# ---- design 1 ----
==> design_1/placement_by_type.png <==
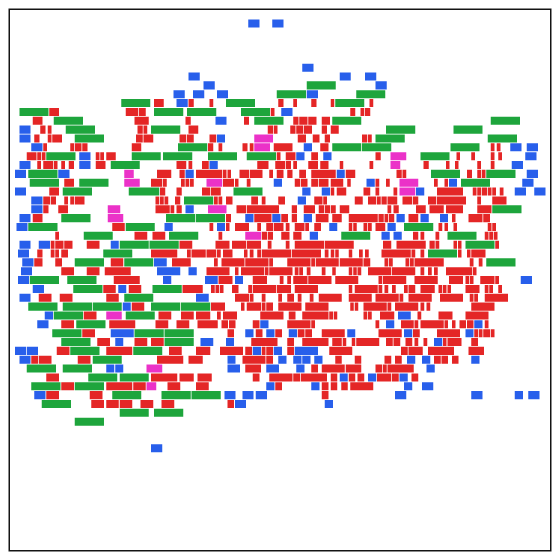

[src/rtl/mac_seq_pkg.sv]
// Shared definitions for the time-multiplexed MAC sequencer.
//   - state_e        : sequencer FSM states
//   - *_DEF          : default DATA_W / NTAPS / OUT_W
//   - acc_width()    : accumulator width that holds a full NTAPS-term sum
//   - addr_width()   : coefficient index width (at least 1 bit)
// Optional build macro used by this slice: SATURATE_EN (clamp the result
// instead of wrapping, and add a sat_flag output).
package mac_seq_pkg;

    localparam int DATA_W_DEF = 8;
    localparam int NTAPS_DEF  = 5;
    localparam int OUT_W_DEF  = 16;

    typedef enum logic [1:0] {
        IDLE = 2'd0,
        ACC  = 2'd1,
        DONE = 2'd2
    } state_e;

    // Product width plus enough guard bits for NTAPS additions.
    function automatic int acc_width(input int data_w, input int ntaps);
        return 2 * data_w + $clog2(ntaps);
    endfunction

    // A single-tap build still needs a 1-bit index port.
    function automatic int addr_width(input int ntaps);
        return (ntaps > 1) ? $clog2(ntaps) : 1;
    endfunction

endpackage

[src/rtl/mac_sequencer_if.sv]
// Bus bundle for mac_sequencer: coefficient config port, attribute input
// stream (valid/ready), result output stream (valid/ready) and status.
//   master modport : upstream / downstream / config side
//   slave modport  : the sequencer itself
// With SATURATE_EN defined the bundle also carries sat_flag.
interface mac_sequencer_if
    import mac_seq_pkg::*;
#(
    parameter int DATA_W = DATA_W_DEF,
    parameter int NTAPS  = NTAPS_DEF,
    parameter int OUT_W  = OUT_W_DEF,
    parameter int ADDR_W = addr_width(NTAPS)
);
    logic              cfg_we;
    logic [ADDR_W-1:0] cfg_addr;
    logic [DATA_W-1:0] cfg_data;
    logic              cfg_err;
    logic              in_valid;
    logic              in_ready;
    logic [DATA_W-1:0] in_data;
    logic              out_valid;
    logic              out_ready;
    logic [OUT_W-1:0]  out_data;
    logic              busy;
    logic [15:0]       sample_cnt;
`ifdef SATURATE_EN
    logic              sat_flag;

    modport master (
        output cfg_we, cfg_addr, cfg_data, in_valid, in_data, out_ready,
        input  cfg_err, in_ready, out_valid, out_data, busy, sample_cnt, sat_flag
    );
    modport slave (
        input  cfg_we, cfg_addr, cfg_data, in_valid, in_data, out_ready,
        output cfg_err, in_ready, out_valid, out_data, busy, sample_cnt, sat_flag
    );
`else
    modport master (
        output cfg_we, cfg_addr, cfg_data, in_valid, in_data, out_ready,
        input  cfg_err, in_ready, out_valid, out_data, busy, sample_cnt
    );
    modport slave (
        input  cfg_we, cfg_addr, cfg_data, in_valid, in_data, out_ready,
        output cfg_err, in_ready, out_valid, out_data, busy, sample_cnt
    );
`endif

endinterface

[src/rtl/mac_coef_bank.sv]
// NTAPS x DATA_W coefficient register file.
//   clk, rst   : clock, asynchronous active-high reset (all entries -> 0)
//   we_i       : write strobe, already qualified by the sequencer
//   waddr_i    : entry to write (must be < NTAPS when we_i is high)
//   wdata_i    : value to write
//   raddr_i    : read index
//   rdata_o    : combinational read of entry raddr_i
module mac_coef_bank
    import mac_seq_pkg::*;
#(
    parameter int DATA_W = DATA_W_DEF,
    parameter int NTAPS  = NTAPS_DEF,
    parameter int ADDR_W = addr_width(NTAPS)
) (
    input  logic              clk,
    input  logic              rst,
    input  logic              we_i,
    input  logic [ADDR_W-1:0] waddr_i,
    input  logic [DATA_W-1:0] wdata_i,
    input  logic [ADDR_W-1:0] raddr_i,
    output logic [DATA_W-1:0] rdata_o
);

    logic [DATA_W-1:0] coef_q [NTAPS];

    genvar gi;
    generate
        for (gi = 0; gi < NTAPS; gi++) begin : g_coef
            always_ff @(posedge clk or posedge rst) begin
                if (rst) begin
                    coef_q[gi] <= '0;
                end else if (we_i && (waddr_i == ADDR_W'(gi))) begin
                    coef_q[gi] <= wdata_i;
                end
            end
        end
    endgenerate

    // The sequencer never drives an index >= NTAPS.
    assign rdata_o = coef_q[raddr_i];

endmodule

[src/rtl/mac_sequencer.sv]
// Time-multiplexed multiply-accumulate sequencer: one shared DATA_W x DATA_W
// multiplier computes sum(attr[i]*coef[i]) over NTAPS attribute beats and
// presents the sum as an OUT_W-bit result word.
//   clk  : rising-edge clock
//   rst  : asynchronous active-high reset
//   bus  : mac_sequencer_if.slave
//          cfg_we/cfg_addr/cfg_data -> coefficient writes (IDLE only), cfg_err pulse
//          in_valid/in_ready/in_data -> attribute beats
//          out_valid/out_ready/out_data -> result words
//          busy, sample_cnt -> status
// Build option SATURATE_EN: result clamps to all-ones instead of wrapping,
// and sat_flag reports the clamp alongside out_data.
module mac_sequencer
    import mac_seq_pkg::*;
#(
    parameter int DATA_W = DATA_W_DEF,
    parameter int NTAPS  = NTAPS_DEF,
    parameter int OUT_W  = OUT_W_DEF
) (
    input  logic            clk,
    input  logic            rst,
    mac_sequencer_if.slave  bus
);

    localparam int ACC_W  = acc_width(DATA_W, NTAPS);
    localparam int ADDR_W = addr_width(NTAPS);
    localparam int PROD_W = 2 * DATA_W;

    state_e             state_q;
    logic [ADDR_W-1:0]  idx_q;
    logic [ACC_W-1:0]   acc_q;
    logic [ACC_W-1:0]   acc_d;
    logic               out_valid_q;
    logic [OUT_W-1:0]   out_data_q;
    logic [OUT_W-1:0]   result_d;
    logic               cfg_err_q;
    logic [15:0]        sample_cnt_q;
    logic               sat_q;
    logic               sat_d;

    logic [DATA_W-1:0]  coef_rd;
    logic [PROD_W-1:0]  prod;
    logic               beat;
    logic               last_beat;
    logic               cfg_ok;

    // Writes land only while idle and in range; everything else is flagged.
    assign cfg_ok = bus.cfg_we && (state_q == IDLE) && (32'(bus.cfg_addr) < NTAPS);

    mac_coef_bank #(
        .DATA_W (DATA_W),
        .NTAPS  (NTAPS),
        .ADDR_W (ADDR_W)
    ) u_coef_bank (
        .clk     (clk),
        .rst     (rst),
        .we_i    (cfg_ok),
        .waddr_i (bus.cfg_addr),
        .wdata_i (bus.cfg_data),
        .raddr_i (idx_q),
        .rdata_o (coef_rd)
    );

    assign bus.in_ready   = (state_q != DONE);
    assign beat           = bus.in_valid && (state_q != DONE);
    // idx is 0 in IDLE, so this also covers a single-tap build.
    assign last_beat      = (32'(idx_q) == NTAPS - 1);

    assign prod  = bus.in_data * coef_rd;
    // The first beat restarts the sum rather than adding to a stale one.
    assign acc_d = ((state_q == IDLE) ? '0 : acc_q) + ACC_W'(prod);

`ifdef SATURATE_EN
    // Zero-extend both sides so the compare works for any ACC_W/OUT_W ratio.
    assign sat_d    = {{OUT_W{1'b0}}, acc_d} > {{ACC_W{1'b0}}, {OUT_W{1'b1}}};
    assign result_d = sat_d ? {OUT_W{1'b1}} : OUT_W'(acc_d);
`else
    assign sat_d    = 1'b0;
    assign result_d = OUT_W'(acc_d);
`endif

    always_ff @(posedge clk or posedge rst) begin
        if (rst) begin
            state_q      <= IDLE;
            idx_q        <= '0;
            acc_q        <= '0;
            out_valid_q  <= 1'b0;
            out_data_q   <= '0;
            cfg_err_q    <= 1'b0;
            sample_cnt_q <= '0;
            sat_q        <= 1'b0;
        end else begin
            cfg_err_q <= bus.cfg_we && !cfg_ok;
            case (state_q)
                IDLE, ACC: begin
                    if (beat) begin
                        acc_q <= acc_d;
                        if (last_beat) begin
                            state_q     <= DONE;
                            idx_q       <= '0;
                            out_valid_q <= 1'b1;
                            out_data_q  <= result_d;
                            sat_q       <= sat_d;
                        end else begin
                            state_q <= ACC;
                            idx_q   <= idx_q + 1'b1;
                        end
                    end
                end
                DONE: begin
                    if (bus.out_ready) begin
                        state_q      <= IDLE;
                        idx_q        <= '0;
                        out_valid_q  <= 1'b0;
                        sample_cnt_q <= sample_cnt_q + 16'd1;
                    end
                end
                default: begin
                    state_q <= IDLE;
                    idx_q   <= '0;
                end
            endcase
        end
    end

    assign bus.out_valid  = out_valid_q;
    assign bus.out_data   = out_data_q;
    assign bus.cfg_err    = cfg_err_q;
    assign bus.busy       = (state_q != IDLE);
    assign bus.sample_cnt = sample_cnt_q;
`ifdef SATURATE_EN
    assign bus.sat_flag   = sat_q;
`else
    // No clamp in this build; the register stays at its reset value.
    logic unused_sat;
    assign unused_sat = sat_q;
`endif

endmodule

[src/flat_wrapper.sv]
// flat-port wrapper written by rule: the top's interface ports become plain ports
module mac_sequencer_flat import mac_seq_pkg::*;
#(
    parameter int DATA_W = DATA_W_DEF,
    parameter int NTAPS  = NTAPS_DEF,
    parameter int OUT_W  = OUT_W_DEF
)
  (clk, rst, bus_cfg_we, bus_cfg_addr, bus_cfg_data, bus_in_valid, bus_in_data, bus_out_ready, bus_cfg_err, bus_in_ready, bus_out_valid, bus_out_data, bus_busy, bus_sample_cnt);
  mac_sequencer_if #(.DATA_W(DATA_W), .NTAPS(NTAPS), .OUT_W(OUT_W)) bus_i ();
  input  logic clk;
  input  logic rst;
  input wire logic [$bits(bus_i.cfg_we)-1:0] bus_cfg_we;
  input wire logic [$bits(bus_i.cfg_addr)-1:0] bus_cfg_addr;
  input wire logic [$bits(bus_i.cfg_data)-1:0] bus_cfg_data;
  input wire logic [$bits(bus_i.in_valid)-1:0] bus_in_valid;
  input wire logic [$bits(bus_i.in_data)-1:0] bus_in_data;
  input wire logic [$bits(bus_i.out_ready)-1:0] bus_out_ready;
  output wire logic [$bits(bus_i.cfg_err)-1:0] bus_cfg_err;
  output wire logic [$bits(bus_i.in_ready)-1:0] bus_in_ready;
  output wire logic [$bits(bus_i.out_valid)-1:0] bus_out_valid;
  output wire logic [$bits(bus_i.out_data)-1:0] bus_out_data;
  output wire logic [$bits(bus_i.busy)-1:0] bus_busy;
  output wire logic [$bits(bus_i.sample_cnt)-1:0] bus_sample_cnt;
  assign bus_i.cfg_we = bus_cfg_we;
  assign bus_i.cfg_addr = bus_cfg_addr;
  assign bus_i.cfg_data = bus_cfg_data;
  assign bus_i.in_valid = bus_in_valid;
  assign bus_i.in_data = bus_in_data;
  assign bus_i.out_ready = bus_out_ready;
  assign bus_cfg_err = bus_i.cfg_err;
  assign bus_in_ready = bus_i.in_ready;
  assign bus_out_valid = bus_i.out_valid;
  assign bus_out_data = bus_i.out_data;
  assign bus_busy = bus_i.busy;
  assign bus_sample_cnt = bus_i.sample_cnt;
  mac_sequencer #(.DATA_W(DATA_W), .NTAPS(NTAPS), .OUT_W(OUT_W)) u_core (.clk(clk), .rst(rst), .bus(bus_i));
endmodule
[config.mk]
export PLATFORM = sky130hd
export DESIGN_NAME = mac_sequencer_flat
export DESIGN_NICKNAME = d
export VERILOG_FILES = /design/src/rtl/mac_seq_pkg.sv /design/src/rtl/mac_sequencer_if.sv /design/src/rtl/mac_coef_bank.sv /design/src/rtl/mac_sequencer.sv /design/src/flat_wrapper.sv
export SDC_FILE = /design/constraint.sdc
export NUM_CORES = 1
export LEC_CHECK = 0
export CAP_MARGIN = 20
export CORE_UTILIZATION = 25
export CTS_BUF_LIST = sky130_fd_sc_hd__clkbuf_8
export DETAILED_ROUTE_END_ITERATION = 12
export GPL_TIMING_DRIVEN = 1
export SKIP_LAST_GASP = 1
export SLEW_MARGIN = 15
export SYNTH_ARGS = -nofsm -noshare
export SYNTH_HDL_FRONTEND = slang
export SYNTH_SLANG_ARGS = --single-unit
[constraint.sdc]
create_clock -name clk -period 5.2 [get_ports clk]
set_input_delay 0.78 -clock clk [delete_from_list [all_inputs] [get_ports clk]]
set_output_delay 0.78 -clock clk [all_outputs]
set_load 0.02 [all_outputs]
# ---- design 2 ----
## src/rtl/ogr_frame_sequencer.sv

```systemverilog
// UART-to-compute-core frame sequencer: assembles an IN_BYTES command frame,
// runs the core once, then streams the OUT_BYTES result back MSB byte first.
module ogr_frame_sequencer #(
   parameter int IN_BYTES       = 6,
   parameter int OUT_BYTES      = 8,
   parameter int TIMEOUT_CYCLES = 120000
) (
   input  logic                   iCE_CLK,
   input  logic                   rst_n,
   input  logic                   rx_valid,
   input  logic [7:0]             rx_data,
   input  logic                   tx_busy,
   output logic                   tx_start,
   output logic [7:0]             tx_data,
   output logic                   core_start,
   output logic [8*IN_BYTES-1:0]  core_operands,
   input  logic                   core_done,
   input  logic [8*OUT_BYTES-1:0] core_result,
   input  logic                   clear_err,
   output logic                   busy,
   output logic                   err_timeout,
   output logic                   err_overrun,
   output logic [7:0]             frame_count
);

   localparam int RW = (IN_BYTES > 1) ? $clog2(IN_BYTES) : 1;
   localparam int TW = (OUT_BYTES > 1) ? $clog2(OUT_BYTES) : 1;
   localparam int CW = (TIMEOUT_CYCLES > 1) ? $clog2(TIMEOUT_CYCLES) : 1;
   localparam logic [RW-1:0] RX_LAST = RW'(IN_BYTES - 1);
   localparam logic [TW-1:0] TX_LAST = TW'(OUT_BYTES - 1);
   localparam logic [CW-1:0] TO_LAST = CW'(TIMEOUT_CYCLES - 1);
   localparam logic [RW-1:0] RX_NEXT = (IN_BYTES > 1) ? RW'(1) : '0;

   localparam logic [2:0] S_IDLE       = 3'd0;
   localparam logic [2:0] S_RECV       = 3'd1;
   localparam logic [2:0] S_START      = 3'd2;
   localparam logic [2:0] S_WAIT_CORE  = 3'd3;
   localparam logic [2:0] S_SEND_LOAD  = 3'd4;
   localparam logic [2:0] S_SEND_ACK   = 3'd5;
   localparam logic [2:0] S_SEND_DRAIN = 3'd6;

   logic [2:0]             state;
   logic [1:0]             rst_sync;
   logic                   run;
   logic [RW-1:0]          rx_idx;
   logic [TW-1:0]          tx_idx;
   logic [CW-1:0]          to_cnt;
   logic [8*OUT_BYTES-1:0] res_shift;
   logic [7:0]             op_bytes [IN_BYTES];

   // Reset asserts asynchronously but releases only after two clean edges.
   always_ff @(posedge iCE_CLK or negedge rst_n) begin
      if (!rst_n) rst_sync <= 2'b00;
      else        rst_sync <= {rst_sync[0], 1'b1};
   end
   assign run = rst_sync[1];

   genvar gi;
   generate
      for (gi = 0; gi < IN_BYTES; gi++) begin : g_op
         assign core_operands[8*(IN_BYTES-gi)-1 -: 8] = op_bytes[gi];
      end
   endgenerate

   assign core_start = (state == S_START);
   assign busy       = (state != S_IDLE);

   always_ff @(posedge iCE_CLK or negedge rst_n) begin
      if (!rst_n) begin
         state       <= S_IDLE;
         rx_idx      <= '0;
         tx_idx      <= '0;
         to_cnt      <= '0;
         tx_start    <= 1'b0;
         tx_data     <= 8'h00;
         res_shift   <= '0;
         err_timeout <= 1'b0;
         err_overrun <= 1'b0;
         frame_count <= 8'h00;
         for (int i = 0; i < IN_BYTES; i++) op_bytes[i] <= 8'h00;
      end else if (run) begin
         tx_start <= 1'b0;
         if (clear_err) begin
            err_timeout <= 1'b0;
            err_overrun <= 1'b0;
         end
         case (state)
            S_IDLE: begin
               if (rx_valid) begin
                  op_bytes[0] <= rx_data;
                  rx_idx      <= RX_NEXT;
                  to_cnt      <= '0;
                  state       <= (IN_BYTES == 1) ? S_START : S_RECV;
               end
            end
            S_RECV: begin
               // An arriving byte wins over a timeout expiring in the same cycle.
               if (rx_valid) begin
                  op_bytes[rx_idx] <= rx_data;
                  to_cnt           <= '0;
                  if (rx_idx == RX_LAST) begin
                     rx_idx <= '0;
                     state  <= S_START;
                  end else begin
                     rx_idx <= rx_idx + 1'b1;
                  end
               end else if (to_cnt == TO_LAST) begin
                  err_timeout <= 1'b1;
                  rx_idx      <= '0;
                  to_cnt      <= '0;
                  state       <= S_IDLE;
               end else begin
                  to_cnt <= to_cnt + 1'b1;
               end
            end
            S_START: state <= S_WAIT_CORE;
            S_WAIT_CORE: begin
               if (core_done) begin
                  res_shift <= core_result;
                  tx_idx    <= '0;
                  state     <= S_SEND_LOAD;
               end
            end
            S_SEND_LOAD: begin
               if (!tx_busy) begin
                  tx_data  <= res_shift[8*OUT_BYTES-1 -: 8];
                  tx_start <= 1'b1;
                  state    <= S_SEND_ACK;
               end
            end
            S_SEND_ACK: if (tx_busy) state <= S_SEND_DRAIN;
            S_SEND_DRAIN: begin
               if (!tx_busy) begin
                  res_shift <= res_shift << 8;
                  if (tx_idx == TX_LAST) begin
                     tx_idx      <= '0;
                     frame_count <= frame_count + 8'd1;
                     state       <= S_IDLE;
                  end else begin
                     tx_idx <= tx_idx + 1'b1;
                     state  <= S_SEND_LOAD;
                  end
               end
            end
            default: state <= S_IDLE;
         endcase
         if (rx_valid && (state != S_IDLE) && (state != S_RECV)) err_overrun <= 1'b1;
      end
   end

endmodule
```

## config.mk

```make
export PLATFORM = sky130hd
export DESIGN_NAME = ogr_frame_sequencer
export DESIGN_NICKNAME = d
export VERILOG_FILES = /design/src/rtl/ogr_frame_sequencer.sv
export SDC_FILE = /design/constraint.sdc
export NUM_CORES = 1
export LEC_CHECK = 0
export ABC_AREA = 1
export CAP_MARGIN = 20
export CELL_PAD_IN_SITES_DETAIL_PLACEMENT = 0
export CELL_PAD_IN_SITES_GLOBAL_PLACEMENT = 2
export CORE_ASPECT_RATIO = 0.6
export CORE_MARGIN = 2
export CORE_UTILIZATION = 40
export CTS_CLUSTER_DIAMETER = 30
export DETAILED_ROUTE_END_ITERATION = 8
export DONT_BUFFER_PORTS = 1
export GPL_TIMING_DRIVEN = 0
export PLACE_DENSITY = 0.83
export SYNTH_ARGS = -nofsm -noshare
export SYNTH_HDL_FRONTEND = slang
export SYNTH_SLANG_ARGS = --single-unit
```

## constraint.sdc

```tcl
create_clock -name iCE_CLK -period 3.7 [get_ports iCE_CLK]
set_clock_uncertainty 0.05 [all_clocks]
set_input_delay 0.74 -clock iCE_CLK [delete_from_list [all_inputs] [get_ports iCE_CLK]]
set_output_delay 0.74 -clock iCE_CLK [all_outputs]
set_load 0.02 [all_outputs]
```

# ---- design 3 ----
$ cat config.mk
export PLATFORM = sky130hd
export DESIGN_NAME = adc_conv
export DESIGN_NICKNAME = d
export VERILOG_FILES = /design/src/rtl/adc_conv.sv
export SDC_FILE = /design/constraint.sdc
export NUM_CORES = 1
export LEC_CHECK = 0
export CORE_MARGIN = 10
export CORE_UTILIZATION = 30
export DETAILED_ROUTE_END_ITERATION = 8
export PLACE_DENSITY = 0.52
export RECOVER_POWER = 50
export SLEW_MARGIN = 20
export SYNTH_ARGS = -nofsm -noshare
export SYNTH_HDL_FRONTEND = slang
export SYNTH_SLANG_ARGS = --single-unit
$ cat constraint.sdc
create_clock -name CLK50MHZ -period 4.93 [get_ports CLK50MHZ]
set_clock_uncertainty 0.1 [all_clocks]
set_input_delay 1.479 -clock CLK50MHZ [delete_from_list [all_inputs] [get_ports CLK50MHZ]]
set_output_delay 1.479 -clock CLK50MHZ [all_outputs]
set_load 0.1 [all_outputs]
$ cat src/rtl/adc_conv.sv
// adc_conv: one LTC1407A dual-channel conversion per controller trigger.
//
// A trigger in IDLE starts a frame: an AD_CONV pulse (CLK_DIV cycles high,
// CLK_DIV cycles low), then 34 SCK periods. spi_miso is sampled on the clock
// edge that raises spi_sck. Of the 34 bits, k=2..15 form adc_a and k=18..31
// form adc_b, MSB first; the rest are dropped. One DONE cycle follows, after
// which the samples are presented together with a one-cycle adc_done pulse.
//
// Ports
//   CLK50MHZ  in   system clock
//   RST       in   asynchronous reset, active low
//   adc_trig  in   start request, ignored unless idle
//   adc_done  out  one-cycle pulse, adc_a/adc_b just updated
//   adc_a     out  channel 0 sample (14b two's complement), held
//   adc_b     out  channel 1 sample (14b two's complement), held
//   busy      out  accepted trigger through the adc_done cycle
//   ad_conv   out  ADC conversion-start pin
//   spi_sck   out  SPI clock, idles low
//   spi_miso  in   ADC serial data
//
// Trigger-to-adc_done latency is 70*CLK_DIV+1 cycles.
module adc_conv #(
  parameter int CLK_DIV = 2  // half-period of spi_sck in clock cycles, >= 1
) (
  input  logic        CLK50MHZ,
  input  logic        RST,
  input  logic        adc_trig,
  output logic        adc_done,
  output logic [13:0] adc_a,
  output logic [13:0] adc_b,
  output logic        busy,
  output logic        ad_conv,
  output logic        spi_sck,
  input  logic        spi_miso
);

  localparam int              DW       = (CLK_DIV > 1) ? $clog2(CLK_DIV) : 1;
  localparam logic [DW-1:0]   DIV_LAST = DW'(CLK_DIV - 1);
  // SHIFT walks 68 half-periods; even = sck low, odd = sck high.
  localparam logic [6:0]      PH_LAST  = 7'd67;

  typedef enum logic [1:0] {IDLE, CONV, SHIFT, DONE} state_t;

  state_t        state_q, state_n;
  logic [DW-1:0] div_q, div_n;
  logic [6:0]    ph_q, ph_n;
  logic [27:0]   sreg_q, sreg_n;
  logic          done_q, done_n;
  logic          busy_q, busy_n;
  logic          conv_q, conv_n;
  logic          sck_q, sck_n;
  logic [13:0]   a_q, a_n;
  logic [13:0]   b_q, b_n;

  logic          div_end;
  logic [5:0]    bit_k;
  logic          keep;

  assign div_end = (div_q == DIV_LAST);
  // Bit index of the SCK period currently in progress.
  assign bit_k   = ph_q[6:1];
  // Only the 28 payload bits are shifted in, so after a full frame the
  // register holds {adc_a, adc_b} with no dead bits to strip.
  assign keep    = ((bit_k >= 6'd2)  && (bit_k <= 6'd15)) ||
                   ((bit_k >= 6'd18) && (bit_k <= 6'd31));

  always_comb begin
    state_n = state_q;
    div_n   = div_q;
    ph_n    = ph_q;
    sreg_n  = sreg_q;
    done_n  = 1'b0;
    busy_n  = busy_q;
    conv_n  = conv_q;
    sck_n   = sck_q;
    a_n     = a_q;
    b_n     = b_q;

    case (state_q)
      IDLE: begin
        // busy is held through the first IDLE cycle after DONE so it covers
        // the adc_done cycle; it drops here unless a new frame starts.
        busy_n = 1'b0;
        conv_n = 1'b0;
        sck_n  = 1'b0;
        if (adc_trig) begin
          state_n = CONV;
          busy_n  = 1'b1;
          conv_n  = 1'b1;
          div_n   = '0;
          ph_n    = '0;
        end
      end

      CONV: begin
        div_n = div_end ? '0 : div_q + DW'(1);
        if (div_end) begin
          if (ph_q == 7'd0) begin
            ph_n   = 7'd1;
            conv_n = 1'b0;
          end else begin
            state_n = SHIFT;
            ph_n    = '0;
          end
        end
      end

      SHIFT: begin
        div_n = div_end ? '0 : div_q + DW'(1);
        if (div_end) begin
          if (!ph_q[0]) begin
            // Rising SCK edge: this is the sampling edge.
            sck_n = 1'b1;
            if (keep) sreg_n = {sreg_q[26:0], spi_miso};
            ph_n = ph_q + 7'd1;
          end else begin
            sck_n = 1'b0;
            if (ph_q == PH_LAST) state_n = DONE;
            else                 ph_n    = ph_q + 7'd1;
          end
        end
      end

      DONE: begin
        state_n = IDLE;
        done_n  = 1'b1;
        a_n     = sreg_q[27:14];
        b_n     = sreg_q[13:0];
      end

      default: state_n = IDLE;
    endcase
  end

  always_ff @(posedge CLK50MHZ or negedge RST) begin
    if (!RST) begin
      state_q <= IDLE;
      div_q   <= '0;
      ph_q    <= '0;
      sreg_q  <= '0;
      done_q  <= 1'b0;
      busy_q  <= 1'b0;
      conv_q  <= 1'b0;
      sck_q   <= 1'b0;
      a_q     <= '0;
      b_q     <= '0;
    end else begin
      state_q <= state_n;
      div_q   <= div_n;
      ph_q    <= ph_n;
      sreg_q  <= sreg_n;
      done_q  <= done_n;
      busy_q  <= busy_n;
      conv_q  <= conv_n;
      sck_q   <= sck_n;
      a_q     <= a_n;
      b_q     <= b_n;
    end
  end

  assign adc_done = done_q;
  assign busy     = busy_q;
  assign ad_conv  = conv_q;
  assign spi_sck  = sck_q;
  assign adc_a    = a_q;
  assign adc_b    = b_q;

endmodule

==> design_3/clocks.png <==
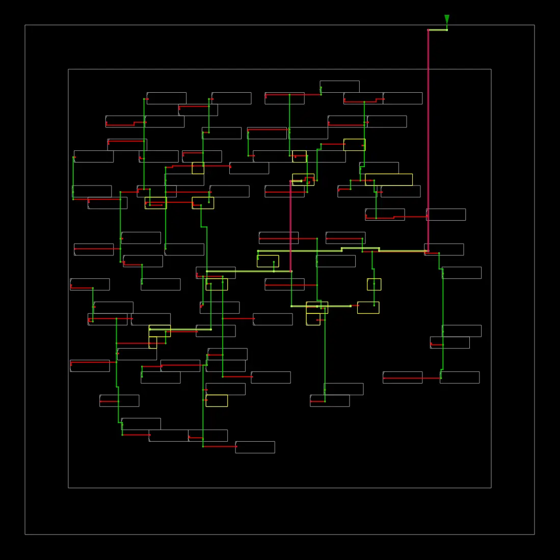
Inserted Clock Buffers: 9
Late-Pin Clk Latency: 340 ps
clock sinks: 70

==> changes_impl.md, design 3 <==
### Physical design

- Status: finished, violations left
- Failing checks: capacitance limit, slew limit
- Hold path start: sreg_q[27]
- NonClk Buf Share: 9.787%
- Pre-CTS setup slack: 1448 ps
- Total wire length: 5462 µm
- Largest Register: sreg_q
- CP startpoint: adc_b[4]
- Die height: 119.1 µm
- P&R area growth vs syn: 23.55%
- Core Rows: 36
- Startpoint Class: flip-flop
- Postcts setup bufs: 0
- Slowest Stage Delay on Critical Path: 1150 ps
- DRC violations left: 0
- Top cells by area: dfrtp_1 (59%), mux2_2 (23%), ha_1 (3.0%)
- Arr. time, crit path: 1850 ps
- Final instance area: 3643 µm²
- CTS tree: built
- Max-Cap Viols: 2
- Mean area per synthesized cell: 14.04 µm²
- Busiest grt layer: met2
- Filler cell count: 949
- YS chip area: 2949 µm²
- Final Max Slew Viols: 104
- Reg2reg end: ph_q[3]
[design 3: synth_stat cells, drive strengths merged]
cell type / number
a21boi: 1
a22o: 1
a2bb2oi: 1
a21oi: 3
mux2: 59
inv: 8
a31o: 1
clkbuf: 3
xnor2: 1
o2bb2ai: 2
dfrtp: 70
ha: 7
or2: 1
mux2i: 2
nor2: 6
o21ai: 4
nor2b: 2
o31a: 1
o21ba: 1
o31ai: 4
nand2b: 1
buf: 6
and4: 1
and3: 2
nor4: 2
or4b: 1
a211oi: 2
nand3: 3
nor3b: 1
nor3: 2
or3: 1
or4: 3
nand2: 7
[design 3: logic make-up (layout without fill, tap and decap cells)]
logic type	after synthesis	in the layout	share of synthesized area, %
xor+xnor	1	1	0.2970
fa+ha+maj	7	7	2.970
compound gates	21	21	5.303
buf+inv	17	61	2.503
mux	61	61	23.21
simple gates	33	33	6.322
flops	70	70	59.40
[design 3: cells in the final DEF (no fill, tap or decap), drive strengths merged, types with 4 or more instances in the layout]
| cell type | count |
|---|---|
| nand2 | 7 |
| nor2 | 6 |
| clkbuf | 12 |
| mux2 | 59 |
| clkdlybuf4s50 | 33 |
| ha | 7 |
| inv | 9 |
| o31ai | 4 |
| dfrtp | 70 |
| o21ai | 4 |
==> design_2/sizes.png <==
Scale bar: 50 µm.
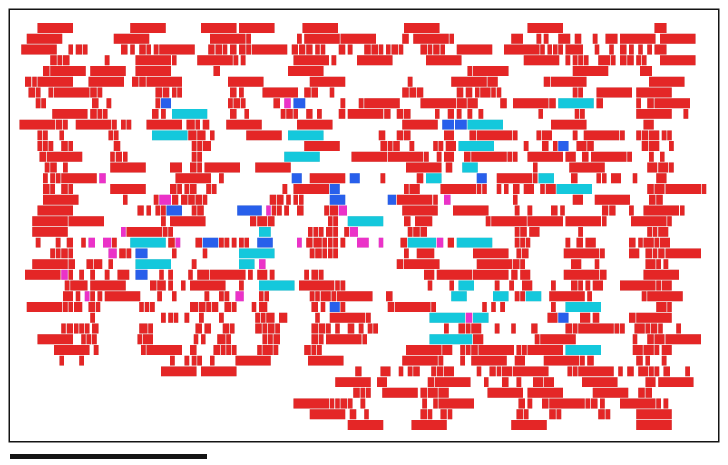
Magenta marks _2 cells, cells 21, share 2.3%. Blue marks _3 and _4 cells, cells 19, share 2.1%. Cyan marks _6 and larger, cells 29, share 3.2%. Red marks _0 and _1 cells, cells 830, share 92%.
buffers outside the clock class: 42
final instance area: 8258 µm²

==> changes_impl.md, design 2 <==
### Physical design

- Via count: 5,937
- Most frequent cells after synthesis: nand2_1 (223), dfrtp_1 (159), inv_1 (105)
- Crit share post-route: 67.62%
- Failing checks: hold timing
- Fraction of area in registers: 48.18%
- DRT Pass-1 Iters: 5
- HPWL after detailed placement: 14,480 µm
- CP Cell Sequence: buf_4, nor3_1
- Status: finished, violations left
- Synth Seq Share: 53.83%
- Final hold slack: -34.81 ps
- Post-Syn Area: 7392 µm²
- Final hold vios: 121
- DRC violations left: 0
- Nets at Floorplan: 949
- Busiest grt layer: met1
## design 2: cells by family (layout without fill, tap and decap cells)
kind of cell	after synthesis	in the layout	share of synthesized area (%)
flip-flops	159	159	53.83
buffers and inverters	154	186	8.937
XOR/XNOR	10	10	1.185
other	1	1	0.05073
AND/OR/NAND/NOR	342	342	19.79
adder cells (fa/ha/maj)	4	4	0.6771
AND-OR/OR-AND	197	197	15.54
## design 2: through the flow
step / hold slack [ps] / setup slack [ps] / utilization [%]
after global routing: -58.01 / 1030 / 45.71
after floorplan: 281.2 / 1855 / -
after global placement: 282.5 / 1481 / 42.58
after CTS: -55.04 / 1154 / 45.71
after detailed placement: 284.7 / 1479 / 42.58
final: -34.81 / 1198 / 45.71
## design 2: registers in the layout, summed over array words and instances, names as in the netlist, 2 cells and up
name           cells
core_operands     48
frame_count        8
res_shift         64
rst_sync           2
rx_idx             3
state              3
to_cnt            17
tx_data            8
tx_idx             3
==> design_1/flops_by_reg.png <==
Scale bar: 50 µm.
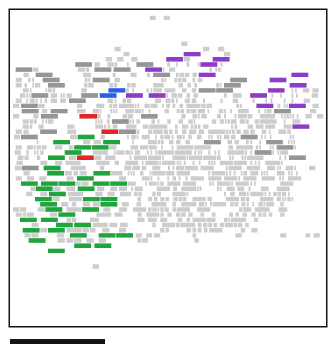
Red marks u_core.idx_q, placed flops 3. Purple marks u_core.bus.out_data, placed flops 16. Blue marks u_core.state_q, placed flops 2. Green marks u_core.u_coef_bank.coef_q, placed flops 40.

## Picture notes: design_1/placement_by_type.png
Red marks combinational and other logic, cells 550, share of their area 54%. Magenta marks clock drivers and dummy loads, cells 16, share of their area 2.5%. Green marks sequential cells, cells 95, share of their area 28%. Blue marks remaining buffers and delay cells, cells 138, share of their area 15%.
Layout Utilization: 33.75%
fraction of area in registers: 26.89%
final instance area: 8845 µm²

==> changes_impl.md, design 1 <==
### Physical design

- Async set-reset flop share out of synthesis: 100.0%
- Initial antenna violation count: 0
- Post-Route M1 WL: 7487 µm
- Clk buf depth: 2
- Pre-CTS setup slack: -207.7 ps
- Met2 WL: 7356 µm
- Clk_skew: 20.52 ps
- Status: finished, violations left
- Distinct cell type count after synthesis: 51
- Met1 usage in global routing: 16.17%
- Clk Tree Root Cell: clkbuf_8
- Logic inverters: 95
- Min cycle time layout: 5155 ps
- Most frequent cells in the layout: dfrtp_1 (94), nand2_1 (87), inv_1 (81), buf_4 (69), clkdlybuf4s50_1 (59)
- Simple Share, Synth: 15.97%
- Layout cell share with drive strength beyond 1: 26.91%
- Hold path depth: 2
- Vias in the first global route: 5,148
- Worst min-delay path class: flip-flop to flip-flop
- Largest Register: u_core.u_coef_bank.coef_q
- Comb. cell area: 4230 µm²
- Dpl cells: 1,099
- Failing checks: DRC
- GRT met2 Usage: 19.24%
- Final Max Slew Viols: 0
- Clock-pin slew of the registers on the worst-case setup and hold paths: 110 ps
- Final hold vios: 0
- DRC violations left: 4
- Num tapcells: 335
-- design 1: cell usage after synthesis, drive strengths merged, types with 3 or more instances --
| library cell | instances | share of area, % |
|---|---|---|
| a21o | 4 | 0.45 |
| o21ai | 28 | 2.1 |
| mux2 | 41 | 6.9 |
| dfrtp | 95 | 35 |
| clkbuf | 12 | 0.67 |
| inv | 94 | 5.2 |
| xor2 | 8 | 1.0 |
| and2 | 8 | 0.74 |
| nor2b | 39 | 3.6 |
| ha | 38 | 7.1 |
| a21oi | 11 | 0.82 |
| nand2b | 16 | 1.5 |
| nand4 | 5 | 0.47 |
| o211ai | 3 | 0.34 |
| mux4 | 8 | 2.7 |
| nand2 | 94 | 5.2 |
| and3 | 4 | 0.37 |
| nor3 | 8 | 0.67 |
| nor2 | 22 | 1.2 |
| nand3 | 13 | 0.97 |
| fa | 50 | 15 |
| a211oi | 3 | 0.34 |
| a22oi | 6 | 0.67 |
| buf | 5 | 0.37 |
| o21a | 3 | 0.34 |
| xnor2 | 16 | 2.1 |

# ---- design 4 ----
==> design_4/sizes.png <==
Scale bar: 10 µm.
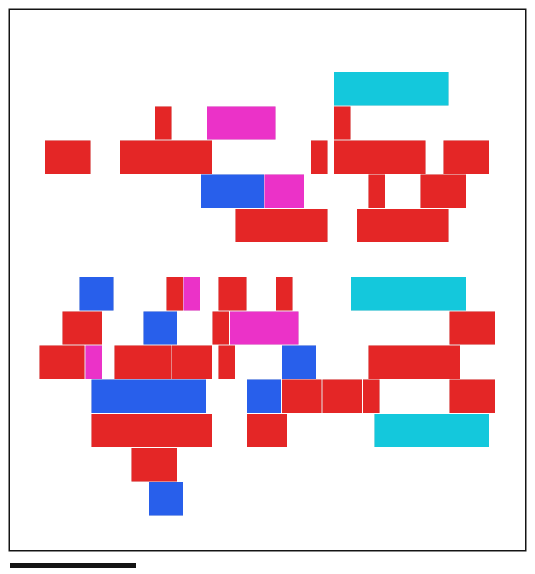

**src/rtl/tp2_ej10_if.sv**
```systemverilog
// Bundle for the tp2_ej10 classifier: five input bits {a,b,c,d,e} and three flags {p,x,t}.
// The master drives the input word; the slave (the classifier) drives the flags.
interface tp2_ej10_if;
  logic a;
  logic b;
  logic c;
  logic d;
  logic e;
  logic p;
  logic x;
  logic t;

  modport master (
    output a, b, c, d, e,
    input  p, x, t
  );

  modport slave (
    input  a, b, c, d, e,
    output p, x, t
  );
endinterface

```
**src/rtl/tp2_ej10.sv**
```systemverilog
// Five-input parity / majority / prime classifier with registered flags.
// Optional input register stage: define TP2_EJ10_INREG_EN (adds one clk of latency).
module tp2_ej10 (
  input logic        clk,
  input logic        rst_n,
  tp2_ej10_if.slave  bus
);

  // One bit per code 0..31, set where the code is prime (2,3,5,7,11,13,17,19,23,29,31).
  localparam logic [31:0] PrimeMask = 32'hA08A_28AC;

  logic [4:0] v_in;
  logic [4:0] v;
  logic [2:0] ones;
  logic       p_n;
  logic       x_n;
  logic       t_n;
  logic       p_q;
  logic       x_q;
  logic       t_q;

  assign v_in = {bus.a, bus.b, bus.c, bus.d, bus.e};

`ifdef TP2_EJ10_INREG_EN
  logic [4:0] v_q;

  always_ff @(posedge clk) begin
    if (!rst_n) begin
      v_q <= '0;
    end else begin
      v_q <= v_in;
    end
  end

  assign v = v_q;
`else
  assign v = v_in;
`endif

  always_comb begin
    ones = '0;
    for (int i = 0; i < 5; i++) begin
      ones = ones + {2'b00, v[i]};
    end
  end

  assign p_n = ^v;
  assign x_n = (ones >= 3'd3);
  assign t_n = PrimeMask[v];

  always_ff @(posedge clk) begin
    if (!rst_n) begin
      p_q <= 1'b0;
      x_q <= 1'b0;
      t_q <= 1'b0;
    end else begin
      p_q <= p_n;
      x_q <= x_n;
      t_q <= t_n;
    end
  end

  assign bus.p = p_q;
  assign bus.x = x_q;
  assign bus.t = t_q;

endmodule

```
**src/flat_wrapper.sv**
```systemverilog
// flat-port wrapper written by rule: the top's interface ports become plain ports
module tp2_ej10_flat 
  (clk, rst_n, bus_a, bus_b, bus_c, bus_d, bus_e, bus_p, bus_x, bus_t);
  tp2_ej10_if bus_i ();
  input logic clk;
  input logic rst_n;
  input wire logic [$bits(bus_i.a)-1:0] bus_a;
  input wire logic [$bits(bus_i.b)-1:0] bus_b;
  input wire logic [$bits(bus_i.c)-1:0] bus_c;
  input wire logic [$bits(bus_i.d)-1:0] bus_d;
  input wire logic [$bits(bus_i.e)-1:0] bus_e;
  output wire logic [$bits(bus_i.p)-1:0] bus_p;
  output wire logic [$bits(bus_i.x)-1:0] bus_x;
  output wire logic [$bits(bus_i.t)-1:0] bus_t;
  assign bus_i.a = bus_a;
  assign bus_i.b = bus_b;
  assign bus_i.c = bus_c;
  assign bus_i.d = bus_d;
  assign bus_i.e = bus_e;
  assign bus_p = bus_i.p;
  assign bus_x = bus_i.x;
  assign bus_t = bus_i.t;
  tp2_ej10 u_core (.clk(clk), .rst_n(rst_n), .bus(bus_i));
endmodule
```
**config.mk**
```make
export PLATFORM = sky130hd
export DESIGN_NAME = tp2_ej10_flat
export DESIGN_NICKNAME = d
export VERILOG_FILES = /design/src/rtl/tp2_ej10_if.sv /design/src/rtl/tp2_ej10.sv /design/src/flat_wrapper.sv
export SDC_FILE = /design/constraint.sdc
export NUM_CORES = 1
export LEC_CHECK = 0
export CAP_MARGIN = 20
export CORE_AREA = 2 2 39 41
export CTS_BUF_LIST = sky130_fd_sc_hd__clkbuf_16
export CTS_CLUSTER_SIZE = 25
export DETAILED_ROUTE_END_ITERATION = 8
export DIE_AREA = 0 0 41 43
export PLACE_DENSITY_LB_ADDON = 0.08
export SYNTH_ARGS = -nofsm -noshare
export SYNTH_HDL_FRONTEND = slang
export SYNTH_SLANG_ARGS = --single-unit
```
**constraint.sdc**
```tcl
create_clock -name clk -period 2.4 [get_ports clk]
set_input_delay 0.6 -clock clk [delete_from_list [all_inputs] [get_ports clk]]
set_output_delay 0.6 -clock clk [all_outputs]
set_load 0.01 [all_outputs]
```
# ---- design 5 ----
**src/rtl/cpu_commit_pkg.sv**
```systemverilog
// rtl/cpu_commit_pkg.sv - shared encodings for the commit stage
package cpu_commit_pkg;

    localparam int WORD_W    = 32;
    localparam int STACK_W   = 35;
    localparam int POP_CNT_W = 11;
    localparam int INSTR_W   = 48;

    // Branch class carried by the 3a bundle
    localparam logic [1:0] UC_BRANCH_NONE     = 2'd0;
    localparam logic [1:0] UC_BRANCH_COND     = 2'd1;
    localparam logic [1:0] UC_BRANCH_JUMP     = 2'd2;
    localparam logic [1:0] UC_BRANCH_INDIRECT = 2'd3;

    // Bit positions inside the push mask; also the push order
    localparam int UC_PUSH_ALU_BIT = 0;
    localparam int UC_PUSH_R0_BIT  = 1;
    localparam int UC_PUSH_R1_BIT  = 2;

    typedef enum logic [2:0] {
        ST_IDLE     = 3'd0,
        ST_POP      = 3'd1,
        ST_PUSH_ALU = 3'd2,
        ST_PUSH_R0  = 3'd3,
        ST_PUSH_R1  = 3'd4
    } commit_state_t;

endpackage

```
**src/rtl/cpu_commit.sv**
```systemverilog
// rtl/cpu_commit.sv - branch resolution and stack-op sequencing after execute
module cpu_commit
    import cpu_commit_pkg::*;
#(
    parameter int KILL_DEPTH = 2,
    parameter int CNT_W      = 2
) (
    input  logic                 clk,
    input  logic                 rst_b,
    input  logic                 alu__cond_3a,
    input  logic [WORD_W-1:0]    alu__out_3a,
    input  logic [1:0]           c__branch_3a,
    input  logic [2:0]           c__to_push_3a,
    input  logic [INSTR_W-1:0]   instruction_3a,
    input  logic [WORD_W-1:0]    pc_3a,
    input  logic [STACK_W-1:0]   r0_3a,
    input  logic [STACK_W-1:0]   r1_3a,
    input  logic [POP_CNT_W-1:0] st__to_pop_3a,
    input  logic                 st__ready_4a,
    output logic                 st__pop_valid_4a,
    output logic [POP_CNT_W-1:0] st__pop_count_4a,
    output logic                 st__push_valid_4a,
    output logic [STACK_W-1:0]   st__push_data_4a,
    output logic                 pc_redirect_valid_4a,
    output logic [WORD_W-1:0]    pc_redirect_4a,
    output logic                 kill_4a,
    output logic                 stall_4a
);

    commit_state_t state, state_nxt;

    logic [POP_CNT_W-1:0] pop_cnt_q;
    logic [2:0]           push_mask_q;
    logic [STACK_W-1:0]   r0_q;
    logic [STACK_W-1:0]   r1_q;
    logic [WORD_W-1:0]    alu_q;

    logic                 kill_q;
    logic [CNT_W-1:0]     kill_cnt_q;
    logic                 redirect_valid_q;
    logic [WORD_W-1:0]    redirect_q;

    logic                 capture;
    logic                 taken;
    logic [WORD_W-1:0]    target;

    // pc and the upper instruction bits are carried for debug only
    logic unused_bundle_bits;
    assign unused_bundle_bits = ^{pc_3a, instruction_3a[INSTR_W-1:WORD_W]};

    // First push state for a mask, honouring the fixed ALU, R0, R1 order
    function automatic commit_state_t first_push(input logic [2:0] mask);
        commit_state_t s;
        if (mask[UC_PUSH_ALU_BIT])
            s = ST_PUSH_ALU;
        else if (mask[UC_PUSH_R0_BIT])
            s = ST_PUSH_R0;
        else if (mask[UC_PUSH_R1_BIT])
            s = ST_PUSH_R1;
        else
            s = ST_IDLE;
        return s;
    endfunction

    // A bundle is taken in only while idle and not inside a kill window
    assign capture = (state == ST_IDLE) && !kill_q;

    // Branch decision and target for the bundle sitting at 3a
    always_comb begin
        taken  = 1'b0;
        target = instruction_3a[WORD_W-1:0];
        case (c__branch_3a)
            UC_BRANCH_COND:     taken = alu__cond_3a;
            UC_BRANCH_JUMP:     taken = 1'b1;
            UC_BRANCH_INDIRECT: begin
                taken  = 1'b1;
                target = alu__out_3a;
            end
            default:            taken = 1'b0;
        endcase
    end

    // State register
    always_ff @(posedge clk or negedge rst_b) begin
        if (!rst_b)
            state <= ST_IDLE;
        else
            state <= state_nxt;
    end

    // Next-state and stack-unit request decode
    always_comb begin
        state_nxt         = state;
        st__pop_valid_4a  = 1'b0;
        st__push_valid_4a = 1'b0;
        st__push_data_4a  = '0;
        stall_4a          = (state != ST_IDLE);
        case (state)
            ST_IDLE: begin
                if (capture) begin
                    if (st__to_pop_3a != '0)
                        state_nxt = ST_POP;
                    else
                        state_nxt = first_push(c__to_push_3a);
                end
            end
            ST_POP: begin
                st__pop_valid_4a = 1'b1;
                if (st__ready_4a)
                    state_nxt = first_push(push_mask_q);
            end
            ST_PUSH_ALU: begin
                st__push_valid_4a = 1'b1;
                st__push_data_4a  = {3'b000, alu_q};
                if (st__ready_4a)
                    state_nxt = first_push(push_mask_q & 3'b110);
            end
            ST_PUSH_R0: begin
                st__push_valid_4a = 1'b1;
                st__push_data_4a  = r0_q;
                if (st__ready_4a)
                    state_nxt = first_push(push_mask_q & 3'b100);
            end
            ST_PUSH_R1: begin
                st__push_valid_4a = 1'b1;
                st__push_data_4a  = r1_q;
                if (st__ready_4a)
                    state_nxt = ST_IDLE;
            end
            default: state_nxt = ST_IDLE;
        endcase
    end

    assign st__pop_count_4a = pop_cnt_q;

    // Holding registers keep the captured operands stable across the sequence
    always_ff @(posedge clk or negedge rst_b) begin
        if (!rst_b) begin
            pop_cnt_q   <= '0;
            push_mask_q <= '0;
            r0_q        <= '0;
            r1_q        <= '0;
            alu_q       <= '0;
        end else if (capture) begin
            pop_cnt_q   <= st__to_pop_3a;
            push_mask_q <= c__to_push_3a;
            r0_q        <= r0_3a;
            r1_q        <= r1_3a;
            alu_q       <= alu__out_3a;
        end
    end

    // Kill window counts discarded captures, so stalls do not shorten it
    always_ff @(posedge clk or negedge rst_b) begin
        if (!rst_b) begin
            kill_q     <= 1'b0;
            kill_cnt_q <= '0;
        end else if (capture && taken) begin
            kill_q     <= 1'b1;
            kill_cnt_q <= KILL_DEPTH[CNT_W-1:0];
        end else if ((state == ST_IDLE) && kill_q) begin
            kill_cnt_q <= kill_cnt_q - 1'b1;
            if (kill_cnt_q == CNT_W'(1))
                kill_q <= 1'b0;
        end
    end

    // One-cycle redirect strobe following a taken branch capture
    always_ff @(posedge clk or negedge rst_b) begin
        if (!rst_b) begin
            redirect_valid_q <= 1'b0;
            redirect_q       <= '0;
        end else begin
            redirect_valid_q <= capture && taken;
            if (capture && taken)
                redirect_q <= target;
        end
    end

    assign kill_4a              = kill_q;
    assign pc_redirect_valid_4a = redirect_valid_q;
    assign pc_redirect_4a       = redirect_q;

endmodule
```
**config.mk**
```make
export PLATFORM = sky130hd
export DESIGN_NAME = cpu_commit
export DESIGN_NICKNAME = d
export VERILOG_FILES = /design/src/rtl/cpu_commit_pkg.sv /design/src/rtl/cpu_commit.sv
export SDC_FILE = /design/constraint.sdc
export NUM_CORES = 1
export LEC_CHECK = 0
export CAP_MARGIN = 10
export CORE_ASPECT_RATIO = 1.1
export CORE_MARGIN = 4
export CORE_UTILIZATION = 47
export CTS_CLUSTER_SIZE = 10
export DETAILED_ROUTE_END_ITERATION = 10
export GPL_TIMING_DRIVEN = 0
export PLACE_DENSITY_LB_ADDON = 0.08
export RECOVER_POWER = 100
export SETUP_SLACK_MARGIN = 0.3
export SLEW_MARGIN = 20
export SYNTH_ARGS = -nofsm -noshare
export SYNTH_HDL_FRONTEND = slang
export SYNTH_SLANG_ARGS = --single-unit
```
**constraint.sdc**
```tcl
create_clock -name clk -period 5.33 [get_ports clk]
set_clock_uncertainty 0.2 [all_clocks]
set_input_delay 1.066 -clock clk [delete_from_list [all_inputs] [get_ports clk]]
set_output_delay 1.066 -clock clk [all_outputs]
set_load 0.05 [all_outputs]
```
# ---- design 6 ----
$ cat config.mk
export PLATFORM = sky130hd
export DESIGN_NAME = stft_frame_sched
export DESIGN_NICKNAME = d
export VERILOG_FILES = /design/src/rtl/stft_pkg.sv /design/src/rtl/stft_frame_sched_counter.sv /design/src/rtl/stft_frame_sched.sv
export SDC_FILE = /design/constraint.sdc
export NUM_CORES = 1
export LEC_CHECK = 0
export ABC_AREA = 1
export CORE_UTILIZATION = 50
export CTS_BUF_LIST = sky130_fd_sc_hd__clkbuf_8
export CTS_CLUSTER_DIAMETER = 100
export DETAILED_ROUTE_END_ITERATION = 16
export HOLD_SLACK_MARGIN = 0.1
export PLACE_DENSITY = 0.89
export SYNTH_ARGS = -nofsm -noshare
export SYNTH_HDL_FRONTEND = slang
export SYNTH_SLANG_ARGS = --single-unit
$ cat constraint.sdc
create_clock -name clk_i -period 2.1 [get_ports clk_i]
set_clock_uncertainty 0.2 [all_clocks]
set_input_delay 0.42 -clock clk_i [delete_from_list [all_inputs] [get_ports clk_i]]
set_output_delay 0.42 -clock clk_i [all_outputs]
set_load 0.005 [all_outputs]
$ cat src/rtl/stft_pkg.sv
// Shared types and defaults for the STFT frame scheduler.
package stft_pkg;

  localparam int unsigned DEF_FFT_SIZE = 256;
  localparam int unsigned DEF_HOP_SIZE = 128;
  localparam int unsigned DEF_DATA_W   = 16;
  localparam int unsigned OVR_CNT_W    = 16;

  typedef logic [DEF_DATA_W-1:0] sample_t;

  typedef enum logic [1:0] {
    ST_FILL   = 2'd0,
    ST_IDLE   = 2'd1,
    ST_STREAM = 2'd2
  } stft_sched_state_e;

  // Bits needed for a counter that must reach max_val (never less than one).
  function automatic int unsigned cnt_w(input int unsigned max_val);
    return (max_val > 0) ? 32'($clog2(max_val + 1)) : 32'd1;
  endfunction

endpackage

$ cat src/rtl/stft_frame_sched_counter.sv
// Wrapping up/down counter over 0..max_val_p with synchronous clear.
module stft_frame_sched_counter
  import stft_pkg::*;
#(
  parameter int unsigned max_val_p = 1,
  localparam int unsigned CW = cnt_w(max_val_p)
) (
  input  logic          clk_i,
  input  logic          reset_i,
  input  logic          up_i,
  input  logic          down_i,
  output logic [CW-1:0] count_o
);

  logic [CW-1:0] count_q, count_d;

  always_comb begin
    count_d = count_q;
    if (up_i && !down_i) begin
      count_d = (count_q == CW'(max_val_p)) ? '0 : count_q + CW'(1);
    end else if (down_i && !up_i) begin
      count_d = (count_q == '0) ? CW'(max_val_p) : count_q - CW'(1);
    end
  end

  always_ff @(posedge clk_i) begin
    if (reset_i) begin
      count_q <= '0;
    end else begin
      count_q <= count_d;
    end
  end

  assign count_o = count_q;

endmodule

$ cat src/rtl/stft_frame_sched.sv
// STFT frame scheduler: writes samples to an external ring RAM and streams overlapping frames.
// Optional overrun counter output enabled by STFT_SCHED_OVR_CNT_EN.
module stft_frame_sched
  import stft_pkg::*;
#(
  parameter int unsigned FFT_SIZE = DEF_FFT_SIZE,
  parameter int unsigned HOP_SIZE = DEF_HOP_SIZE,
  parameter int unsigned DATA_W   = DEF_DATA_W,
  localparam int unsigned MEM_DEPTH = 2 * FFT_SIZE,
  localparam int unsigned AW        = $clog2(MEM_DEPTH),
  localparam int unsigned IW        = $clog2(FFT_SIZE)
) (
  input  logic              clk_i,
  input  logic              reset_i,
  input  logic              sample_valid_i,
  input  logic [DATA_W-1:0] sample_i,
  output logic              mem_we_o,
  output logic [AW-1:0]     mem_waddr_o,
  output logic [DATA_W-1:0] mem_wdata_o,
  output logic              mem_re_o,
  output logic [AW-1:0]     mem_raddr_o,
  input  logic [DATA_W-1:0] mem_rdata_i,
  output logic              out_valid_o,
  input  logic              out_ready_i,
  output logic [DATA_W-1:0] out_data_o,
  output logic [IW-1:0]     out_idx_o,
  output logic              out_first_o,
  output logic              out_last_o,
  output logic              busy_o,
  output logic              overrun_o
`ifdef STFT_SCHED_OVR_CNT_EN
  ,
  output logic [OVR_CNT_W-1:0] overrun_cnt_o
`endif
);

  localparam int unsigned HW = cnt_w(HOP_SIZE - 1);

  stft_sched_state_e state_q, state_d;
  logic [AW-1:0] wr_ptr_q, wr_ptr_d;
  logic [IW-1:0] smp_cnt_q, smp_cnt_d;
  logic [AW-1:0] base_q, base_d;
  logic          pend_q, pend_d;
  logic [AW-1:0] pend_base_q, pend_base_d;
  logic          out_valid_q, out_valid_d;
  logic [IW-1:0] out_idx_q, out_idx_d;
  logic          overrun_q, overrun_d;

  logic [HW-1:0] hop_cnt;
  logic [IW-1:0] rd_cnt;
  logic          trig;
  logic          rd_en;
  logic          last_rd;
  logic [AW-1:0] trig_base;

  stft_frame_sched_counter #(.max_val_p(HOP_SIZE - 1)) u_hop_cnt (
    .clk_i   (clk_i),
    .reset_i (reset_i),
    .up_i    (sample_valid_i && (state_q != ST_FILL)),
    .down_i  (1'b0),
    .count_o (hop_cnt)
  );

  // Read index wraps to 0 on the last read, which is exactly the start of any follow-on frame.
  stft_frame_sched_counter #(.max_val_p(FFT_SIZE - 1)) u_rd_cnt (
    .clk_i   (clk_i),
    .reset_i (reset_i),
    .up_i    (rd_en),
    .down_i  (1'b0),
    .count_o (rd_cnt)
  );

  // Trigger detection: priming count in FILL, hop cadence afterwards.
  always_comb begin
    trig      = 1'b0;
    trig_base = AW'(wr_ptr_q + AW'(1) - AW'(FFT_SIZE));
    if (sample_valid_i) begin
      trig = (state_q == ST_FILL) ? (smp_cnt_q == IW'(FFT_SIZE - 1))
                                  : (hop_cnt == HW'(HOP_SIZE - 1));
    end
  end

  assign rd_en   = (state_q == ST_STREAM) && (!out_valid_q || out_ready_i) && !reset_i;
  assign last_rd = rd_en && (rd_cnt == IW'(FFT_SIZE - 1));

  always_comb begin
    state_d     = state_q;
    base_d      = base_q;
    pend_d      = pend_q;
    pend_base_d = pend_base_q;
    overrun_d   = 1'b0;
    case (state_q)
      ST_FILL, ST_IDLE: begin
        if (trig) begin
          state_d = ST_STREAM;
          base_d  = trig_base;
        end
      end
      ST_STREAM: begin
        if (last_rd) begin
          // Frame ends: chain into the pending frame, or a coincident trigger, without a bubble.
          if (pend_q) begin
            base_d = pend_base_q;
            pend_d = trig;
            if (trig) pend_base_d = trig_base;
          end else if (trig) begin
            base_d = trig_base;
          end else begin
            state_d = ST_IDLE;
          end
        end else if (trig) begin
          if (pend_q) begin
            overrun_d = 1'b1;
          end else begin
            pend_d      = 1'b1;
            pend_base_d = trig_base;
          end
        end
      end
      default: state_d = ST_FILL;
    endcase
  end

  always_comb begin
    wr_ptr_d    = sample_valid_i ? wr_ptr_q + AW'(1) : wr_ptr_q;
    smp_cnt_d   = (sample_valid_i && (state_q == ST_FILL)) ? smp_cnt_q + IW'(1) : smp_cnt_q;
    out_valid_d = rd_en || (out_valid_q && !out_ready_i);
    out_idx_d   = rd_en ? rd_cnt : out_idx_q;
  end

  always_ff @(posedge clk_i) begin
    if (reset_i) begin
      state_q     <= ST_FILL;
      wr_ptr_q    <= '0;
      smp_cnt_q   <= '0;
      base_q      <= '0;
      pend_q      <= 1'b0;
      pend_base_q <= '0;
      out_valid_q <= 1'b0;
      out_idx_q   <= '0;
      overrun_q   <= 1'b0;
    end else begin
      state_q     <= state_d;
      wr_ptr_q    <= wr_ptr_d;
      smp_cnt_q   <= smp_cnt_d;
      base_q      <= base_d;
      pend_q      <= pend_d;
      pend_base_q <= pend_base_d;
      out_valid_q <= out_valid_d;
      out_idx_q   <= out_idx_d;
      overrun_q   <= overrun_d;
    end
  end

`ifdef STFT_SCHED_OVR_CNT_EN
  logic [OVR_CNT_W-1:0] ovr_cnt_q, ovr_cnt_d;

  always_comb begin
    ovr_cnt_d = ovr_cnt_q;
    if (overrun_d && (ovr_cnt_q != '1)) ovr_cnt_d = ovr_cnt_q + 16'(1);
  end

  always_ff @(posedge clk_i) begin
    if (reset_i) begin
      ovr_cnt_q <= '0;
    end else begin
      ovr_cnt_q <= ovr_cnt_d;
    end
  end

  assign overrun_cnt_o = ovr_cnt_q;
`endif

  assign mem_we_o    = sample_valid_i;
  assign mem_waddr_o = wr_ptr_q;
  assign mem_wdata_o = sample_i;
  assign mem_re_o    = rd_en;
  assign mem_raddr_o = AW'(base_q + AW'(rd_cnt));
  assign out_valid_o = out_valid_q;
  assign out_data_o  = mem_rdata_i;
  assign out_idx_o   = out_idx_q;
  assign out_first_o = out_valid_q && (out_idx_q == '0);
  assign out_last_o  = out_valid_q && (out_idx_q == IW'(FFT_SIZE - 1));
  assign busy_o      = (state_q == ST_STREAM) || out_valid_q;
  assign overrun_o   = overrun_q;

endmodule

==> layout pictures side by side <==
Cells coloured by class.
picture 1
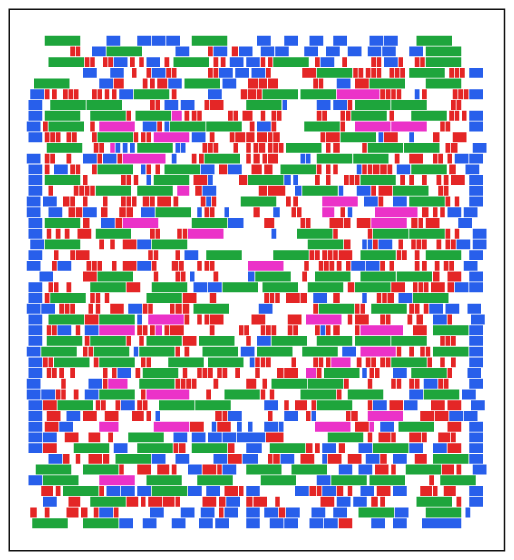
picture 2
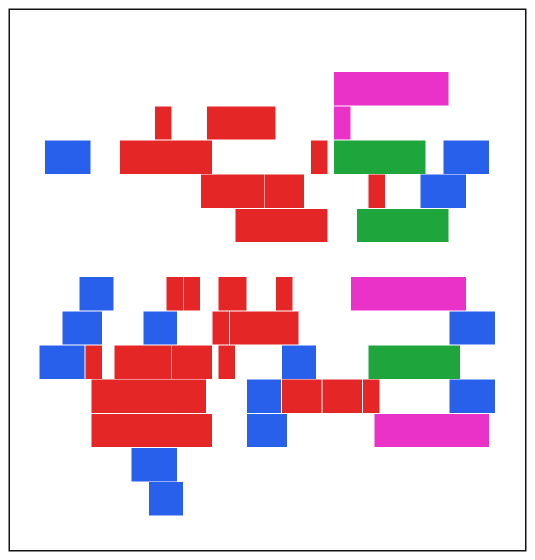
picture 3
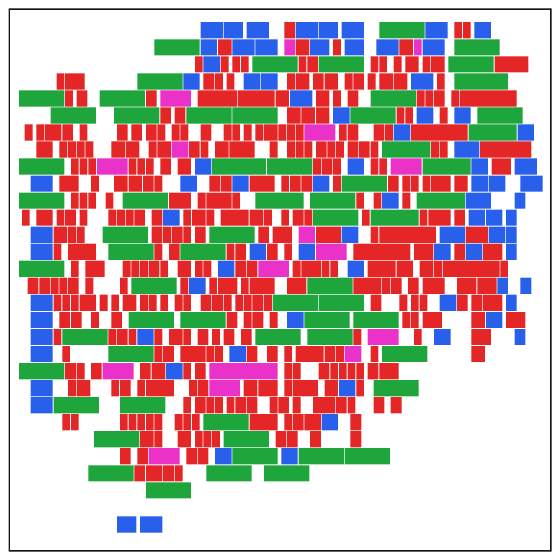
design 5: picture 1
design 6: picture 3
design 4: picture 2
Of these, fewest sequential cells: picture 2
Of these, most cells: picture 1

Key to picture 3:
Red marks combinational and other logic, cells 388, share of their area 49%. Green marks sequential cells, cells 63, share of their area 30%. Magenta marks clock drivers and dummy loads, cells 16, share of their area 4.7%. Blue marks remaining buffers and delay cells, cells 82, share of their area 16%.

==> design_6/clocks.png <==
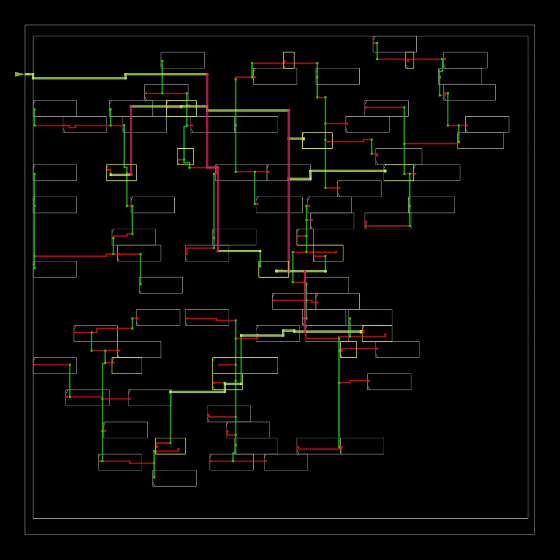
Inserted Clock Buffers: 9
clock buffer count in the final layout: 10

==> changes_impl.md, design 6 <==
### Physical design

- CP endpoint kind: primary output
- Max-Cap Viols: 0
- Setup violators final: 7
- Mean area per synthesized cell: 7.175 µm²
- Sequential fraction of design power: 50.6%
- All-Layer GR Usage: 24.79%
- Vias in the first global route: 3,281
- Initial antenna violation count: 0
- Dpl cells: 626
- Top Consumer: registers
- Final Max Slew Viols: 0
- Largest net degree at the start of global routing: 28
- Failing checks: setup timing
- Reg2reg end: base_q[2]
- Clock-pin slew of the registers on the worst-case setup and hold paths: 70 ps
- Status: finished, violations left
- Internal power: 1.842 mW
- Arr. time, crit path: 1760 ps
- Postcts setup bufs: 3
- Tool warnings: 28
- Crit path DRT: 1480 ps
- Clock share of power: 43.5%
- Die W: 86.20 µm
- Nets: 593
- Total wire length: 8881 µm
- Post-DRT Antenna Nets: 0
- Setup ws final: -278.6 ps
[design 6: logic make-up after synthesis]
family	count (synthesis)	share of synthesized area, %
AOI/OAI and AO/OA	92	14.30
buffers and inverters	118	16.52
xor gates and xnor gates	12	2.965
adders and majority gates	13	4.800
DFF	63	35.58
and+or+nand+nor	196	25.84
[design 6: routing by layer]
layer,part of all wire [%],track usage (%),vias to the layer above
met5,0,0,-
met4,2.4,11.36,0
met3,5.6,5.714,28
met2,50,42.71,117
met1,42,29.30,1579
li1,-,-,1669
[design 6: worst max path at each step]
stage          startpoint             end  cells after the start
2_1_floorplan   base_q[0]  mem_raddr_o[8]                      7
3_3_place_gp    base_q[0]  mem_raddr_o[6]                      7
3_5_place_dp    base_q[0]  mem_raddr_o[6]                      7
4_1_cts         base_q[0]  mem_raddr_o[8]                      8
5_1_grt         base_q[0]  mem_raddr_o[8]                      8
6_report        base_q[0]  mem_raddr_o[8]                      8
[design 6: cell type report]
type	count	area, µm²	area share [%]
inverters	75	286.5	6.560
multi-input cells	313	1815	41.56
flip-flops and latches	63	1276	29.22
clock buffers	10	137.6	3.151
well taps	96	120.1	2.750
clock inverters	6	61.31	1.404
repair buffers	82	670.6	15.35
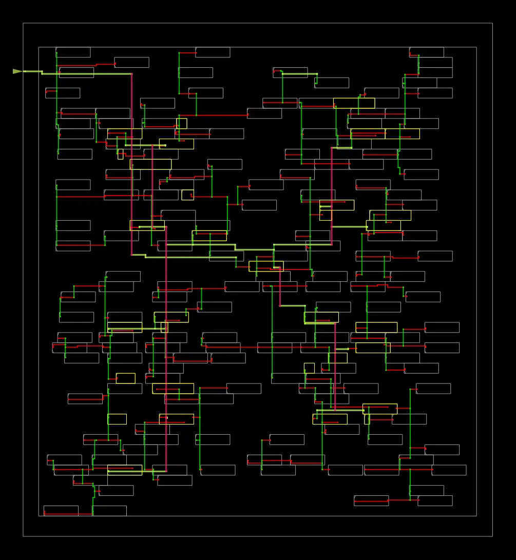
(design_5/clocks.png)
Late-Pin Clk Latency: 420 ps
Inserted Clock Buffers: 17
clock sinks: 155
Seq Cell Count: 155

==> changes_impl.md, design 5 <==
### Physical design

- Status: finished, violations left
- Failing checks: capacitance limit, slew limit
- Min cycle time layout: 4712 ps
- CTS H-Tree Depth: 4
- Reg-to-reg startpoint: state[2]
- Most frequent cells in the layout: nand2_1 (389), dfrtp_1 (155), clkdlybuf4s50_1 (152), dlygate4sd3_1 (83), mux2i_1 (65)
- Max-Cap Viols: 1
- Final Max Slew Viols: 67
- Top cells by area: dfrtp_1 (55%), nand2_1 (21%), mux2i_1 (9.2%)
- Top Consumer: combinational logic
- Power Combinational: 3.36 mW
- Layout cell share with drive strength beyond 1: 5.174%
- Placed Area: 9743 µm²
- Post-DRT Antenna Nets: 0
- Registers, synthesis: 155
- Seq. pwr: 2.09 mW
## design 5: routing by layer
layer,vias up,part of all wire (%),global-route usage (%)
met4,0,1.9,7.711
met2,183,50,43.45
met5,-,0,0
li1,3047,-,-
met3,32,6.2,7.416
met1,2912,41,30.61
## design 5: synthesized netlist by cell type, types with 2 or more instances
cell	instances
a32o_1	3
clkbuf_1	21
buf_12	4
o22ai_1	2
buf_1	7
buf_6	8
a21oi_2	20
nand2_1	389
nor3b_1	2
nand2b_1	4
nor2_4	2
a21oi_1	14
dfrtp_1	155
mux2i_1	65
nor3_1	2
nor2_1	36
or4_1	2
o21ai_0	34
inv_1	3
buf_2	8
## design 5: cell type report
class,count,area (µm²)
fillers,1252,4359
flip-flops and latches,155,3879
multi-input cells,588,2860
repair buffers,237,2384
clock buffers,22,474.2
well taps,192,240.2
plain buffers,48,224.0
clock inverters,10,187.7
inverters,3,11.26
## design 5: per-stage QoR
step	setup WS, ps	power (mW)
final	617.8	6.794
after CTS	762.3	7.054
after detailed placement	1229	5.685
after global routing	374.3	7.221
after floorplan	1916	4.439
after global placement	-3327	5.607
==> design_4/io_fan.png <==
Scale bar: 10 µm.
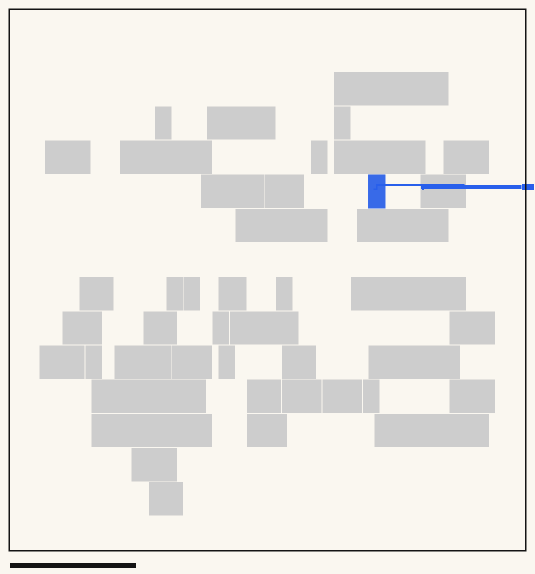
Blue marks rst_n, direction input, edge right, end cells 1, buffers 1, wire 15.3 µm.

About design_4/sizes.png:
Blue marks _3 and _4 cells, cells 7, share 16%. Red marks _0 and _1 cells, cells 29, share 66%. Magenta marks _2 cells, cells 5, share 11%. Cyan marks _6 and larger, cells 3, share 6.8%.
P&R area growth vs syn: 96.15%
buffers outside the clock class: 14
setup ws final: 79.68 ps

==> changes_impl.md, design 4 <==
### Physical design

- Status: completed
- Internal power: 0.3269 mW
- Most frequent cells in the layout: inv_1 (6), clkdlybuf4s50_1 (5), buf_4 (5), clkbuf_16 (3), dfxtp_1 (3)
- Hold path start: bus_a
- Total wire length: 544 µm
- Sequential fraction of design power: 14.3%
- Postcts setup bufs: 0
- Final Wtd Congestion: 0.6730
- Filler cell count: 146
- Final hold vios: 0
- Startpoint Class: input port
- Area share of the largest cell type after synthesis: 23.08%
- Clock sinks: 3
- CTS H-Tree Depth: 1
- Worst min-delay path class: input port to flip-flop
- First-pass GRT wire length: 924 µm
- Crit share post-route: 96.68%
- Most frequent cell after synthesis: inv_1
- Num tapcells: 16
- Async set-reset flop share out of synthesis: 0%
- Top Consumer: clock
- Diode count: 0
- Core Rows: 14
- Via count: 232
## design 4: worst max-delay path: stages
cell and delay [ps]:
clkdlybuf4s15_1 220, ha_4 290, fa_1 400, inv_1 70, ha_2 150, inv_1 50
fa_1 500, nand2b_4 110, a21oi_2 40
## design 4: stage by stage
stage | setup WS [ps] | utilization [%] | TNS (ps) | hold WS, ps
after floorplan | 40.56 | - | 0 | 713.2
after global placement | -517.1 | 29.48 | -517.1 | 1224
after detailed placement | -563.0 | 29.48 | -563.0 | 1235
after CTS | 11.05 | 35.71 | 0 | 855.0
after global routing | 2.190 | 36.89 | 0 | 877.6
final | 79.68 | 36.89 | 0 | 849.9
## design 4: kinds of logic after synthesis
group                      after synthesis  synth area share (%)
muxes                                    1                 10.10
AOI/OAI and AO/OA                        2                 7.689
and+or+nand+nor                          5                 9.137
xor gates and xnor gates                 3                 10.10
buffers and inverters                    7                 10.09
DFF                                      3                 23.08
adders and majority gates                5                 29.81
## design 4: layer usage
layer / track usage [%] / vias up / part of all wire [%]
met5: 0 / - / 0
met4: 8.000 / 0 / 2.6
met3: 3.141 / 2 / 8.6
met2: 10.63 / 10 / 47
met1: 10.03 / 101 / 41
li1: - / 119 / -

# ---- design 7 ----
==> design_7/clocks.png <==
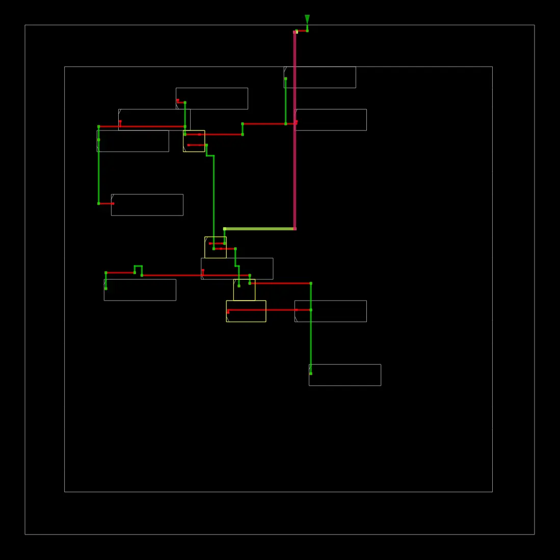

$ cat src/rtl/hazard_detect_ctrl_if.sv
// Bubble-insert / pipeline-control bundle between the hazard controller (master)
// and the pipeline registers and ID-stage control mux (slave).
interface hazard_detect_ctrl_if #(
    parameter int REG_W = 5
);
    logic             idex_memread_i;
    logic [REG_W-1:0] idex_rt_i;
    logic [REG_W-1:0] ifid_rs_i;
    logic [REG_W-1:0] ifid_rt_i;
    logic             branch_taken_i;
    logic             mem_busy_i;
    logic             hd_o;
    logic             pc_write_o;
    logic             ifid_write_o;
    logic             ifid_flush_o;
    logic             pipe_en_o;
    logic             timeout_o;
    logic [15:0]      stall_cnt_o;

    modport master (
        input  idex_memread_i, idex_rt_i, ifid_rs_i, ifid_rt_i,
        input  branch_taken_i, mem_busy_i,
        output hd_o, pc_write_o, ifid_write_o, ifid_flush_o,
        output pipe_en_o, timeout_o, stall_cnt_o
    );

    modport slave (
        output idex_memread_i, idex_rt_i, ifid_rs_i, ifid_rt_i,
        output branch_taken_i, mem_busy_i,
        input  hd_o, pc_write_o, ifid_write_o, ifid_flush_o,
        input  pipe_en_o, timeout_o, stall_cnt_o
    );
endinterface

$ cat src/rtl/hazard_detect_ctrl.sv
// Load-use / branch / memory-wait hazard controller for the 5-stage pipeline.
// Optional load-use bubble counter enabled by defining HAZARD_STALL_COUNT_EN.
module hazard_detect_ctrl #(
    parameter int REG_W    = 5,
    parameter int MAX_WAIT = 16,
    parameter int CNT_W    = 8
) (
    input  logic                 clk_i,
    input  logic                 rst_i,
    hazard_detect_ctrl_if.master bus
);
    typedef enum logic {
        RUN      = 1'b0,
        MEM_WAIT = 1'b1
    } state_e;

    localparam logic [REG_W-1:0] ZERO_REG = '0;
    localparam logic [CNT_W-1:0] CNT_MAX  = '1;
    localparam logic [CNT_W-1:0] WAIT_LIM = CNT_W'(MAX_WAIT);

    state_e           state_q, state_d;
    logic [CNT_W-1:0] wait_cnt_q, wait_cnt_d;
    logic             timeout_q, timeout_d;
    logic             lu_s;
    logic             hd_s, pc_write_s, ifid_write_s, ifid_flush_s, pipe_en_s;

    // Load-use hazard: load in EX writes a non-zero register read by ID.
    always_comb begin
        lu_s = bus.idex_memread_i & (bus.idex_rt_i != ZERO_REG) &
               ((bus.idex_rt_i == bus.ifid_rs_i) | (bus.idex_rt_i == bus.ifid_rt_i));
    end

    // Next-state and control outputs; reset overrides outputs combinationally.
    always_comb begin
        state_d      = state_q;
        wait_cnt_d   = wait_cnt_q;
        hd_s         = 1'b0;
        pc_write_s   = 1'b1;
        ifid_write_s = 1'b1;
        ifid_flush_s = 1'b0;
        pipe_en_s    = 1'b1;
        case (state_q)
            RUN: begin
                if (bus.mem_busy_i) begin
                    pipe_en_s    = 1'b0;
                    pc_write_s   = 1'b0;
                    ifid_write_s = 1'b0;
                    state_d      = MEM_WAIT;
                    wait_cnt_d   = {{(CNT_W-1){1'b0}}, 1'b1};
                end else if (lu_s) begin
                    hd_s         = 1'b1;
                    pc_write_s   = 1'b0;
                    ifid_write_s = 1'b0;
                end else if (bus.branch_taken_i) begin
                    ifid_flush_s = 1'b1;
                end else begin
                    ifid_flush_s = 1'b0;
                end
            end
            MEM_WAIT: begin
                pipe_en_s    = 1'b0;
                pc_write_s   = 1'b0;
                ifid_write_s = 1'b0;
                if (bus.mem_busy_i) begin
                    if (wait_cnt_q != CNT_MAX) begin
                        wait_cnt_d = wait_cnt_q + {{(CNT_W-1){1'b0}}, 1'b1};
                    end else begin
                        wait_cnt_d = wait_cnt_q;
                    end
                end else begin
                    // Release cycle stays frozen; RUN rules resume next cycle.
                    state_d    = RUN;
                    wait_cnt_d = '0;
                end
            end
            default: begin
                state_d    = RUN;
                wait_cnt_d = '0;
            end
        endcase
        timeout_d = timeout_q | (bus.mem_busy_i & (wait_cnt_d >= WAIT_LIM));
        if (rst_i) begin
            hd_s         = 1'b1;
            pc_write_s   = 1'b0;
            ifid_write_s = 1'b0;
            ifid_flush_s = 1'b0;
            pipe_en_s    = 1'b0;
        end else begin
            hd_s = hd_s;
        end
    end

    // State, wait watchdog and sticky timeout registers.
    always_ff @(posedge clk_i or posedge rst_i) begin
        if (rst_i) begin
            state_q    <= RUN;
            wait_cnt_q <= '0;
            timeout_q  <= 1'b0;
        end else begin
            state_q    <= state_d;
            wait_cnt_q <= wait_cnt_d;
            timeout_q  <= timeout_d;
        end
    end

`ifdef HAZARD_STALL_COUNT_EN
    logic [15:0] stall_cnt_q, stall_cnt_d;

    // Count accepted load-use bubbles, saturating.
    always_comb begin
        if ((state_q == RUN) && lu_s && !bus.mem_busy_i && (stall_cnt_q != 16'hFFFF)) begin
            stall_cnt_d = stall_cnt_q + 16'd1;
        end else begin
            stall_cnt_d = stall_cnt_q;
        end
    end

    // Bubble counter register.
    always_ff @(posedge clk_i or posedge rst_i) begin
        if (rst_i) begin
            stall_cnt_q <= 16'h0000;
        end else begin
            stall_cnt_q <= stall_cnt_d;
        end
    end

    assign bus.stall_cnt_o = stall_cnt_q;
`else
    assign bus.stall_cnt_o = 16'h0000;
`endif

    assign bus.hd_o         = hd_s;
    assign bus.pc_write_o   = pc_write_s;
    assign bus.ifid_write_o = ifid_write_s;
    assign bus.ifid_flush_o = ifid_flush_s;
    assign bus.pipe_en_o    = pipe_en_s;
    assign bus.timeout_o    = timeout_q;
endmodule

$ cat src/flat_wrapper.sv
// flat-port wrapper written by rule: the top's interface ports become plain ports
module hazard_detect_ctrl_flat 
#(
    parameter int REG_W    = 5,
    parameter int MAX_WAIT = 16,
    parameter int CNT_W    = 8
)
  (clk_i, rst_i, bus_idex_memread_i, bus_idex_rt_i, bus_ifid_rs_i, bus_ifid_rt_i, bus_branch_taken_i, bus_mem_busy_i, bus_hd_o, bus_pc_write_o, bus_ifid_write_o, bus_ifid_flush_o, bus_pipe_en_o, bus_timeout_o, bus_stall_cnt_o);
  hazard_detect_ctrl_if #(.REG_W(REG_W)) bus_i ();
  input  logic clk_i;
  input  logic rst_i;
  input wire logic [$bits(bus_i.idex_memread_i)-1:0] bus_idex_memread_i;
  input wire logic [$bits(bus_i.idex_rt_i)-1:0] bus_idex_rt_i;
  input wire logic [$bits(bus_i.ifid_rs_i)-1:0] bus_ifid_rs_i;
  input wire logic [$bits(bus_i.ifid_rt_i)-1:0] bus_ifid_rt_i;
  input wire logic [$bits(bus_i.branch_taken_i)-1:0] bus_branch_taken_i;
  input wire logic [$bits(bus_i.mem_busy_i)-1:0] bus_mem_busy_i;
  output wire logic [$bits(bus_i.hd_o)-1:0] bus_hd_o;
  output wire logic [$bits(bus_i.pc_write_o)-1:0] bus_pc_write_o;
  output wire logic [$bits(bus_i.ifid_write_o)-1:0] bus_ifid_write_o;
  output wire logic [$bits(bus_i.ifid_flush_o)-1:0] bus_ifid_flush_o;
  output wire logic [$bits(bus_i.pipe_en_o)-1:0] bus_pipe_en_o;
  output wire logic [$bits(bus_i.timeout_o)-1:0] bus_timeout_o;
  output wire logic [$bits(bus_i.stall_cnt_o)-1:0] bus_stall_cnt_o;
  assign bus_i.idex_memread_i = bus_idex_memread_i;
  assign bus_i.idex_rt_i = bus_idex_rt_i;
  assign bus_i.ifid_rs_i = bus_ifid_rs_i;
  assign bus_i.ifid_rt_i = bus_ifid_rt_i;
  assign bus_i.branch_taken_i = bus_branch_taken_i;
  assign bus_i.mem_busy_i = bus_mem_busy_i;
  assign bus_hd_o = bus_i.hd_o;
  assign bus_pc_write_o = bus_i.pc_write_o;
  assign bus_ifid_write_o = bus_i.ifid_write_o;
  assign bus_ifid_flush_o = bus_i.ifid_flush_o;
  assign bus_pipe_en_o = bus_i.pipe_en_o;
  assign bus_timeout_o = bus_i.timeout_o;
  assign bus_stall_cnt_o = bus_i.stall_cnt_o;
  hazard_detect_ctrl #(.REG_W(REG_W), .MAX_WAIT(MAX_WAIT), .CNT_W(CNT_W)) u_core (.clk_i(clk_i), .rst_i(rst_i), .bus(bus_i));
endmodule
$ cat config.mk
export PLATFORM = sky130hd
export DESIGN_NAME = hazard_detect_ctrl_flat
export DESIGN_NICKNAME = d
export VERILOG_FILES = /design/src/rtl/hazard_detect_ctrl_if.sv /design/src/rtl/hazard_detect_ctrl.sv /design/src/flat_wrapper.sv
export SDC_FILE = /design/constraint.sdc
export NUM_CORES = 1
export LEC_CHECK = 0
export CORE_MARGIN = 5
export CORE_UTILIZATION = 30
export DETAILED_ROUTE_END_ITERATION = 10
export PLACE_DENSITY = 0.62
export SETUP_SLACK_MARGIN = 0.02
export SYNTH_ARGS = -nofsm -noshare
export SYNTH_HDL_FRONTEND = slang
export SYNTH_SLANG_ARGS = --single-unit
$ cat constraint.sdc
create_clock -name clk_i -period 1.85 [get_ports clk_i]
set_clock_uncertainty 0.2 [all_clocks]
set_input_delay 0.37 -clock clk_i [delete_from_list [all_inputs] [get_ports clk_i]]
set_output_delay 0.37 -clock clk_i [all_outputs]
set_load 0.02 [all_outputs]
# ---- design 8 ----
===== src/rtl/n_bit_adder_if.sv =====
// Operand/result bundle for one n_bit_adder cell: master drives operands, slave returns the registered sum.
interface n_bit_adder_if #(
  parameter int N = 16
);
  logic         in_valid;
  logic [N-1:0] input1;
  logic [N-1:0] input2;
  logic         cin;
  logic [N-1:0] out;
  logic         cout;
  logic         overflow;
  logic         out_valid;

  modport master (
    output in_valid, input1, input2, cin,
    input  out, cout, overflow, out_valid
  );

  modport slave (
    input  in_valid, input1, input2, cin,
    output out, cout, overflow, out_valid
  );
endinterface


===== src/rtl/n_bit_adder.sv =====
// Ripple-carry two's-complement adder with registered sum/cout/overflow; N_BIT_ADDER_SATURATE_EN clamps out on overflow.
// Latency 1 cycle, one addition per cycle; no backpressure, out_valid is in_valid delayed by one edge.
module n_bit_adder #(
  parameter int N = 16
) (
  input  logic          clk,
  input  logic          reset,
  n_bit_adder_if.slave  bus
);

  if (N < 2) begin : g_bad_width
    $error("n_bit_adder: N must be at least 2");
  end

  logic [N:0]   c;
  logic [N-1:0] raw;
  logic [N-1:0] res;
  logic         ovf;

  logic [N-1:0] out_q;
  logic         cout_q;
  logic         ovf_q;
  logic         vld_q;

  assign c[0] = bus.cin;

  for (genvar i = 0; i < N; i++) begin : g_fa_cell
    logic p;
    assign p        = bus.input1[i] ^ bus.input2[i];
    assign raw[i]   = p ^ c[i];
    assign c[i+1]   = (bus.input1[i] & bus.input2[i]) | (c[i] & p);
  end

  // Carries into and out of the sign bit disagree exactly when the signed result cannot fit.
  assign ovf = c[N] ^ c[N-1];

  always_comb begin
    res = raw;
`ifdef N_BIT_ADDER_SATURATE_EN
    // Overflow only happens with equal operand signs, so operand A's sign picks the rail.
    if (ovf) begin
      res = bus.input1[N-1] ? {1'b1, {(N-1){1'b0}}} : {1'b0, {(N-1){1'b1}}};
    end
`endif
  end

  always_ff @(posedge clk) begin
    if (reset) begin
      out_q  <= '0;
      cout_q <= 1'b0;
      ovf_q  <= 1'b0;
      vld_q  <= 1'b0;
    end else begin
      out_q  <= res;
      cout_q <= c[N];
      ovf_q  <= ovf;
      vld_q  <= bus.in_valid;
    end
  end

  assign bus.out       = out_q;
  assign bus.cout      = cout_q;
  assign bus.overflow  = ovf_q;
  assign bus.out_valid = vld_q;

endmodule


===== src/flat_wrapper.sv =====
// flat-port wrapper written by rule: the top's interface ports become plain ports
module n_bit_adder_flat 
#(
  parameter int N = 16
)
  (clk, reset, bus_in_valid, bus_input1, bus_input2, bus_cin, bus_out, bus_cout, bus_overflow, bus_out_valid);
  n_bit_adder_if #(.N(N)) bus_i ();
  input  logic clk;
  input  logic reset;
  input wire logic [$bits(bus_i.in_valid)-1:0] bus_in_valid;
  input wire logic [$bits(bus_i.input1)-1:0] bus_input1;
  input wire logic [$bits(bus_i.input2)-1:0] bus_input2;
  input wire logic [$bits(bus_i.cin)-1:0] bus_cin;
  output wire logic [$bits(bus_i.out)-1:0] bus_out;
  output wire logic [$bits(bus_i.cout)-1:0] bus_cout;
  output wire logic [$bits(bus_i.overflow)-1:0] bus_overflow;
  output wire logic [$bits(bus_i.out_valid)-1:0] bus_out_valid;
  assign bus_i.in_valid = bus_in_valid;
  assign bus_i.input1 = bus_input1;
  assign bus_i.input2 = bus_input2;
  assign bus_i.cin = bus_cin;
  assign bus_out = bus_i.out;
  assign bus_cout = bus_i.cout;
  assign bus_overflow = bus_i.overflow;
  assign bus_out_valid = bus_i.out_valid;
  n_bit_adder #(.N(N)) u_core (.clk(clk), .reset(reset), .bus(bus_i));
endmodule

===== config.mk =====
export PLATFORM = sky130hd
export DESIGN_NAME = n_bit_adder_flat
export DESIGN_NICKNAME = d
export VERILOG_FILES = /design/src/rtl/n_bit_adder_if.sv /design/src/rtl/n_bit_adder.sv /design/src/flat_wrapper.sv
export SDC_FILE = /design/constraint.sdc
export NUM_CORES = 1
export LEC_CHECK = 0
export ABC_CLOCK_PERIOD_IN_PS = 13300
export CELL_PAD_IN_SITES_DETAIL_PLACEMENT = 0
export CELL_PAD_IN_SITES_GLOBAL_PLACEMENT = 2
export CORE_AREA = 3 3 66 68
export DETAILED_ROUTE_END_ITERATION = 16
export DIE_AREA = 0 0 69 71
export PLACE_DENSITY = 0.78
export SYNTH_ARGS = -nofsm -noshare
export SYNTH_HDL_FRONTEND = slang
export SYNTH_SLANG_ARGS = --single-unit

===== constraint.sdc =====
create_clock -name clk -period 13.3 [get_ports clk]
set_input_delay 2.66 -clock clk [delete_from_list [all_inputs] [get_ports clk]]
set_output_delay 2.66 -clock clk [all_outputs]
set_load 0.005 [all_outputs]

# ---- design 9 ----
### config.mk
export PLATFORM = sky130hd
export DESIGN_NAME = iomem_sample_fifo_flat
export DESIGN_NICKNAME = d
export VERILOG_FILES = /design/src/rtl/iomem_sample_fifo_pkg.sv /design/src/rtl/iomem_sample_fifo_if.sv /design/src/rtl/iomem_sample_fifo_sync_fifo.sv /design/src/rtl/iomem_sample_fifo.sv /design/src/flat_wrapper.sv
export SDC_FILE = /design/constraint.sdc
export NUM_CORES = 1
export LEC_CHECK = 0
export ABC_AREA = 0
export CORE_MARGIN = 8
export CORE_UTILIZATION = 50
export CTS_CLUSTER_DIAMETER = 80
export DETAILED_ROUTE_END_ITERATION = 7
export PLACE_DENSITY = 0.7
export SYNTH_ARGS = -nofsm -noshare
export SYNTH_HDL_FRONTEND = slang
export SYNTH_SLANG_ARGS = --single-unit
### constraint.sdc
create_clock -name ck -period 6.4 [get_ports ck]
set_clock_uncertainty 0.15 [all_clocks]
set_input_delay 1.28 -clock ck [delete_from_list [all_inputs] [get_ports ck]]
set_output_delay 1.28 -clock ck [all_outputs]
set_load 0.02 [all_outputs]
### src/rtl/iomem_sample_fifo_pkg.sv
// Shared register map for the iomem sample FIFO: register offsets,
// STATUS/CTRL bit positions and a STATUS word builder.
package iomem_sample_fifo_pkg;

    typedef enum logic [1:0] {
        REG_DATA   = 2'd0,
        REG_STATUS = 2'd1,
        REG_CTRL   = 2'd2,
        REG_THRESH = 2'd3
    } reg_addr_e;

    localparam int STATUS_EMPTY_BIT = 16;
    localparam int STATUS_FULL_BIT  = 17;
    localparam int STATUS_OVF_BIT   = 18;
    localparam int STATUS_UNF_BIT   = 19;

    localparam int CTRL_FLUSH_BIT   = 0;
    localparam int CTRL_CLR_OVF_BIT = 1;
    localparam int CTRL_CLR_UNF_BIT = 2;

    // count arrives zero-extended to 16 bits so the function stays depth-agnostic
    function automatic logic [31:0] status_word(input logic [15:0] count,
                                                input logic empty,
                                                input logic full,
                                                input logic ovf,
                                                input logic unf);
        logic [31:0] w;
        w                   = '0;
        w[15:0]             = count;
        w[STATUS_EMPTY_BIT] = empty;
        w[STATUS_FULL_BIT]  = full;
        w[STATUS_OVF_BIT]   = ovf;
        w[STATUS_UNF_BIT]   = unf;
        return w;
    endfunction

endpackage

### src/rtl/iomem_sample_fifo_if.sv
// Bus and DSP-side signals of the sample FIFO. The master side is the
// iomem decoder plus DSP pipeline; the slave side is the FIFO itself.
interface iomem_sample_fifo_if #(
    parameter int WIDTH = 16
);
    logic             we;
    logic             re;
    logic [1:0]       addr;
    logic [31:0]      wdata;
    logic [31:0]      rdata;
    logic             in_valid;
    logic [WIDTH-1:0] in_data;
    logic             irq;

    modport master (
        output we, re, addr, wdata, in_valid, in_data,
        input  rdata, irq
    );

    modport slave (
        input  we, re, addr, wdata, in_valid, in_data,
        output rdata, irq
    );
endinterface

### src/rtl/iomem_sample_fifo_sync_fifo.sv
// First-word fall-through FIFO: asynchronous-read storage array, wrapping
// pointers and an explicit occupancy count with push/pop/flush controls.
module iomem_sample_fifo_sync_fifo #(
    parameter int WIDTH      = 16,
    parameter int DEPTH_LOG2 = 4
) (
    input  logic                  ck,
    input  logic                  rst,
    input  logic                  push,
    input  logic                  pop,
    input  logic                  flush,
    input  logic [WIDTH-1:0]      wr_data,
    output logic [WIDTH-1:0]      rd_data,
    output logic [DEPTH_LOG2:0]   count,
    output logic                  full,
    output logic                  empty
);
    localparam int DEPTH = 1 << DEPTH_LOG2;
    localparam logic [DEPTH_LOG2-1:0] PTR_ONE   = 1;
    localparam logic [DEPTH_LOG2:0]   COUNT_ONE = 1;

    logic [WIDTH-1:0]      mem [DEPTH];
    logic [DEPTH_LOG2-1:0] wr_ptr_reg;
    logic [DEPTH_LOG2-1:0] rd_ptr_reg;
    logic [DEPTH_LOG2:0]   count_reg;
    logic                  push_ok;
    logic                  pop_ok;

    // count never exceeds DEPTH, so its top bit alone marks full
    assign full  = count_reg[DEPTH_LOG2];
    assign empty = (count_reg == '0);
    assign count = count_reg;

    assign pop_ok  = pop && !empty && !flush;
    // a same-edge pop frees the slot a full FIFO needs
    assign push_ok = push && !flush && (!full || pop_ok);

    assign rd_data = mem[rd_ptr_reg];

    always_ff @(posedge ck) begin
        if (push_ok) begin
            mem[wr_ptr_reg] <= wr_data;
        end
    end

    always_ff @(posedge ck or posedge rst) begin
        if (rst) begin
            wr_ptr_reg <= '0;
            rd_ptr_reg <= '0;
            count_reg  <= '0;
        end else if (flush) begin
            wr_ptr_reg <= '0;
            rd_ptr_reg <= '0;
            count_reg  <= '0;
        end else begin
            if (push_ok) begin
                wr_ptr_reg <= wr_ptr_reg + PTR_ONE;
            end
            if (pop_ok) begin
                rd_ptr_reg <= rd_ptr_reg + PTR_ONE;
            end
            case ({push_ok, pop_ok})
                2'b10:   count_reg <= count_reg + COUNT_ONE;
                2'b01:   count_reg <= count_reg - COUNT_ONE;
                default: count_reg <= count_reg;
            endcase
        end
    end

endmodule

### src/rtl/iomem_sample_fifo.sv
// Register-mapped capture FIFO behind the iomem decoder: DATA/STATUS/CTRL/
// THRESH registers, sticky overflow/underflow flags and a level interrupt.
module iomem_sample_fifo
    import iomem_sample_fifo_pkg::*;
#(
    parameter int WIDTH      = 16,
    parameter int DEPTH_LOG2 = 4
) (
    input  logic                ck,
    input  logic                rst,
    iomem_sample_fifo_if.slave  bus
);
    reg_addr_e             addr_sel;
    logic                  pop_req;
    logic                  pop_ok;
    logic                  ctrl_wr;
    logic                  thresh_wr;
    logic                  flush;
    logic                  clr_ovf;
    logic                  clr_unf;
    logic                  ovf_set;
    logic                  unf_set;

    logic [WIDTH-1:0]      head;
    logic [DEPTH_LOG2:0]   count;
    logic                  full;
    logic                  empty;

    logic                  ovf_reg;
    logic                  unf_reg;
    logic                  irq_reg;
    logic [DEPTH_LOG2:0]   thresh_reg;

    logic [31:0]           data_ext;
    logic [15:0]           count_ext;
    logic [31:0]           rdata_mux;
    logic                  unused_wdata;

    assign addr_sel  = reg_addr_e'(bus.addr);
    assign pop_req   = bus.re && (addr_sel == REG_DATA);
    assign pop_ok    = pop_req && !empty;
    assign ctrl_wr   = bus.we && (addr_sel == REG_CTRL);
    assign thresh_wr = bus.we && (addr_sel == REG_THRESH);
    assign flush     = ctrl_wr && bus.wdata[CTRL_FLUSH_BIT];
    assign clr_ovf   = ctrl_wr && bus.wdata[CTRL_CLR_OVF_BIT];
    assign clr_unf   = ctrl_wr && bus.wdata[CTRL_CLR_UNF_BIT];

    // a push discarded by flush is not an overflow
    assign ovf_set   = bus.in_valid && full && !pop_ok && !flush;
    assign unf_set   = pop_req && empty;

    assign unused_wdata = ^bus.wdata[31:DEPTH_LOG2+1];

    iomem_sample_fifo_sync_fifo #(
        .WIDTH      (WIDTH),
        .DEPTH_LOG2 (DEPTH_LOG2)
    ) u_fifo (
        .ck      (ck),
        .rst     (rst),
        .push    (bus.in_valid),
        .pop     (pop_req),
        .flush   (flush),
        .wr_data (bus.in_data),
        .rd_data (head),
        .count   (count),
        .full    (full),
        .empty   (empty)
    );

    always_ff @(posedge ck or posedge rst) begin
        if (rst) begin
            ovf_reg    <= 1'b0;
            unf_reg    <= 1'b0;
            irq_reg    <= 1'b0;
            thresh_reg <= '0;
        end else begin
            if (clr_ovf) begin
                ovf_reg <= 1'b0;
            end else if (ovf_set) begin
                ovf_reg <= 1'b1;
            end
            if (clr_unf) begin
                unf_reg <= 1'b0;
            end else if (unf_set) begin
                unf_reg <= 1'b1;
            end
            if (thresh_wr) begin
                thresh_reg <= bus.wdata[DEPTH_LOG2:0];
            end
            irq_reg <= ((thresh_reg != '0) && (count >= thresh_reg)) || ovf_reg;
        end
    end

    always_comb begin
        data_ext                  = '0;
        data_ext[WIDTH-1:0]       = head;
        count_ext                 = '0;
        count_ext[DEPTH_LOG2:0]   = count;
    end

    always_comb begin
        rdata_mux = '0;
        if (bus.re) begin
            case (addr_sel)
                REG_DATA: begin
                    if (!empty) begin
                        rdata_mux = data_ext;
                    end
                end
                REG_STATUS: rdata_mux = status_word(count_ext, empty, full, ovf_reg, unf_reg);
                REG_CTRL:   rdata_mux = '0;
                REG_THRESH: rdata_mux[DEPTH_LOG2:0] = thresh_reg;
            endcase
        end
    end

    assign bus.rdata = rdata_mux;
    assign bus.irq   = irq_reg;

endmodule
### src/flat_wrapper.sv
// flat-port wrapper written by rule: the top's interface ports become plain ports
module iomem_sample_fifo_flat import iomem_sample_fifo_pkg::*;
#(
    parameter int WIDTH      = 16,
    parameter int DEPTH_LOG2 = 4
)
  (ck, rst, bus_we, bus_re, bus_addr, bus_wdata, bus_in_valid, bus_in_data, bus_rdata, bus_irq);
  iomem_sample_fifo_if #(.WIDTH(WIDTH)) bus_i ();
  input  logic ck;
  input  logic rst;
  input wire logic [$bits(bus_i.we)-1:0] bus_we;
  input wire logic [$bits(bus_i.re)-1:0] bus_re;
  input wire logic [$bits(bus_i.addr)-1:0] bus_addr;
  input wire logic [$bits(bus_i.wdata)-1:0] bus_wdata;
  input wire logic [$bits(bus_i.in_valid)-1:0] bus_in_valid;
  input wire logic [$bits(bus_i.in_data)-1:0] bus_in_data;
  output wire logic [$bits(bus_i.rdata)-1:0] bus_rdata;
  output wire logic [$bits(bus_i.irq)-1:0] bus_irq;
  assign bus_i.we = bus_we;
  assign bus_i.re = bus_re;
  assign bus_i.addr = bus_addr;
  assign bus_i.wdata = bus_wdata;
  assign bus_i.in_valid = bus_in_valid;
  assign bus_i.in_data = bus_in_data;
  assign bus_rdata = bus_i.rdata;
  assign bus_irq = bus_i.irq;
  iomem_sample_fifo #(.WIDTH(WIDTH), .DEPTH_LOG2(DEPTH_LOG2)) u_core (.ck(ck), .rst(rst), .bus(bus_i));
endmodule
# ---- design 10 ----
## config.mk

```make
export PLATFORM = sky130hd
export DESIGN_NAME = seg_scan_driver
export DESIGN_NICKNAME = d
export VERILOG_FILES = /design/src/rtl/seg_scan_driver.sv
export SDC_FILE = /design/constraint.sdc
export NUM_CORES = 1
export LEC_CHECK = 0
export ABC_AREA = 1
export CORE_MARGIN = 2
export CORE_UTILIZATION = 58
export DETAILED_ROUTE_END_ITERATION = 10
export PLACE_DENSITY = 0.79
export SYNTH_ARGS = -nofsm -noshare
export SYNTH_HDL_FRONTEND = slang
export SYNTH_SLANG_ARGS = --single-unit
```

## constraint.sdc

```tcl
create_clock -name clk -period 1.8 [get_ports clk]
set_clock_uncertainty 0.2 [all_clocks]
set_input_delay 0.18 -clock clk [delete_from_list [all_inputs] [get_ports clk]]
set_output_delay 0.18 -clock clk [all_outputs]
set_load 0.01 [all_outputs]
```

## src/rtl/seg_scan_driver.sv

```systemverilog
// Binary-to-BCD converter (sequential double-dabble) feeding a multiplexed
// four-digit seven-segment scan with optional leading-zero blanking.
module seg_scan_driver #(
    parameter int unsigned REFRESH_DIV = 50000
) (
    input  logic        clk,
    input  logic        rst_n,
    input  logic [13:0] value,
    input  logic        load,
    input  logic        blank_lead,
    output logic [3:0]  digit,
    output logic [3:0]  anode,
    output logic        busy,
    output logic        overflow
);

    localparam int unsigned PW = (REFRESH_DIV > 1) ? $clog2(REFRESH_DIV) : 1;
    localparam logic [PW-1:0] PRE_LAST = PW'(REFRESH_DIV - 1);

    typedef enum logic [1:0] {
        S_IDLE   = 2'd0,
        S_SHIFT  = 2'd1,
        S_COMMIT = 2'd2
    } state_t;

    state_t        state_q;
    logic [13:0]   bin_q;
    logic [15:0]   bcd_q;
    logic [3:0]    cnt_q;
    logic          sat_q;
    logic          busy_q;
    logic [15:0]   disp_q;
    logic          ovf_q;
    logic [PW-1:0] pre_q;
    logic [1:0]    idx_q;
    logic [3:0]    digit_q;
    logic [3:0]    anode_q;

    logic [29:0]   shift_d;
    logic [3:0]    digit_d;
    logic [3:0]    anode_d;
    logic          blank_d;
    logic          z3_d;
    logic          z2_d;
    logic          z1_d;

    // Add 3 to every BCD nibble that is 5 or more, ahead of the next shift.
    function automatic logic [15:0] bcd_adjust(input logic [15:0] b);
        logic [15:0] r;
        r = b;
        for (int i = 0; i < 4; i++) begin
            if (r[4*i +: 4] >= 4'd5) begin
                r[4*i +: 4] = r[4*i +: 4] + 4'd3;
            end else begin
                r[4*i +: 4] = r[4*i +: 4];
            end
        end
        return r;
    endfunction

    // One double-dabble step over the combined {bcd, bin} shift register.
    always_comb begin
        shift_d = {bcd_adjust(bcd_q), bin_q} << 1;
    end

    // Conversion FSM: capture/saturate, 14 shift steps, then commit to the display.
    always_ff @(posedge clk) begin
        if (!rst_n) begin
            state_q <= S_IDLE;
            bin_q   <= 14'd0;
            bcd_q   <= 16'd0;
            cnt_q   <= 4'd0;
            sat_q   <= 1'b0;
            busy_q  <= 1'b0;
            disp_q  <= 16'd0;
            ovf_q   <= 1'b0;
        end else begin
            case (state_q)
                S_IDLE: begin
                    if (load) begin
                        if (value > 14'd9999) begin
                            bin_q <= 14'd9999;
                            sat_q <= 1'b1;
                        end else begin
                            bin_q <= value;
                            sat_q <= 1'b0;
                        end
                        bcd_q   <= 16'd0;
                        cnt_q   <= 4'd0;
                        busy_q  <= 1'b1;
                        state_q <= S_SHIFT;
                    end
                end
                S_SHIFT: begin
                    {bcd_q, bin_q} <= shift_d;
                    cnt_q          <= cnt_q + 4'd1;
                    if (cnt_q == 4'd13) begin
                        state_q <= S_COMMIT;
                    end
                end
                S_COMMIT: begin
                    disp_q  <= bcd_q;
                    ovf_q   <= sat_q;
                    busy_q  <= 1'b0;
                    state_q <= S_IDLE;
                end
                default: begin
                    busy_q  <= 1'b0;
                    state_q <= S_IDLE;
                end
            endcase
        end
    end

    // Free-running refresh prescaler and scan index; independent of conversions.
    always_ff @(posedge clk) begin
        if (!rst_n) begin
            pre_q <= '0;
            idx_q <= 2'd0;
        end else if (pre_q == PRE_LAST) begin
            pre_q <= '0;
            idx_q <= idx_q + 2'd1;
        end else begin
            pre_q <= pre_q + 1'b1;
        end
    end

    // Leading-zero blanking: a position is dark when it and every higher digit is zero.
    always_comb begin
        z3_d = (disp_q[15:12] == 4'd0);
        z2_d = z3_d && (disp_q[11:8] == 4'd0);
        z1_d = z2_d && (disp_q[7:4] == 4'd0);
        case (idx_q)
            2'd1:    blank_d = blank_lead && z1_d;
            2'd2:    blank_d = blank_lead && z2_d;
            2'd3:    blank_d = blank_lead && z3_d;
            default: blank_d = 1'b0;
        endcase
        digit_d = disp_q[{idx_q, 2'b00} +: 4];
        if (blank_d) begin
            anode_d = 4'b1111;
        end else begin
            anode_d = ~(4'b0001 << idx_q);
        end
    end

    // Registered digit bus and anode enables.
    always_ff @(posedge clk) begin
        if (!rst_n) begin
            digit_q <= 4'd0;
            anode_q <= 4'b1110;
        end else begin
            digit_q <= digit_d;
            anode_q <= anode_d;
        end
    end

    assign digit    = digit_q;
    assign anode    = anode_q;
    assign busy     = busy_q;
    assign overflow = ovf_q;

endmodule
```

==> design_7/sizes.png <==
Scale bar: 20 µm.
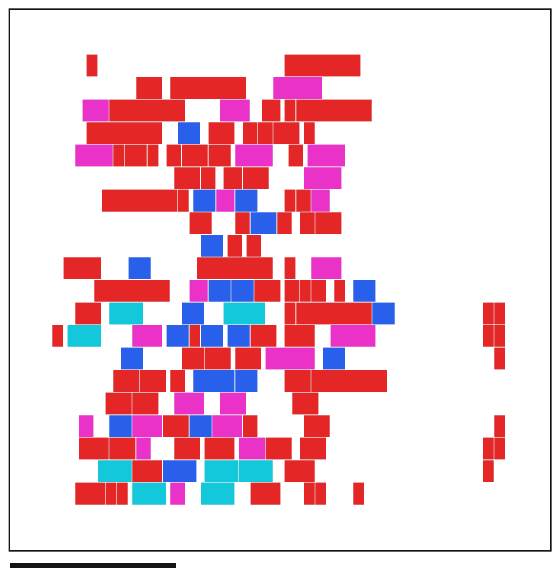
Cyan marks _6 and larger, cells 8, share 5.7%. Magenta marks _2 cells, cells 22, share 16%. Blue marks _3 and _4 cells, cells 21, share 15%. Red marks _0 and _1 cells, cells 90, share 64%.
P&R area growth vs syn: 40.41%
buffers outside the clock class: 40

## Picture notes: design_7/clocks.png
Seq Cell Count: 10
Late-Pin Clk Latency: 270 ps
clock buffer count in the final layout: 4

==> changes_impl.md, design 7 <==
### Physical design

- Status: finished, violations left
- Failing checks: setup timing
- Largest Register: u_core.wait_cnt_q
- Total wire length: 2174 µm
- Inserted Clock Buffers: 3
- CP Max Fanout: 3
- Crit path kind: input port to primary output
- Sw frac: 32.13%
- Avg WL per Cell: 12.49 µm
- Placed Area: 1215 µm²
- Setup violators final: 4
- Xor-xnor portion of the synthesized cell area: 11.51%
- Layout Utilization: 43.07%
- Final instance area: 1282 µm²
- Setup ws final: -287.0 ps
design 7: area by class of cell:
| class | count | share of cell area (%) |
|---|---|---|
| Sequential cell | 10 | 19.51 |
| Multi-Input combinational cell | 84 | 46.34 |
| Timing Repair Buffer | 40 | 27.22 |
| Tap cell | 33 | 3.220 |
| Clock buffer | 4 | 2.829 |
| Inverter | 3 | 0.8780 |
design 7: cells in the mapped netlist, drive strengths merged (2+ instances only):
cell and number:
a21o 2, a21oi 7, and2 2, buf 19, dfrtp 10, inv 3
nand2 4, nand3 6, nor2 7, nor3 5, nor3b 2, o21ai 5
xnor2 6, xor2 6
design 7: power groups by stage:
stage / Clock (mW) / Sequential, mW / Combinational [mW]
floorplan: 0 / 0.255 / 0.134
global placement: 0 / 0.255 / 0.197
detailed placement: 0 / 0.255 / 0.199
CTS: 0.204 / 0.250 / 0.197
global route: 0.215 / 0.255 / 0.220
finish: 0.204 / 0.251 / 0.202
design 7: routing by layer:
| layer | GRT usage, % | routed length [µm] |
|---|---|---|
| met2 | 18.08 | 1098 |
| met4 | 4.663 | 25 |
| met3 | 1.026 | 74 |
| met5 | 0 | 0 |
| met1 | 14.81 | 975 |
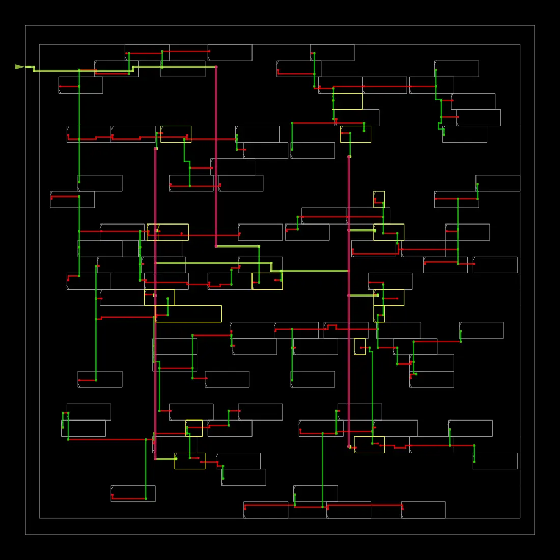
(design_10/clocks.png)
Late-Pin Clk Latency: 350 ps
Seq Cell Count: 81
clock sinks: 81

==> changes_impl.md, design 10 <==
### Physical design

- Status: completed
- DRT Pass-1 Iters: 4
- Cells in synth_stat.txt: 502
- Vias in the first global route: 3,079
- DRC violations left: 0
- Hold Buf Count CTS: 0
- Final hold slack: 237.7 ps
- Xor-xnor portion of the synthesized cell area: 1.621%
- Largest regs: bcd_q (16), disp_q (16), pre_q (16)
- Comb. cell area: 1800 µm²
- Layout Utilization: 68.63%
- Clk Tree Root Cell: clkbuf_8
- Post-Syn Area: 3781 µm²
- Worst path slowest cell: dfxtp_1
- Crit share post-route: 91.50%
==> design 10: critical path: cells and delay by family, from the launching register on <==
family	cells	cell delay, ps
simple gates	4	380
flops	1	440
buf+inv	2	160
compound gates	1	180
fa+ha+maj	1	220
==> design 10: worst max-delay path by stage <==
stage | from | end | slack, ps
floorplan | idx_q[1] | anode[1] | 250
global placement | value[9] | bin_q[1] | 90
detailed placement | value[8] | bin_q[2] | 60
CTS | pre_q[0] | pre_q[2] | 110
global route | pre_q[0] | pre_q[3] | 30
finish | bcd_q[4] | bcd_q[8] | 150
==> design 10: report_power, final <==
part | leakage [nW] | switching (mW) | internal [mW] | total, mW
sequential | 0.657 | 0.0246 | 1.83 | 1.86
combinational | 0.892 | 0.156 | 0.114 | 0.270
clock | 0.102 | 0.640 | 0.669 | 1.31
==> design 10: area by class of cell <==
type | instances | area share [%]
sequential | 81 | 37.42
tap | 77 | 2.224
inverter | 63 | 5.573
clock buffer | 10 | 3.176
clock inverter | 6 | 1.328
multi-input combinational | 339 | 41.55
timing repair buffer | 38 | 8.721
==> design_8/sizes.png <==
Scale bar: 20 µm.
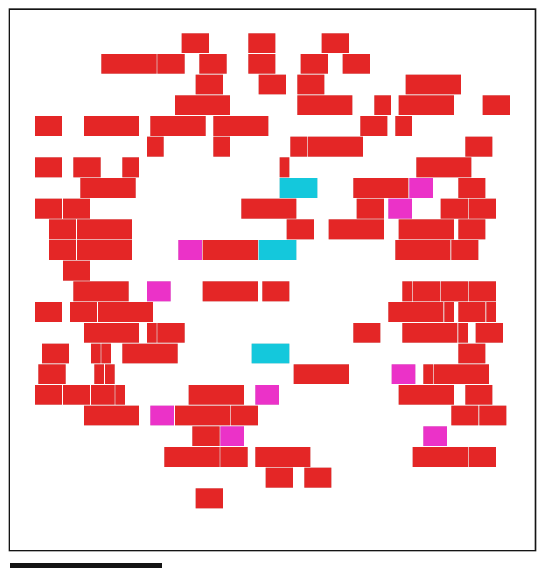
Red marks _0 and _1 cells, cells 108, share 90%. Magenta marks _2 cells, cells 9, share 7.5%. Cyan marks _6 and larger, cells 3, share 2.5%.

==> design_8/clocks.png <==
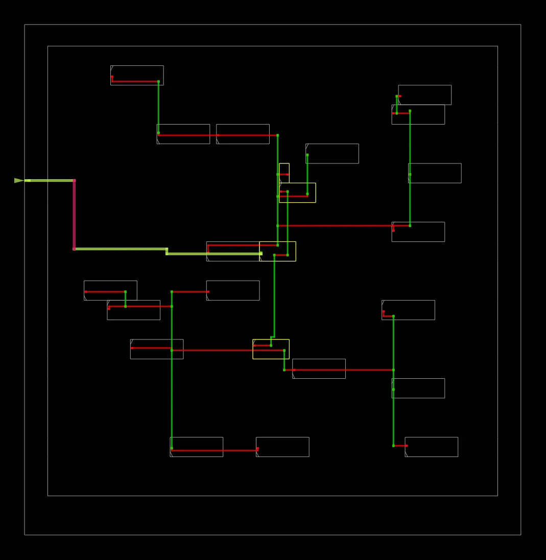
clock buffer count in the final layout: 4
clock sinks: 19
Inserted Clock Buffers: 3
Clock net power: 0.0406 mW

==> changes_impl.md, design 8 <==
### Physical design

- Status: completed
- Vias in the first global route: 671
- Most frequent logic cell in the layout: clkdlybuf4s50_1
- Buffers outside the clock class: 54
- Adder share: 36.47%
- CP Cell Sequence: clkdlybuf4s50_1, fa_1, inv_1, fa_1, inv_1, fa_1, fa_1, fa_1, fa_1, fa_1, fa_1, fa_1, fa_1, fa_1, fa_1, fa_1, fa_1, fa_1, inv_1, fa_1, nor2_1
- Final hold vios: 0
- Post-Syn Instances: 63
- Top Consumer: registers
- Met2 WL: 917 µm
- IO Pins: 55
- Crit path DRT: 13,480 ps
- Crit share post-route: 70.26%
- Layout cell share with drive strength beyond 1: 10.00%
- Final Max Slew Viols: 0
- Power Combinational: 0.0434 mW
- GRT met2 Usage: 13.67%
==> design 8: stage by stage <==
step / cells / utilization (%) / hold slack [ps] / setup slack (ps) / total power, mW
finish: 170 / 38.71 / 3012 / 3956 / 0.1496
floorplan: 63 / - / 2802 / 4425 / 0.08169
CTS: 170 / 38.71 / 3011 / 3895 / 0.1534
global route: 170 / 38.71 / 3038 / 3664 / 0.1599
detailed placement: 166 / 37.56 / 3274 / 3643 / 0.1114
global placement: 166 / 37.56 / 3271 / 3713 / 0.1104
==> design 8: worst max-delay path by stage <==
| stage | startpoint | to | depth (start not counted) | slack (ps) |
|---|---|---|---|---|
| 6_report | bus_cin | u_core.bus.out[15] | 21 | 3960 |
| 5_1_grt | bus_cin | u_core.bus.overflow | 22 | 3660 |
| 4_1_cts | bus_cin | u_core.bus.out[15] | 21 | 3890 |
| 3_5_place_dp | bus_cin | u_core.bus.out[15] | 21 | 3640 |
| 3_3_place_gp | bus_cin | u_core.bus.out[15] | 21 | 3710 |
| 2_1_floorplan | bus_cin | u_core.bus.out[15] | 20 | 4430 |
==> design_9/flops_by_reg.png <==
Scale bar: 50 µm.
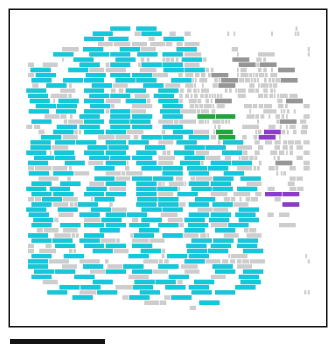
Purple marks u_core.thresh_reg, placed flops 5, where right middle. Cyan marks u_core.u_fifo.mem, placed flops 256. Green marks u_core.u_fifo.rd_ptr_reg, placed flops 4.

==> design_9/sizes.png <==
Scale bar: 50 µm.
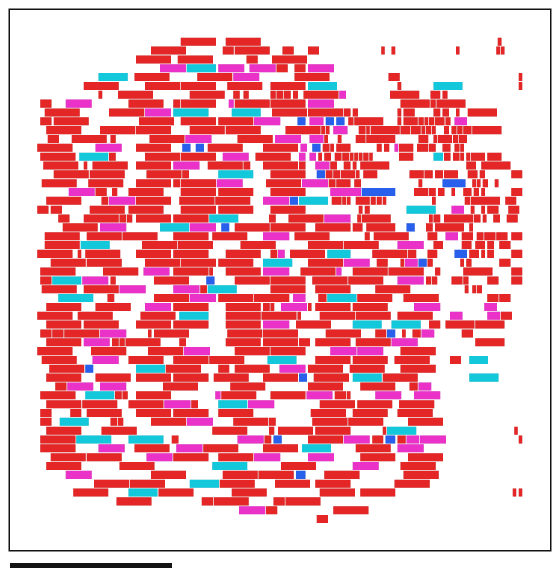
Red marks _0 and _1 cells, cells 533, share 78%. Cyan marks _6 and larger, cells 38, share 5.6%. Magenta marks _2 cells, cells 89, share 13%. Blue marks _3 and _4 cells, cells 21, share 3.1%.

==> changes_impl.md, design 9 <==
### Physical design

- Startpoint Class: input port
- Power Density: 366.4 nW/µm²
- Clk Tree Root Cell: clkbuf_16
- Clock sinks: 277
- Status: completed
- Total wire length: 23,570 µm
- Clk buf depth: 3
- Simple Share, Synth: 4.428%
- Post-Syn Instances: 600
- Filler cell count: 1,594
- Fp_density: 50.41%
- Chip area: 27,610 µm²
- Hold EP: u_core.unf_reg
- Xor-xnor portion of the synthesized cell area: 0.4661%
- Yosys warning total: 0
- Async set-reset flop share out of synthesis: 7.581%
- Post-Syn Area: 11,270 µm²
-- design 9: where the power goes --
| part | internal, mW | switching [mW] | leakage [nW] |
|---|---|---|---|
| combinational | 0.424 | 0.356 | 1.22 |
| clock | 1.09 | 0.702 | 0.492 |
| sequential | 2.05 | 0.183 | 2.56 |
-- design 9: routing by layer --
layer / track usage (%) / share of wire [%]
met4: 4.308 / 1.9
met2: 30.77 / 52
met1: 21.00 / 37
met5: 0 / 0
met3: 3.470 / 8.3
-- design 9: worst max-delay path by stage --
stage | startpoint | depth (start not counted) | end | slack, ps
3_3_place_gp | bus_addr[0] | 6 | bus_rdata[13] | 1400
3_5_place_dp | bus_addr[0] | 6 | bus_rdata[15] | 1430
2_1_floorplan | bus_addr[1] | 4 | u_core.u_fifo.mem[1][0] | 2080
4_1_cts | bus_addr[0] | 6 | bus_rdata[11] | 1340
6_report | bus_addr[0] | 6 | bus_rdata[11] | 1320
5_1_grt | bus_addr[0] | 6 | bus_rdata[11] | 1220
-- design 9: metrics by stage --
step                      utilization, %  instances
after floorplan                        -        611
after global placement             53.91        912
after detailed placement           53.91        912
after CTS                          58.57        966
after global routing               58.57        966
final                              58.57        966


==> screenshots <==
Clock network drawn from the DEF.
Plate I
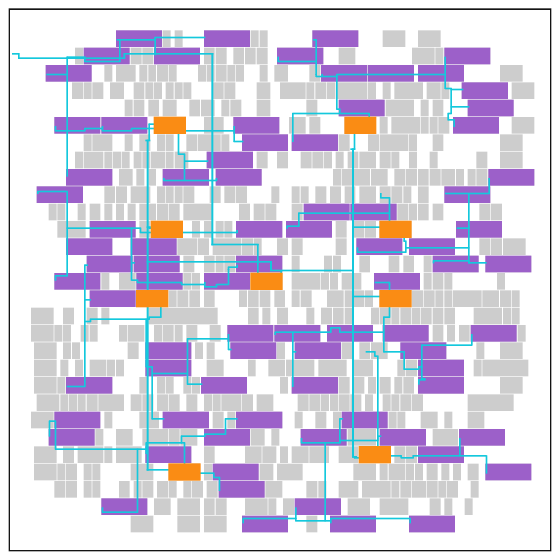
Plate II
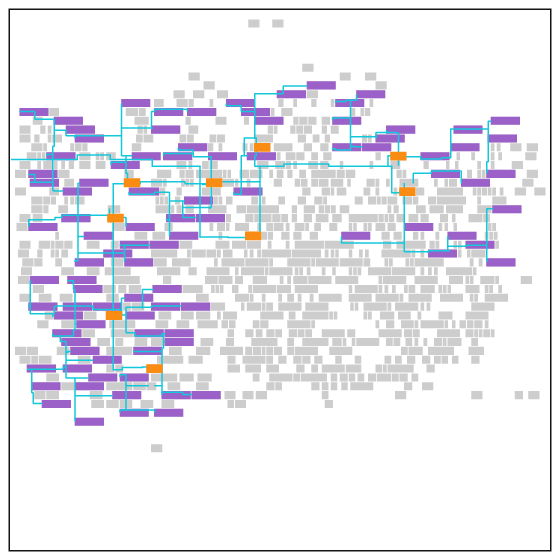
Plate III
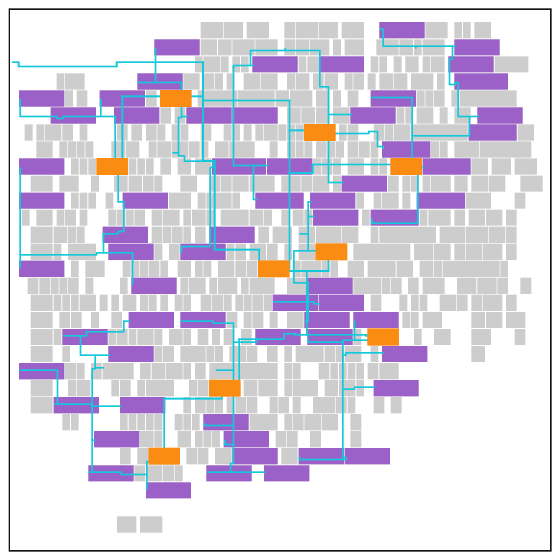
Plate IV
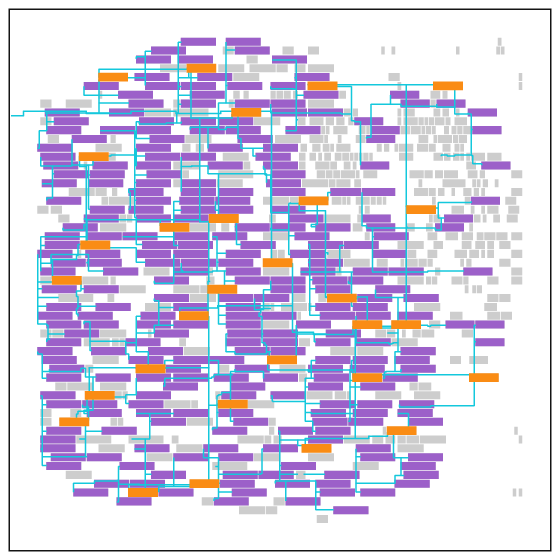
Plate V
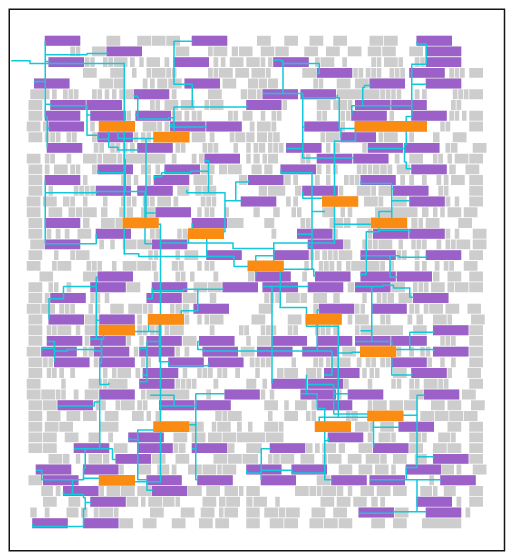
Plate VI
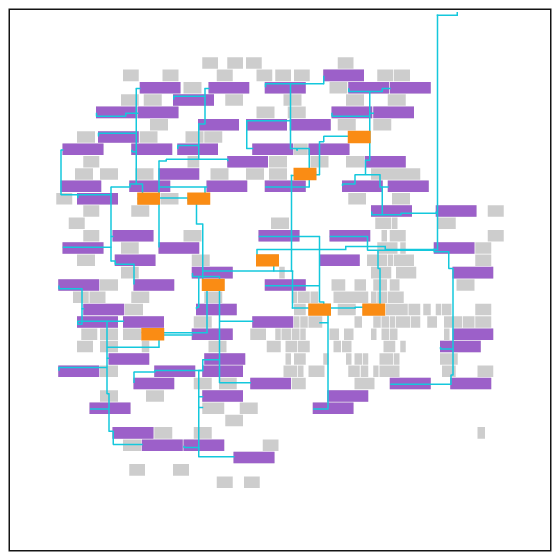
design 1: Plate II
design 3: Plate VI
design 5: Plate V
design 10: Plate I
design 9: Plate IV
design 6: Plate III
The one with the most sequential cells is Plate IV.

Key to Plate III:
Purple marks flip-flops, count 63. Orange marks clock drivers, count 9. Cyan marks clock wires, length 789 µm.
There are 10 routed clock nets. Position of the flops: all over the die.


==> notes/layouts.md <==
Pictures saved along the way, in no particular order.

Cells coloured by class.
panel A
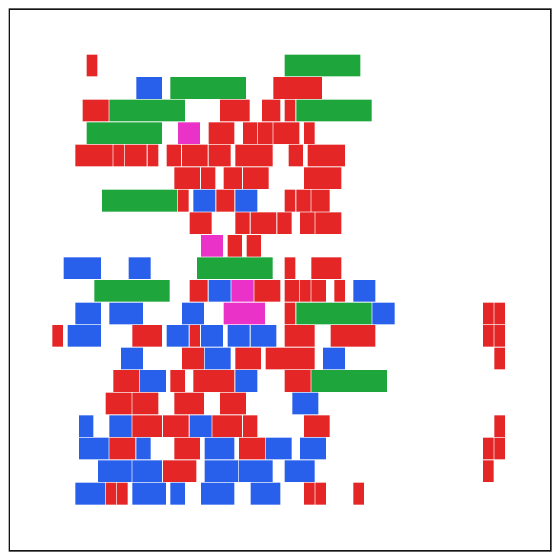
panel B
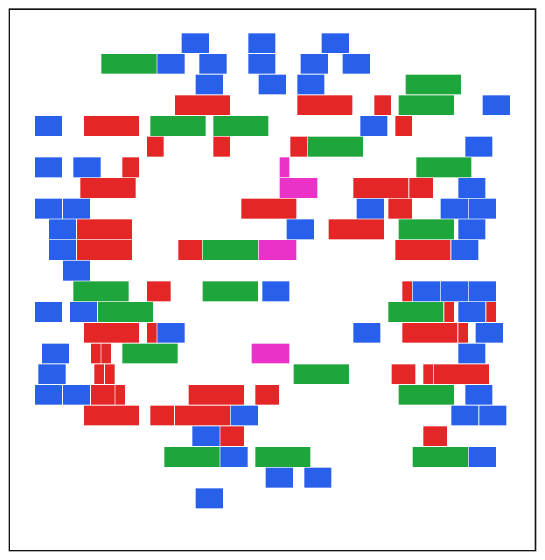
panel C
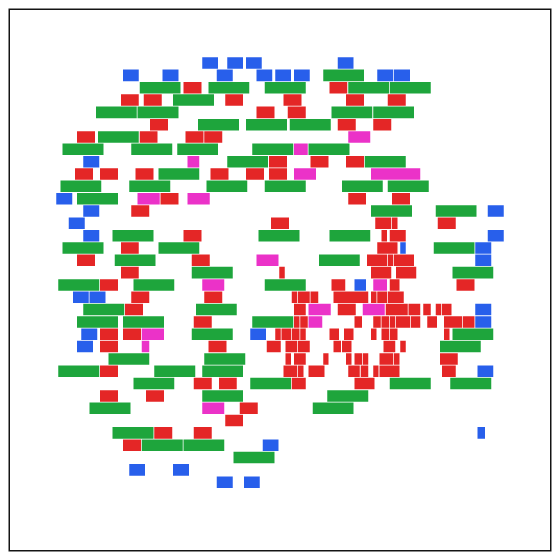
panel D
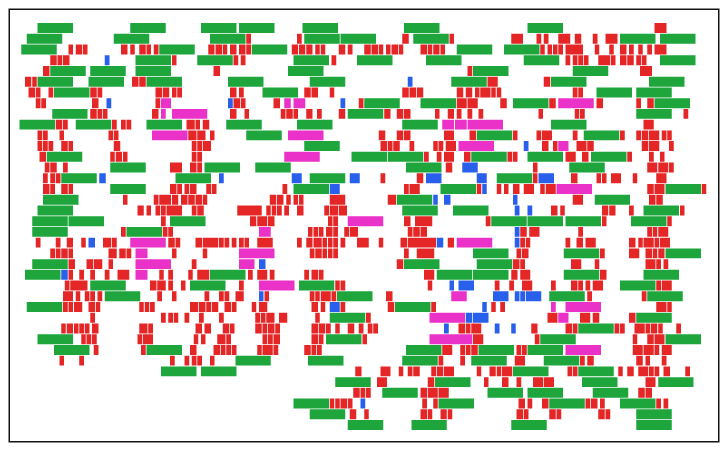
panel E
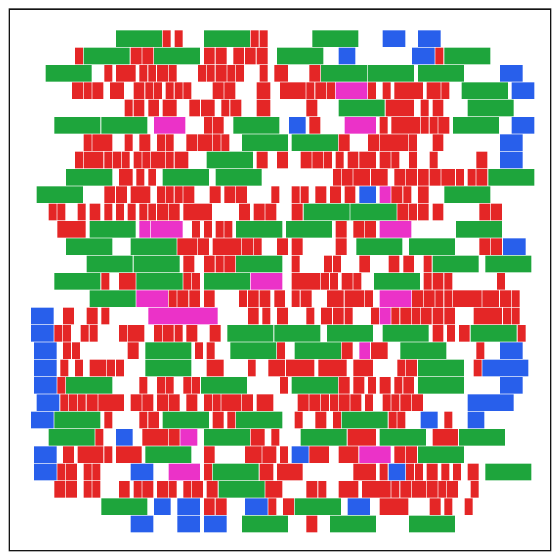
panel F
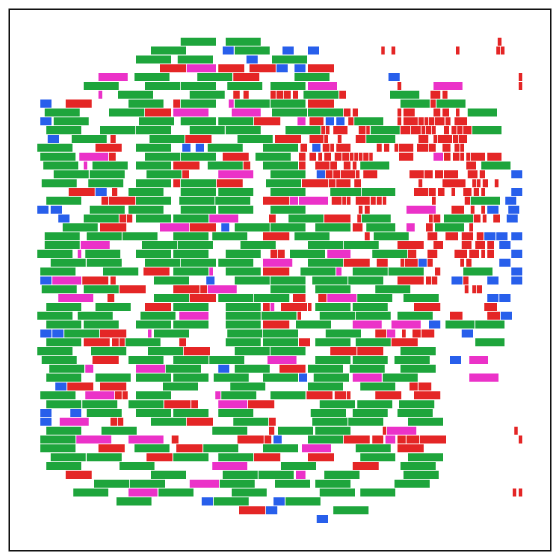
Panel D is design 2.
Panel F is design 9.
Panel A is design 7.
Panel E is design 10.
Panel B is design 8.
Panel C is design 3.
The one with the fewest sequential cells is panel A.
The one with the most sequential cells is panel F.

No activity file was given, so power comes from the tool's default toggle rates.
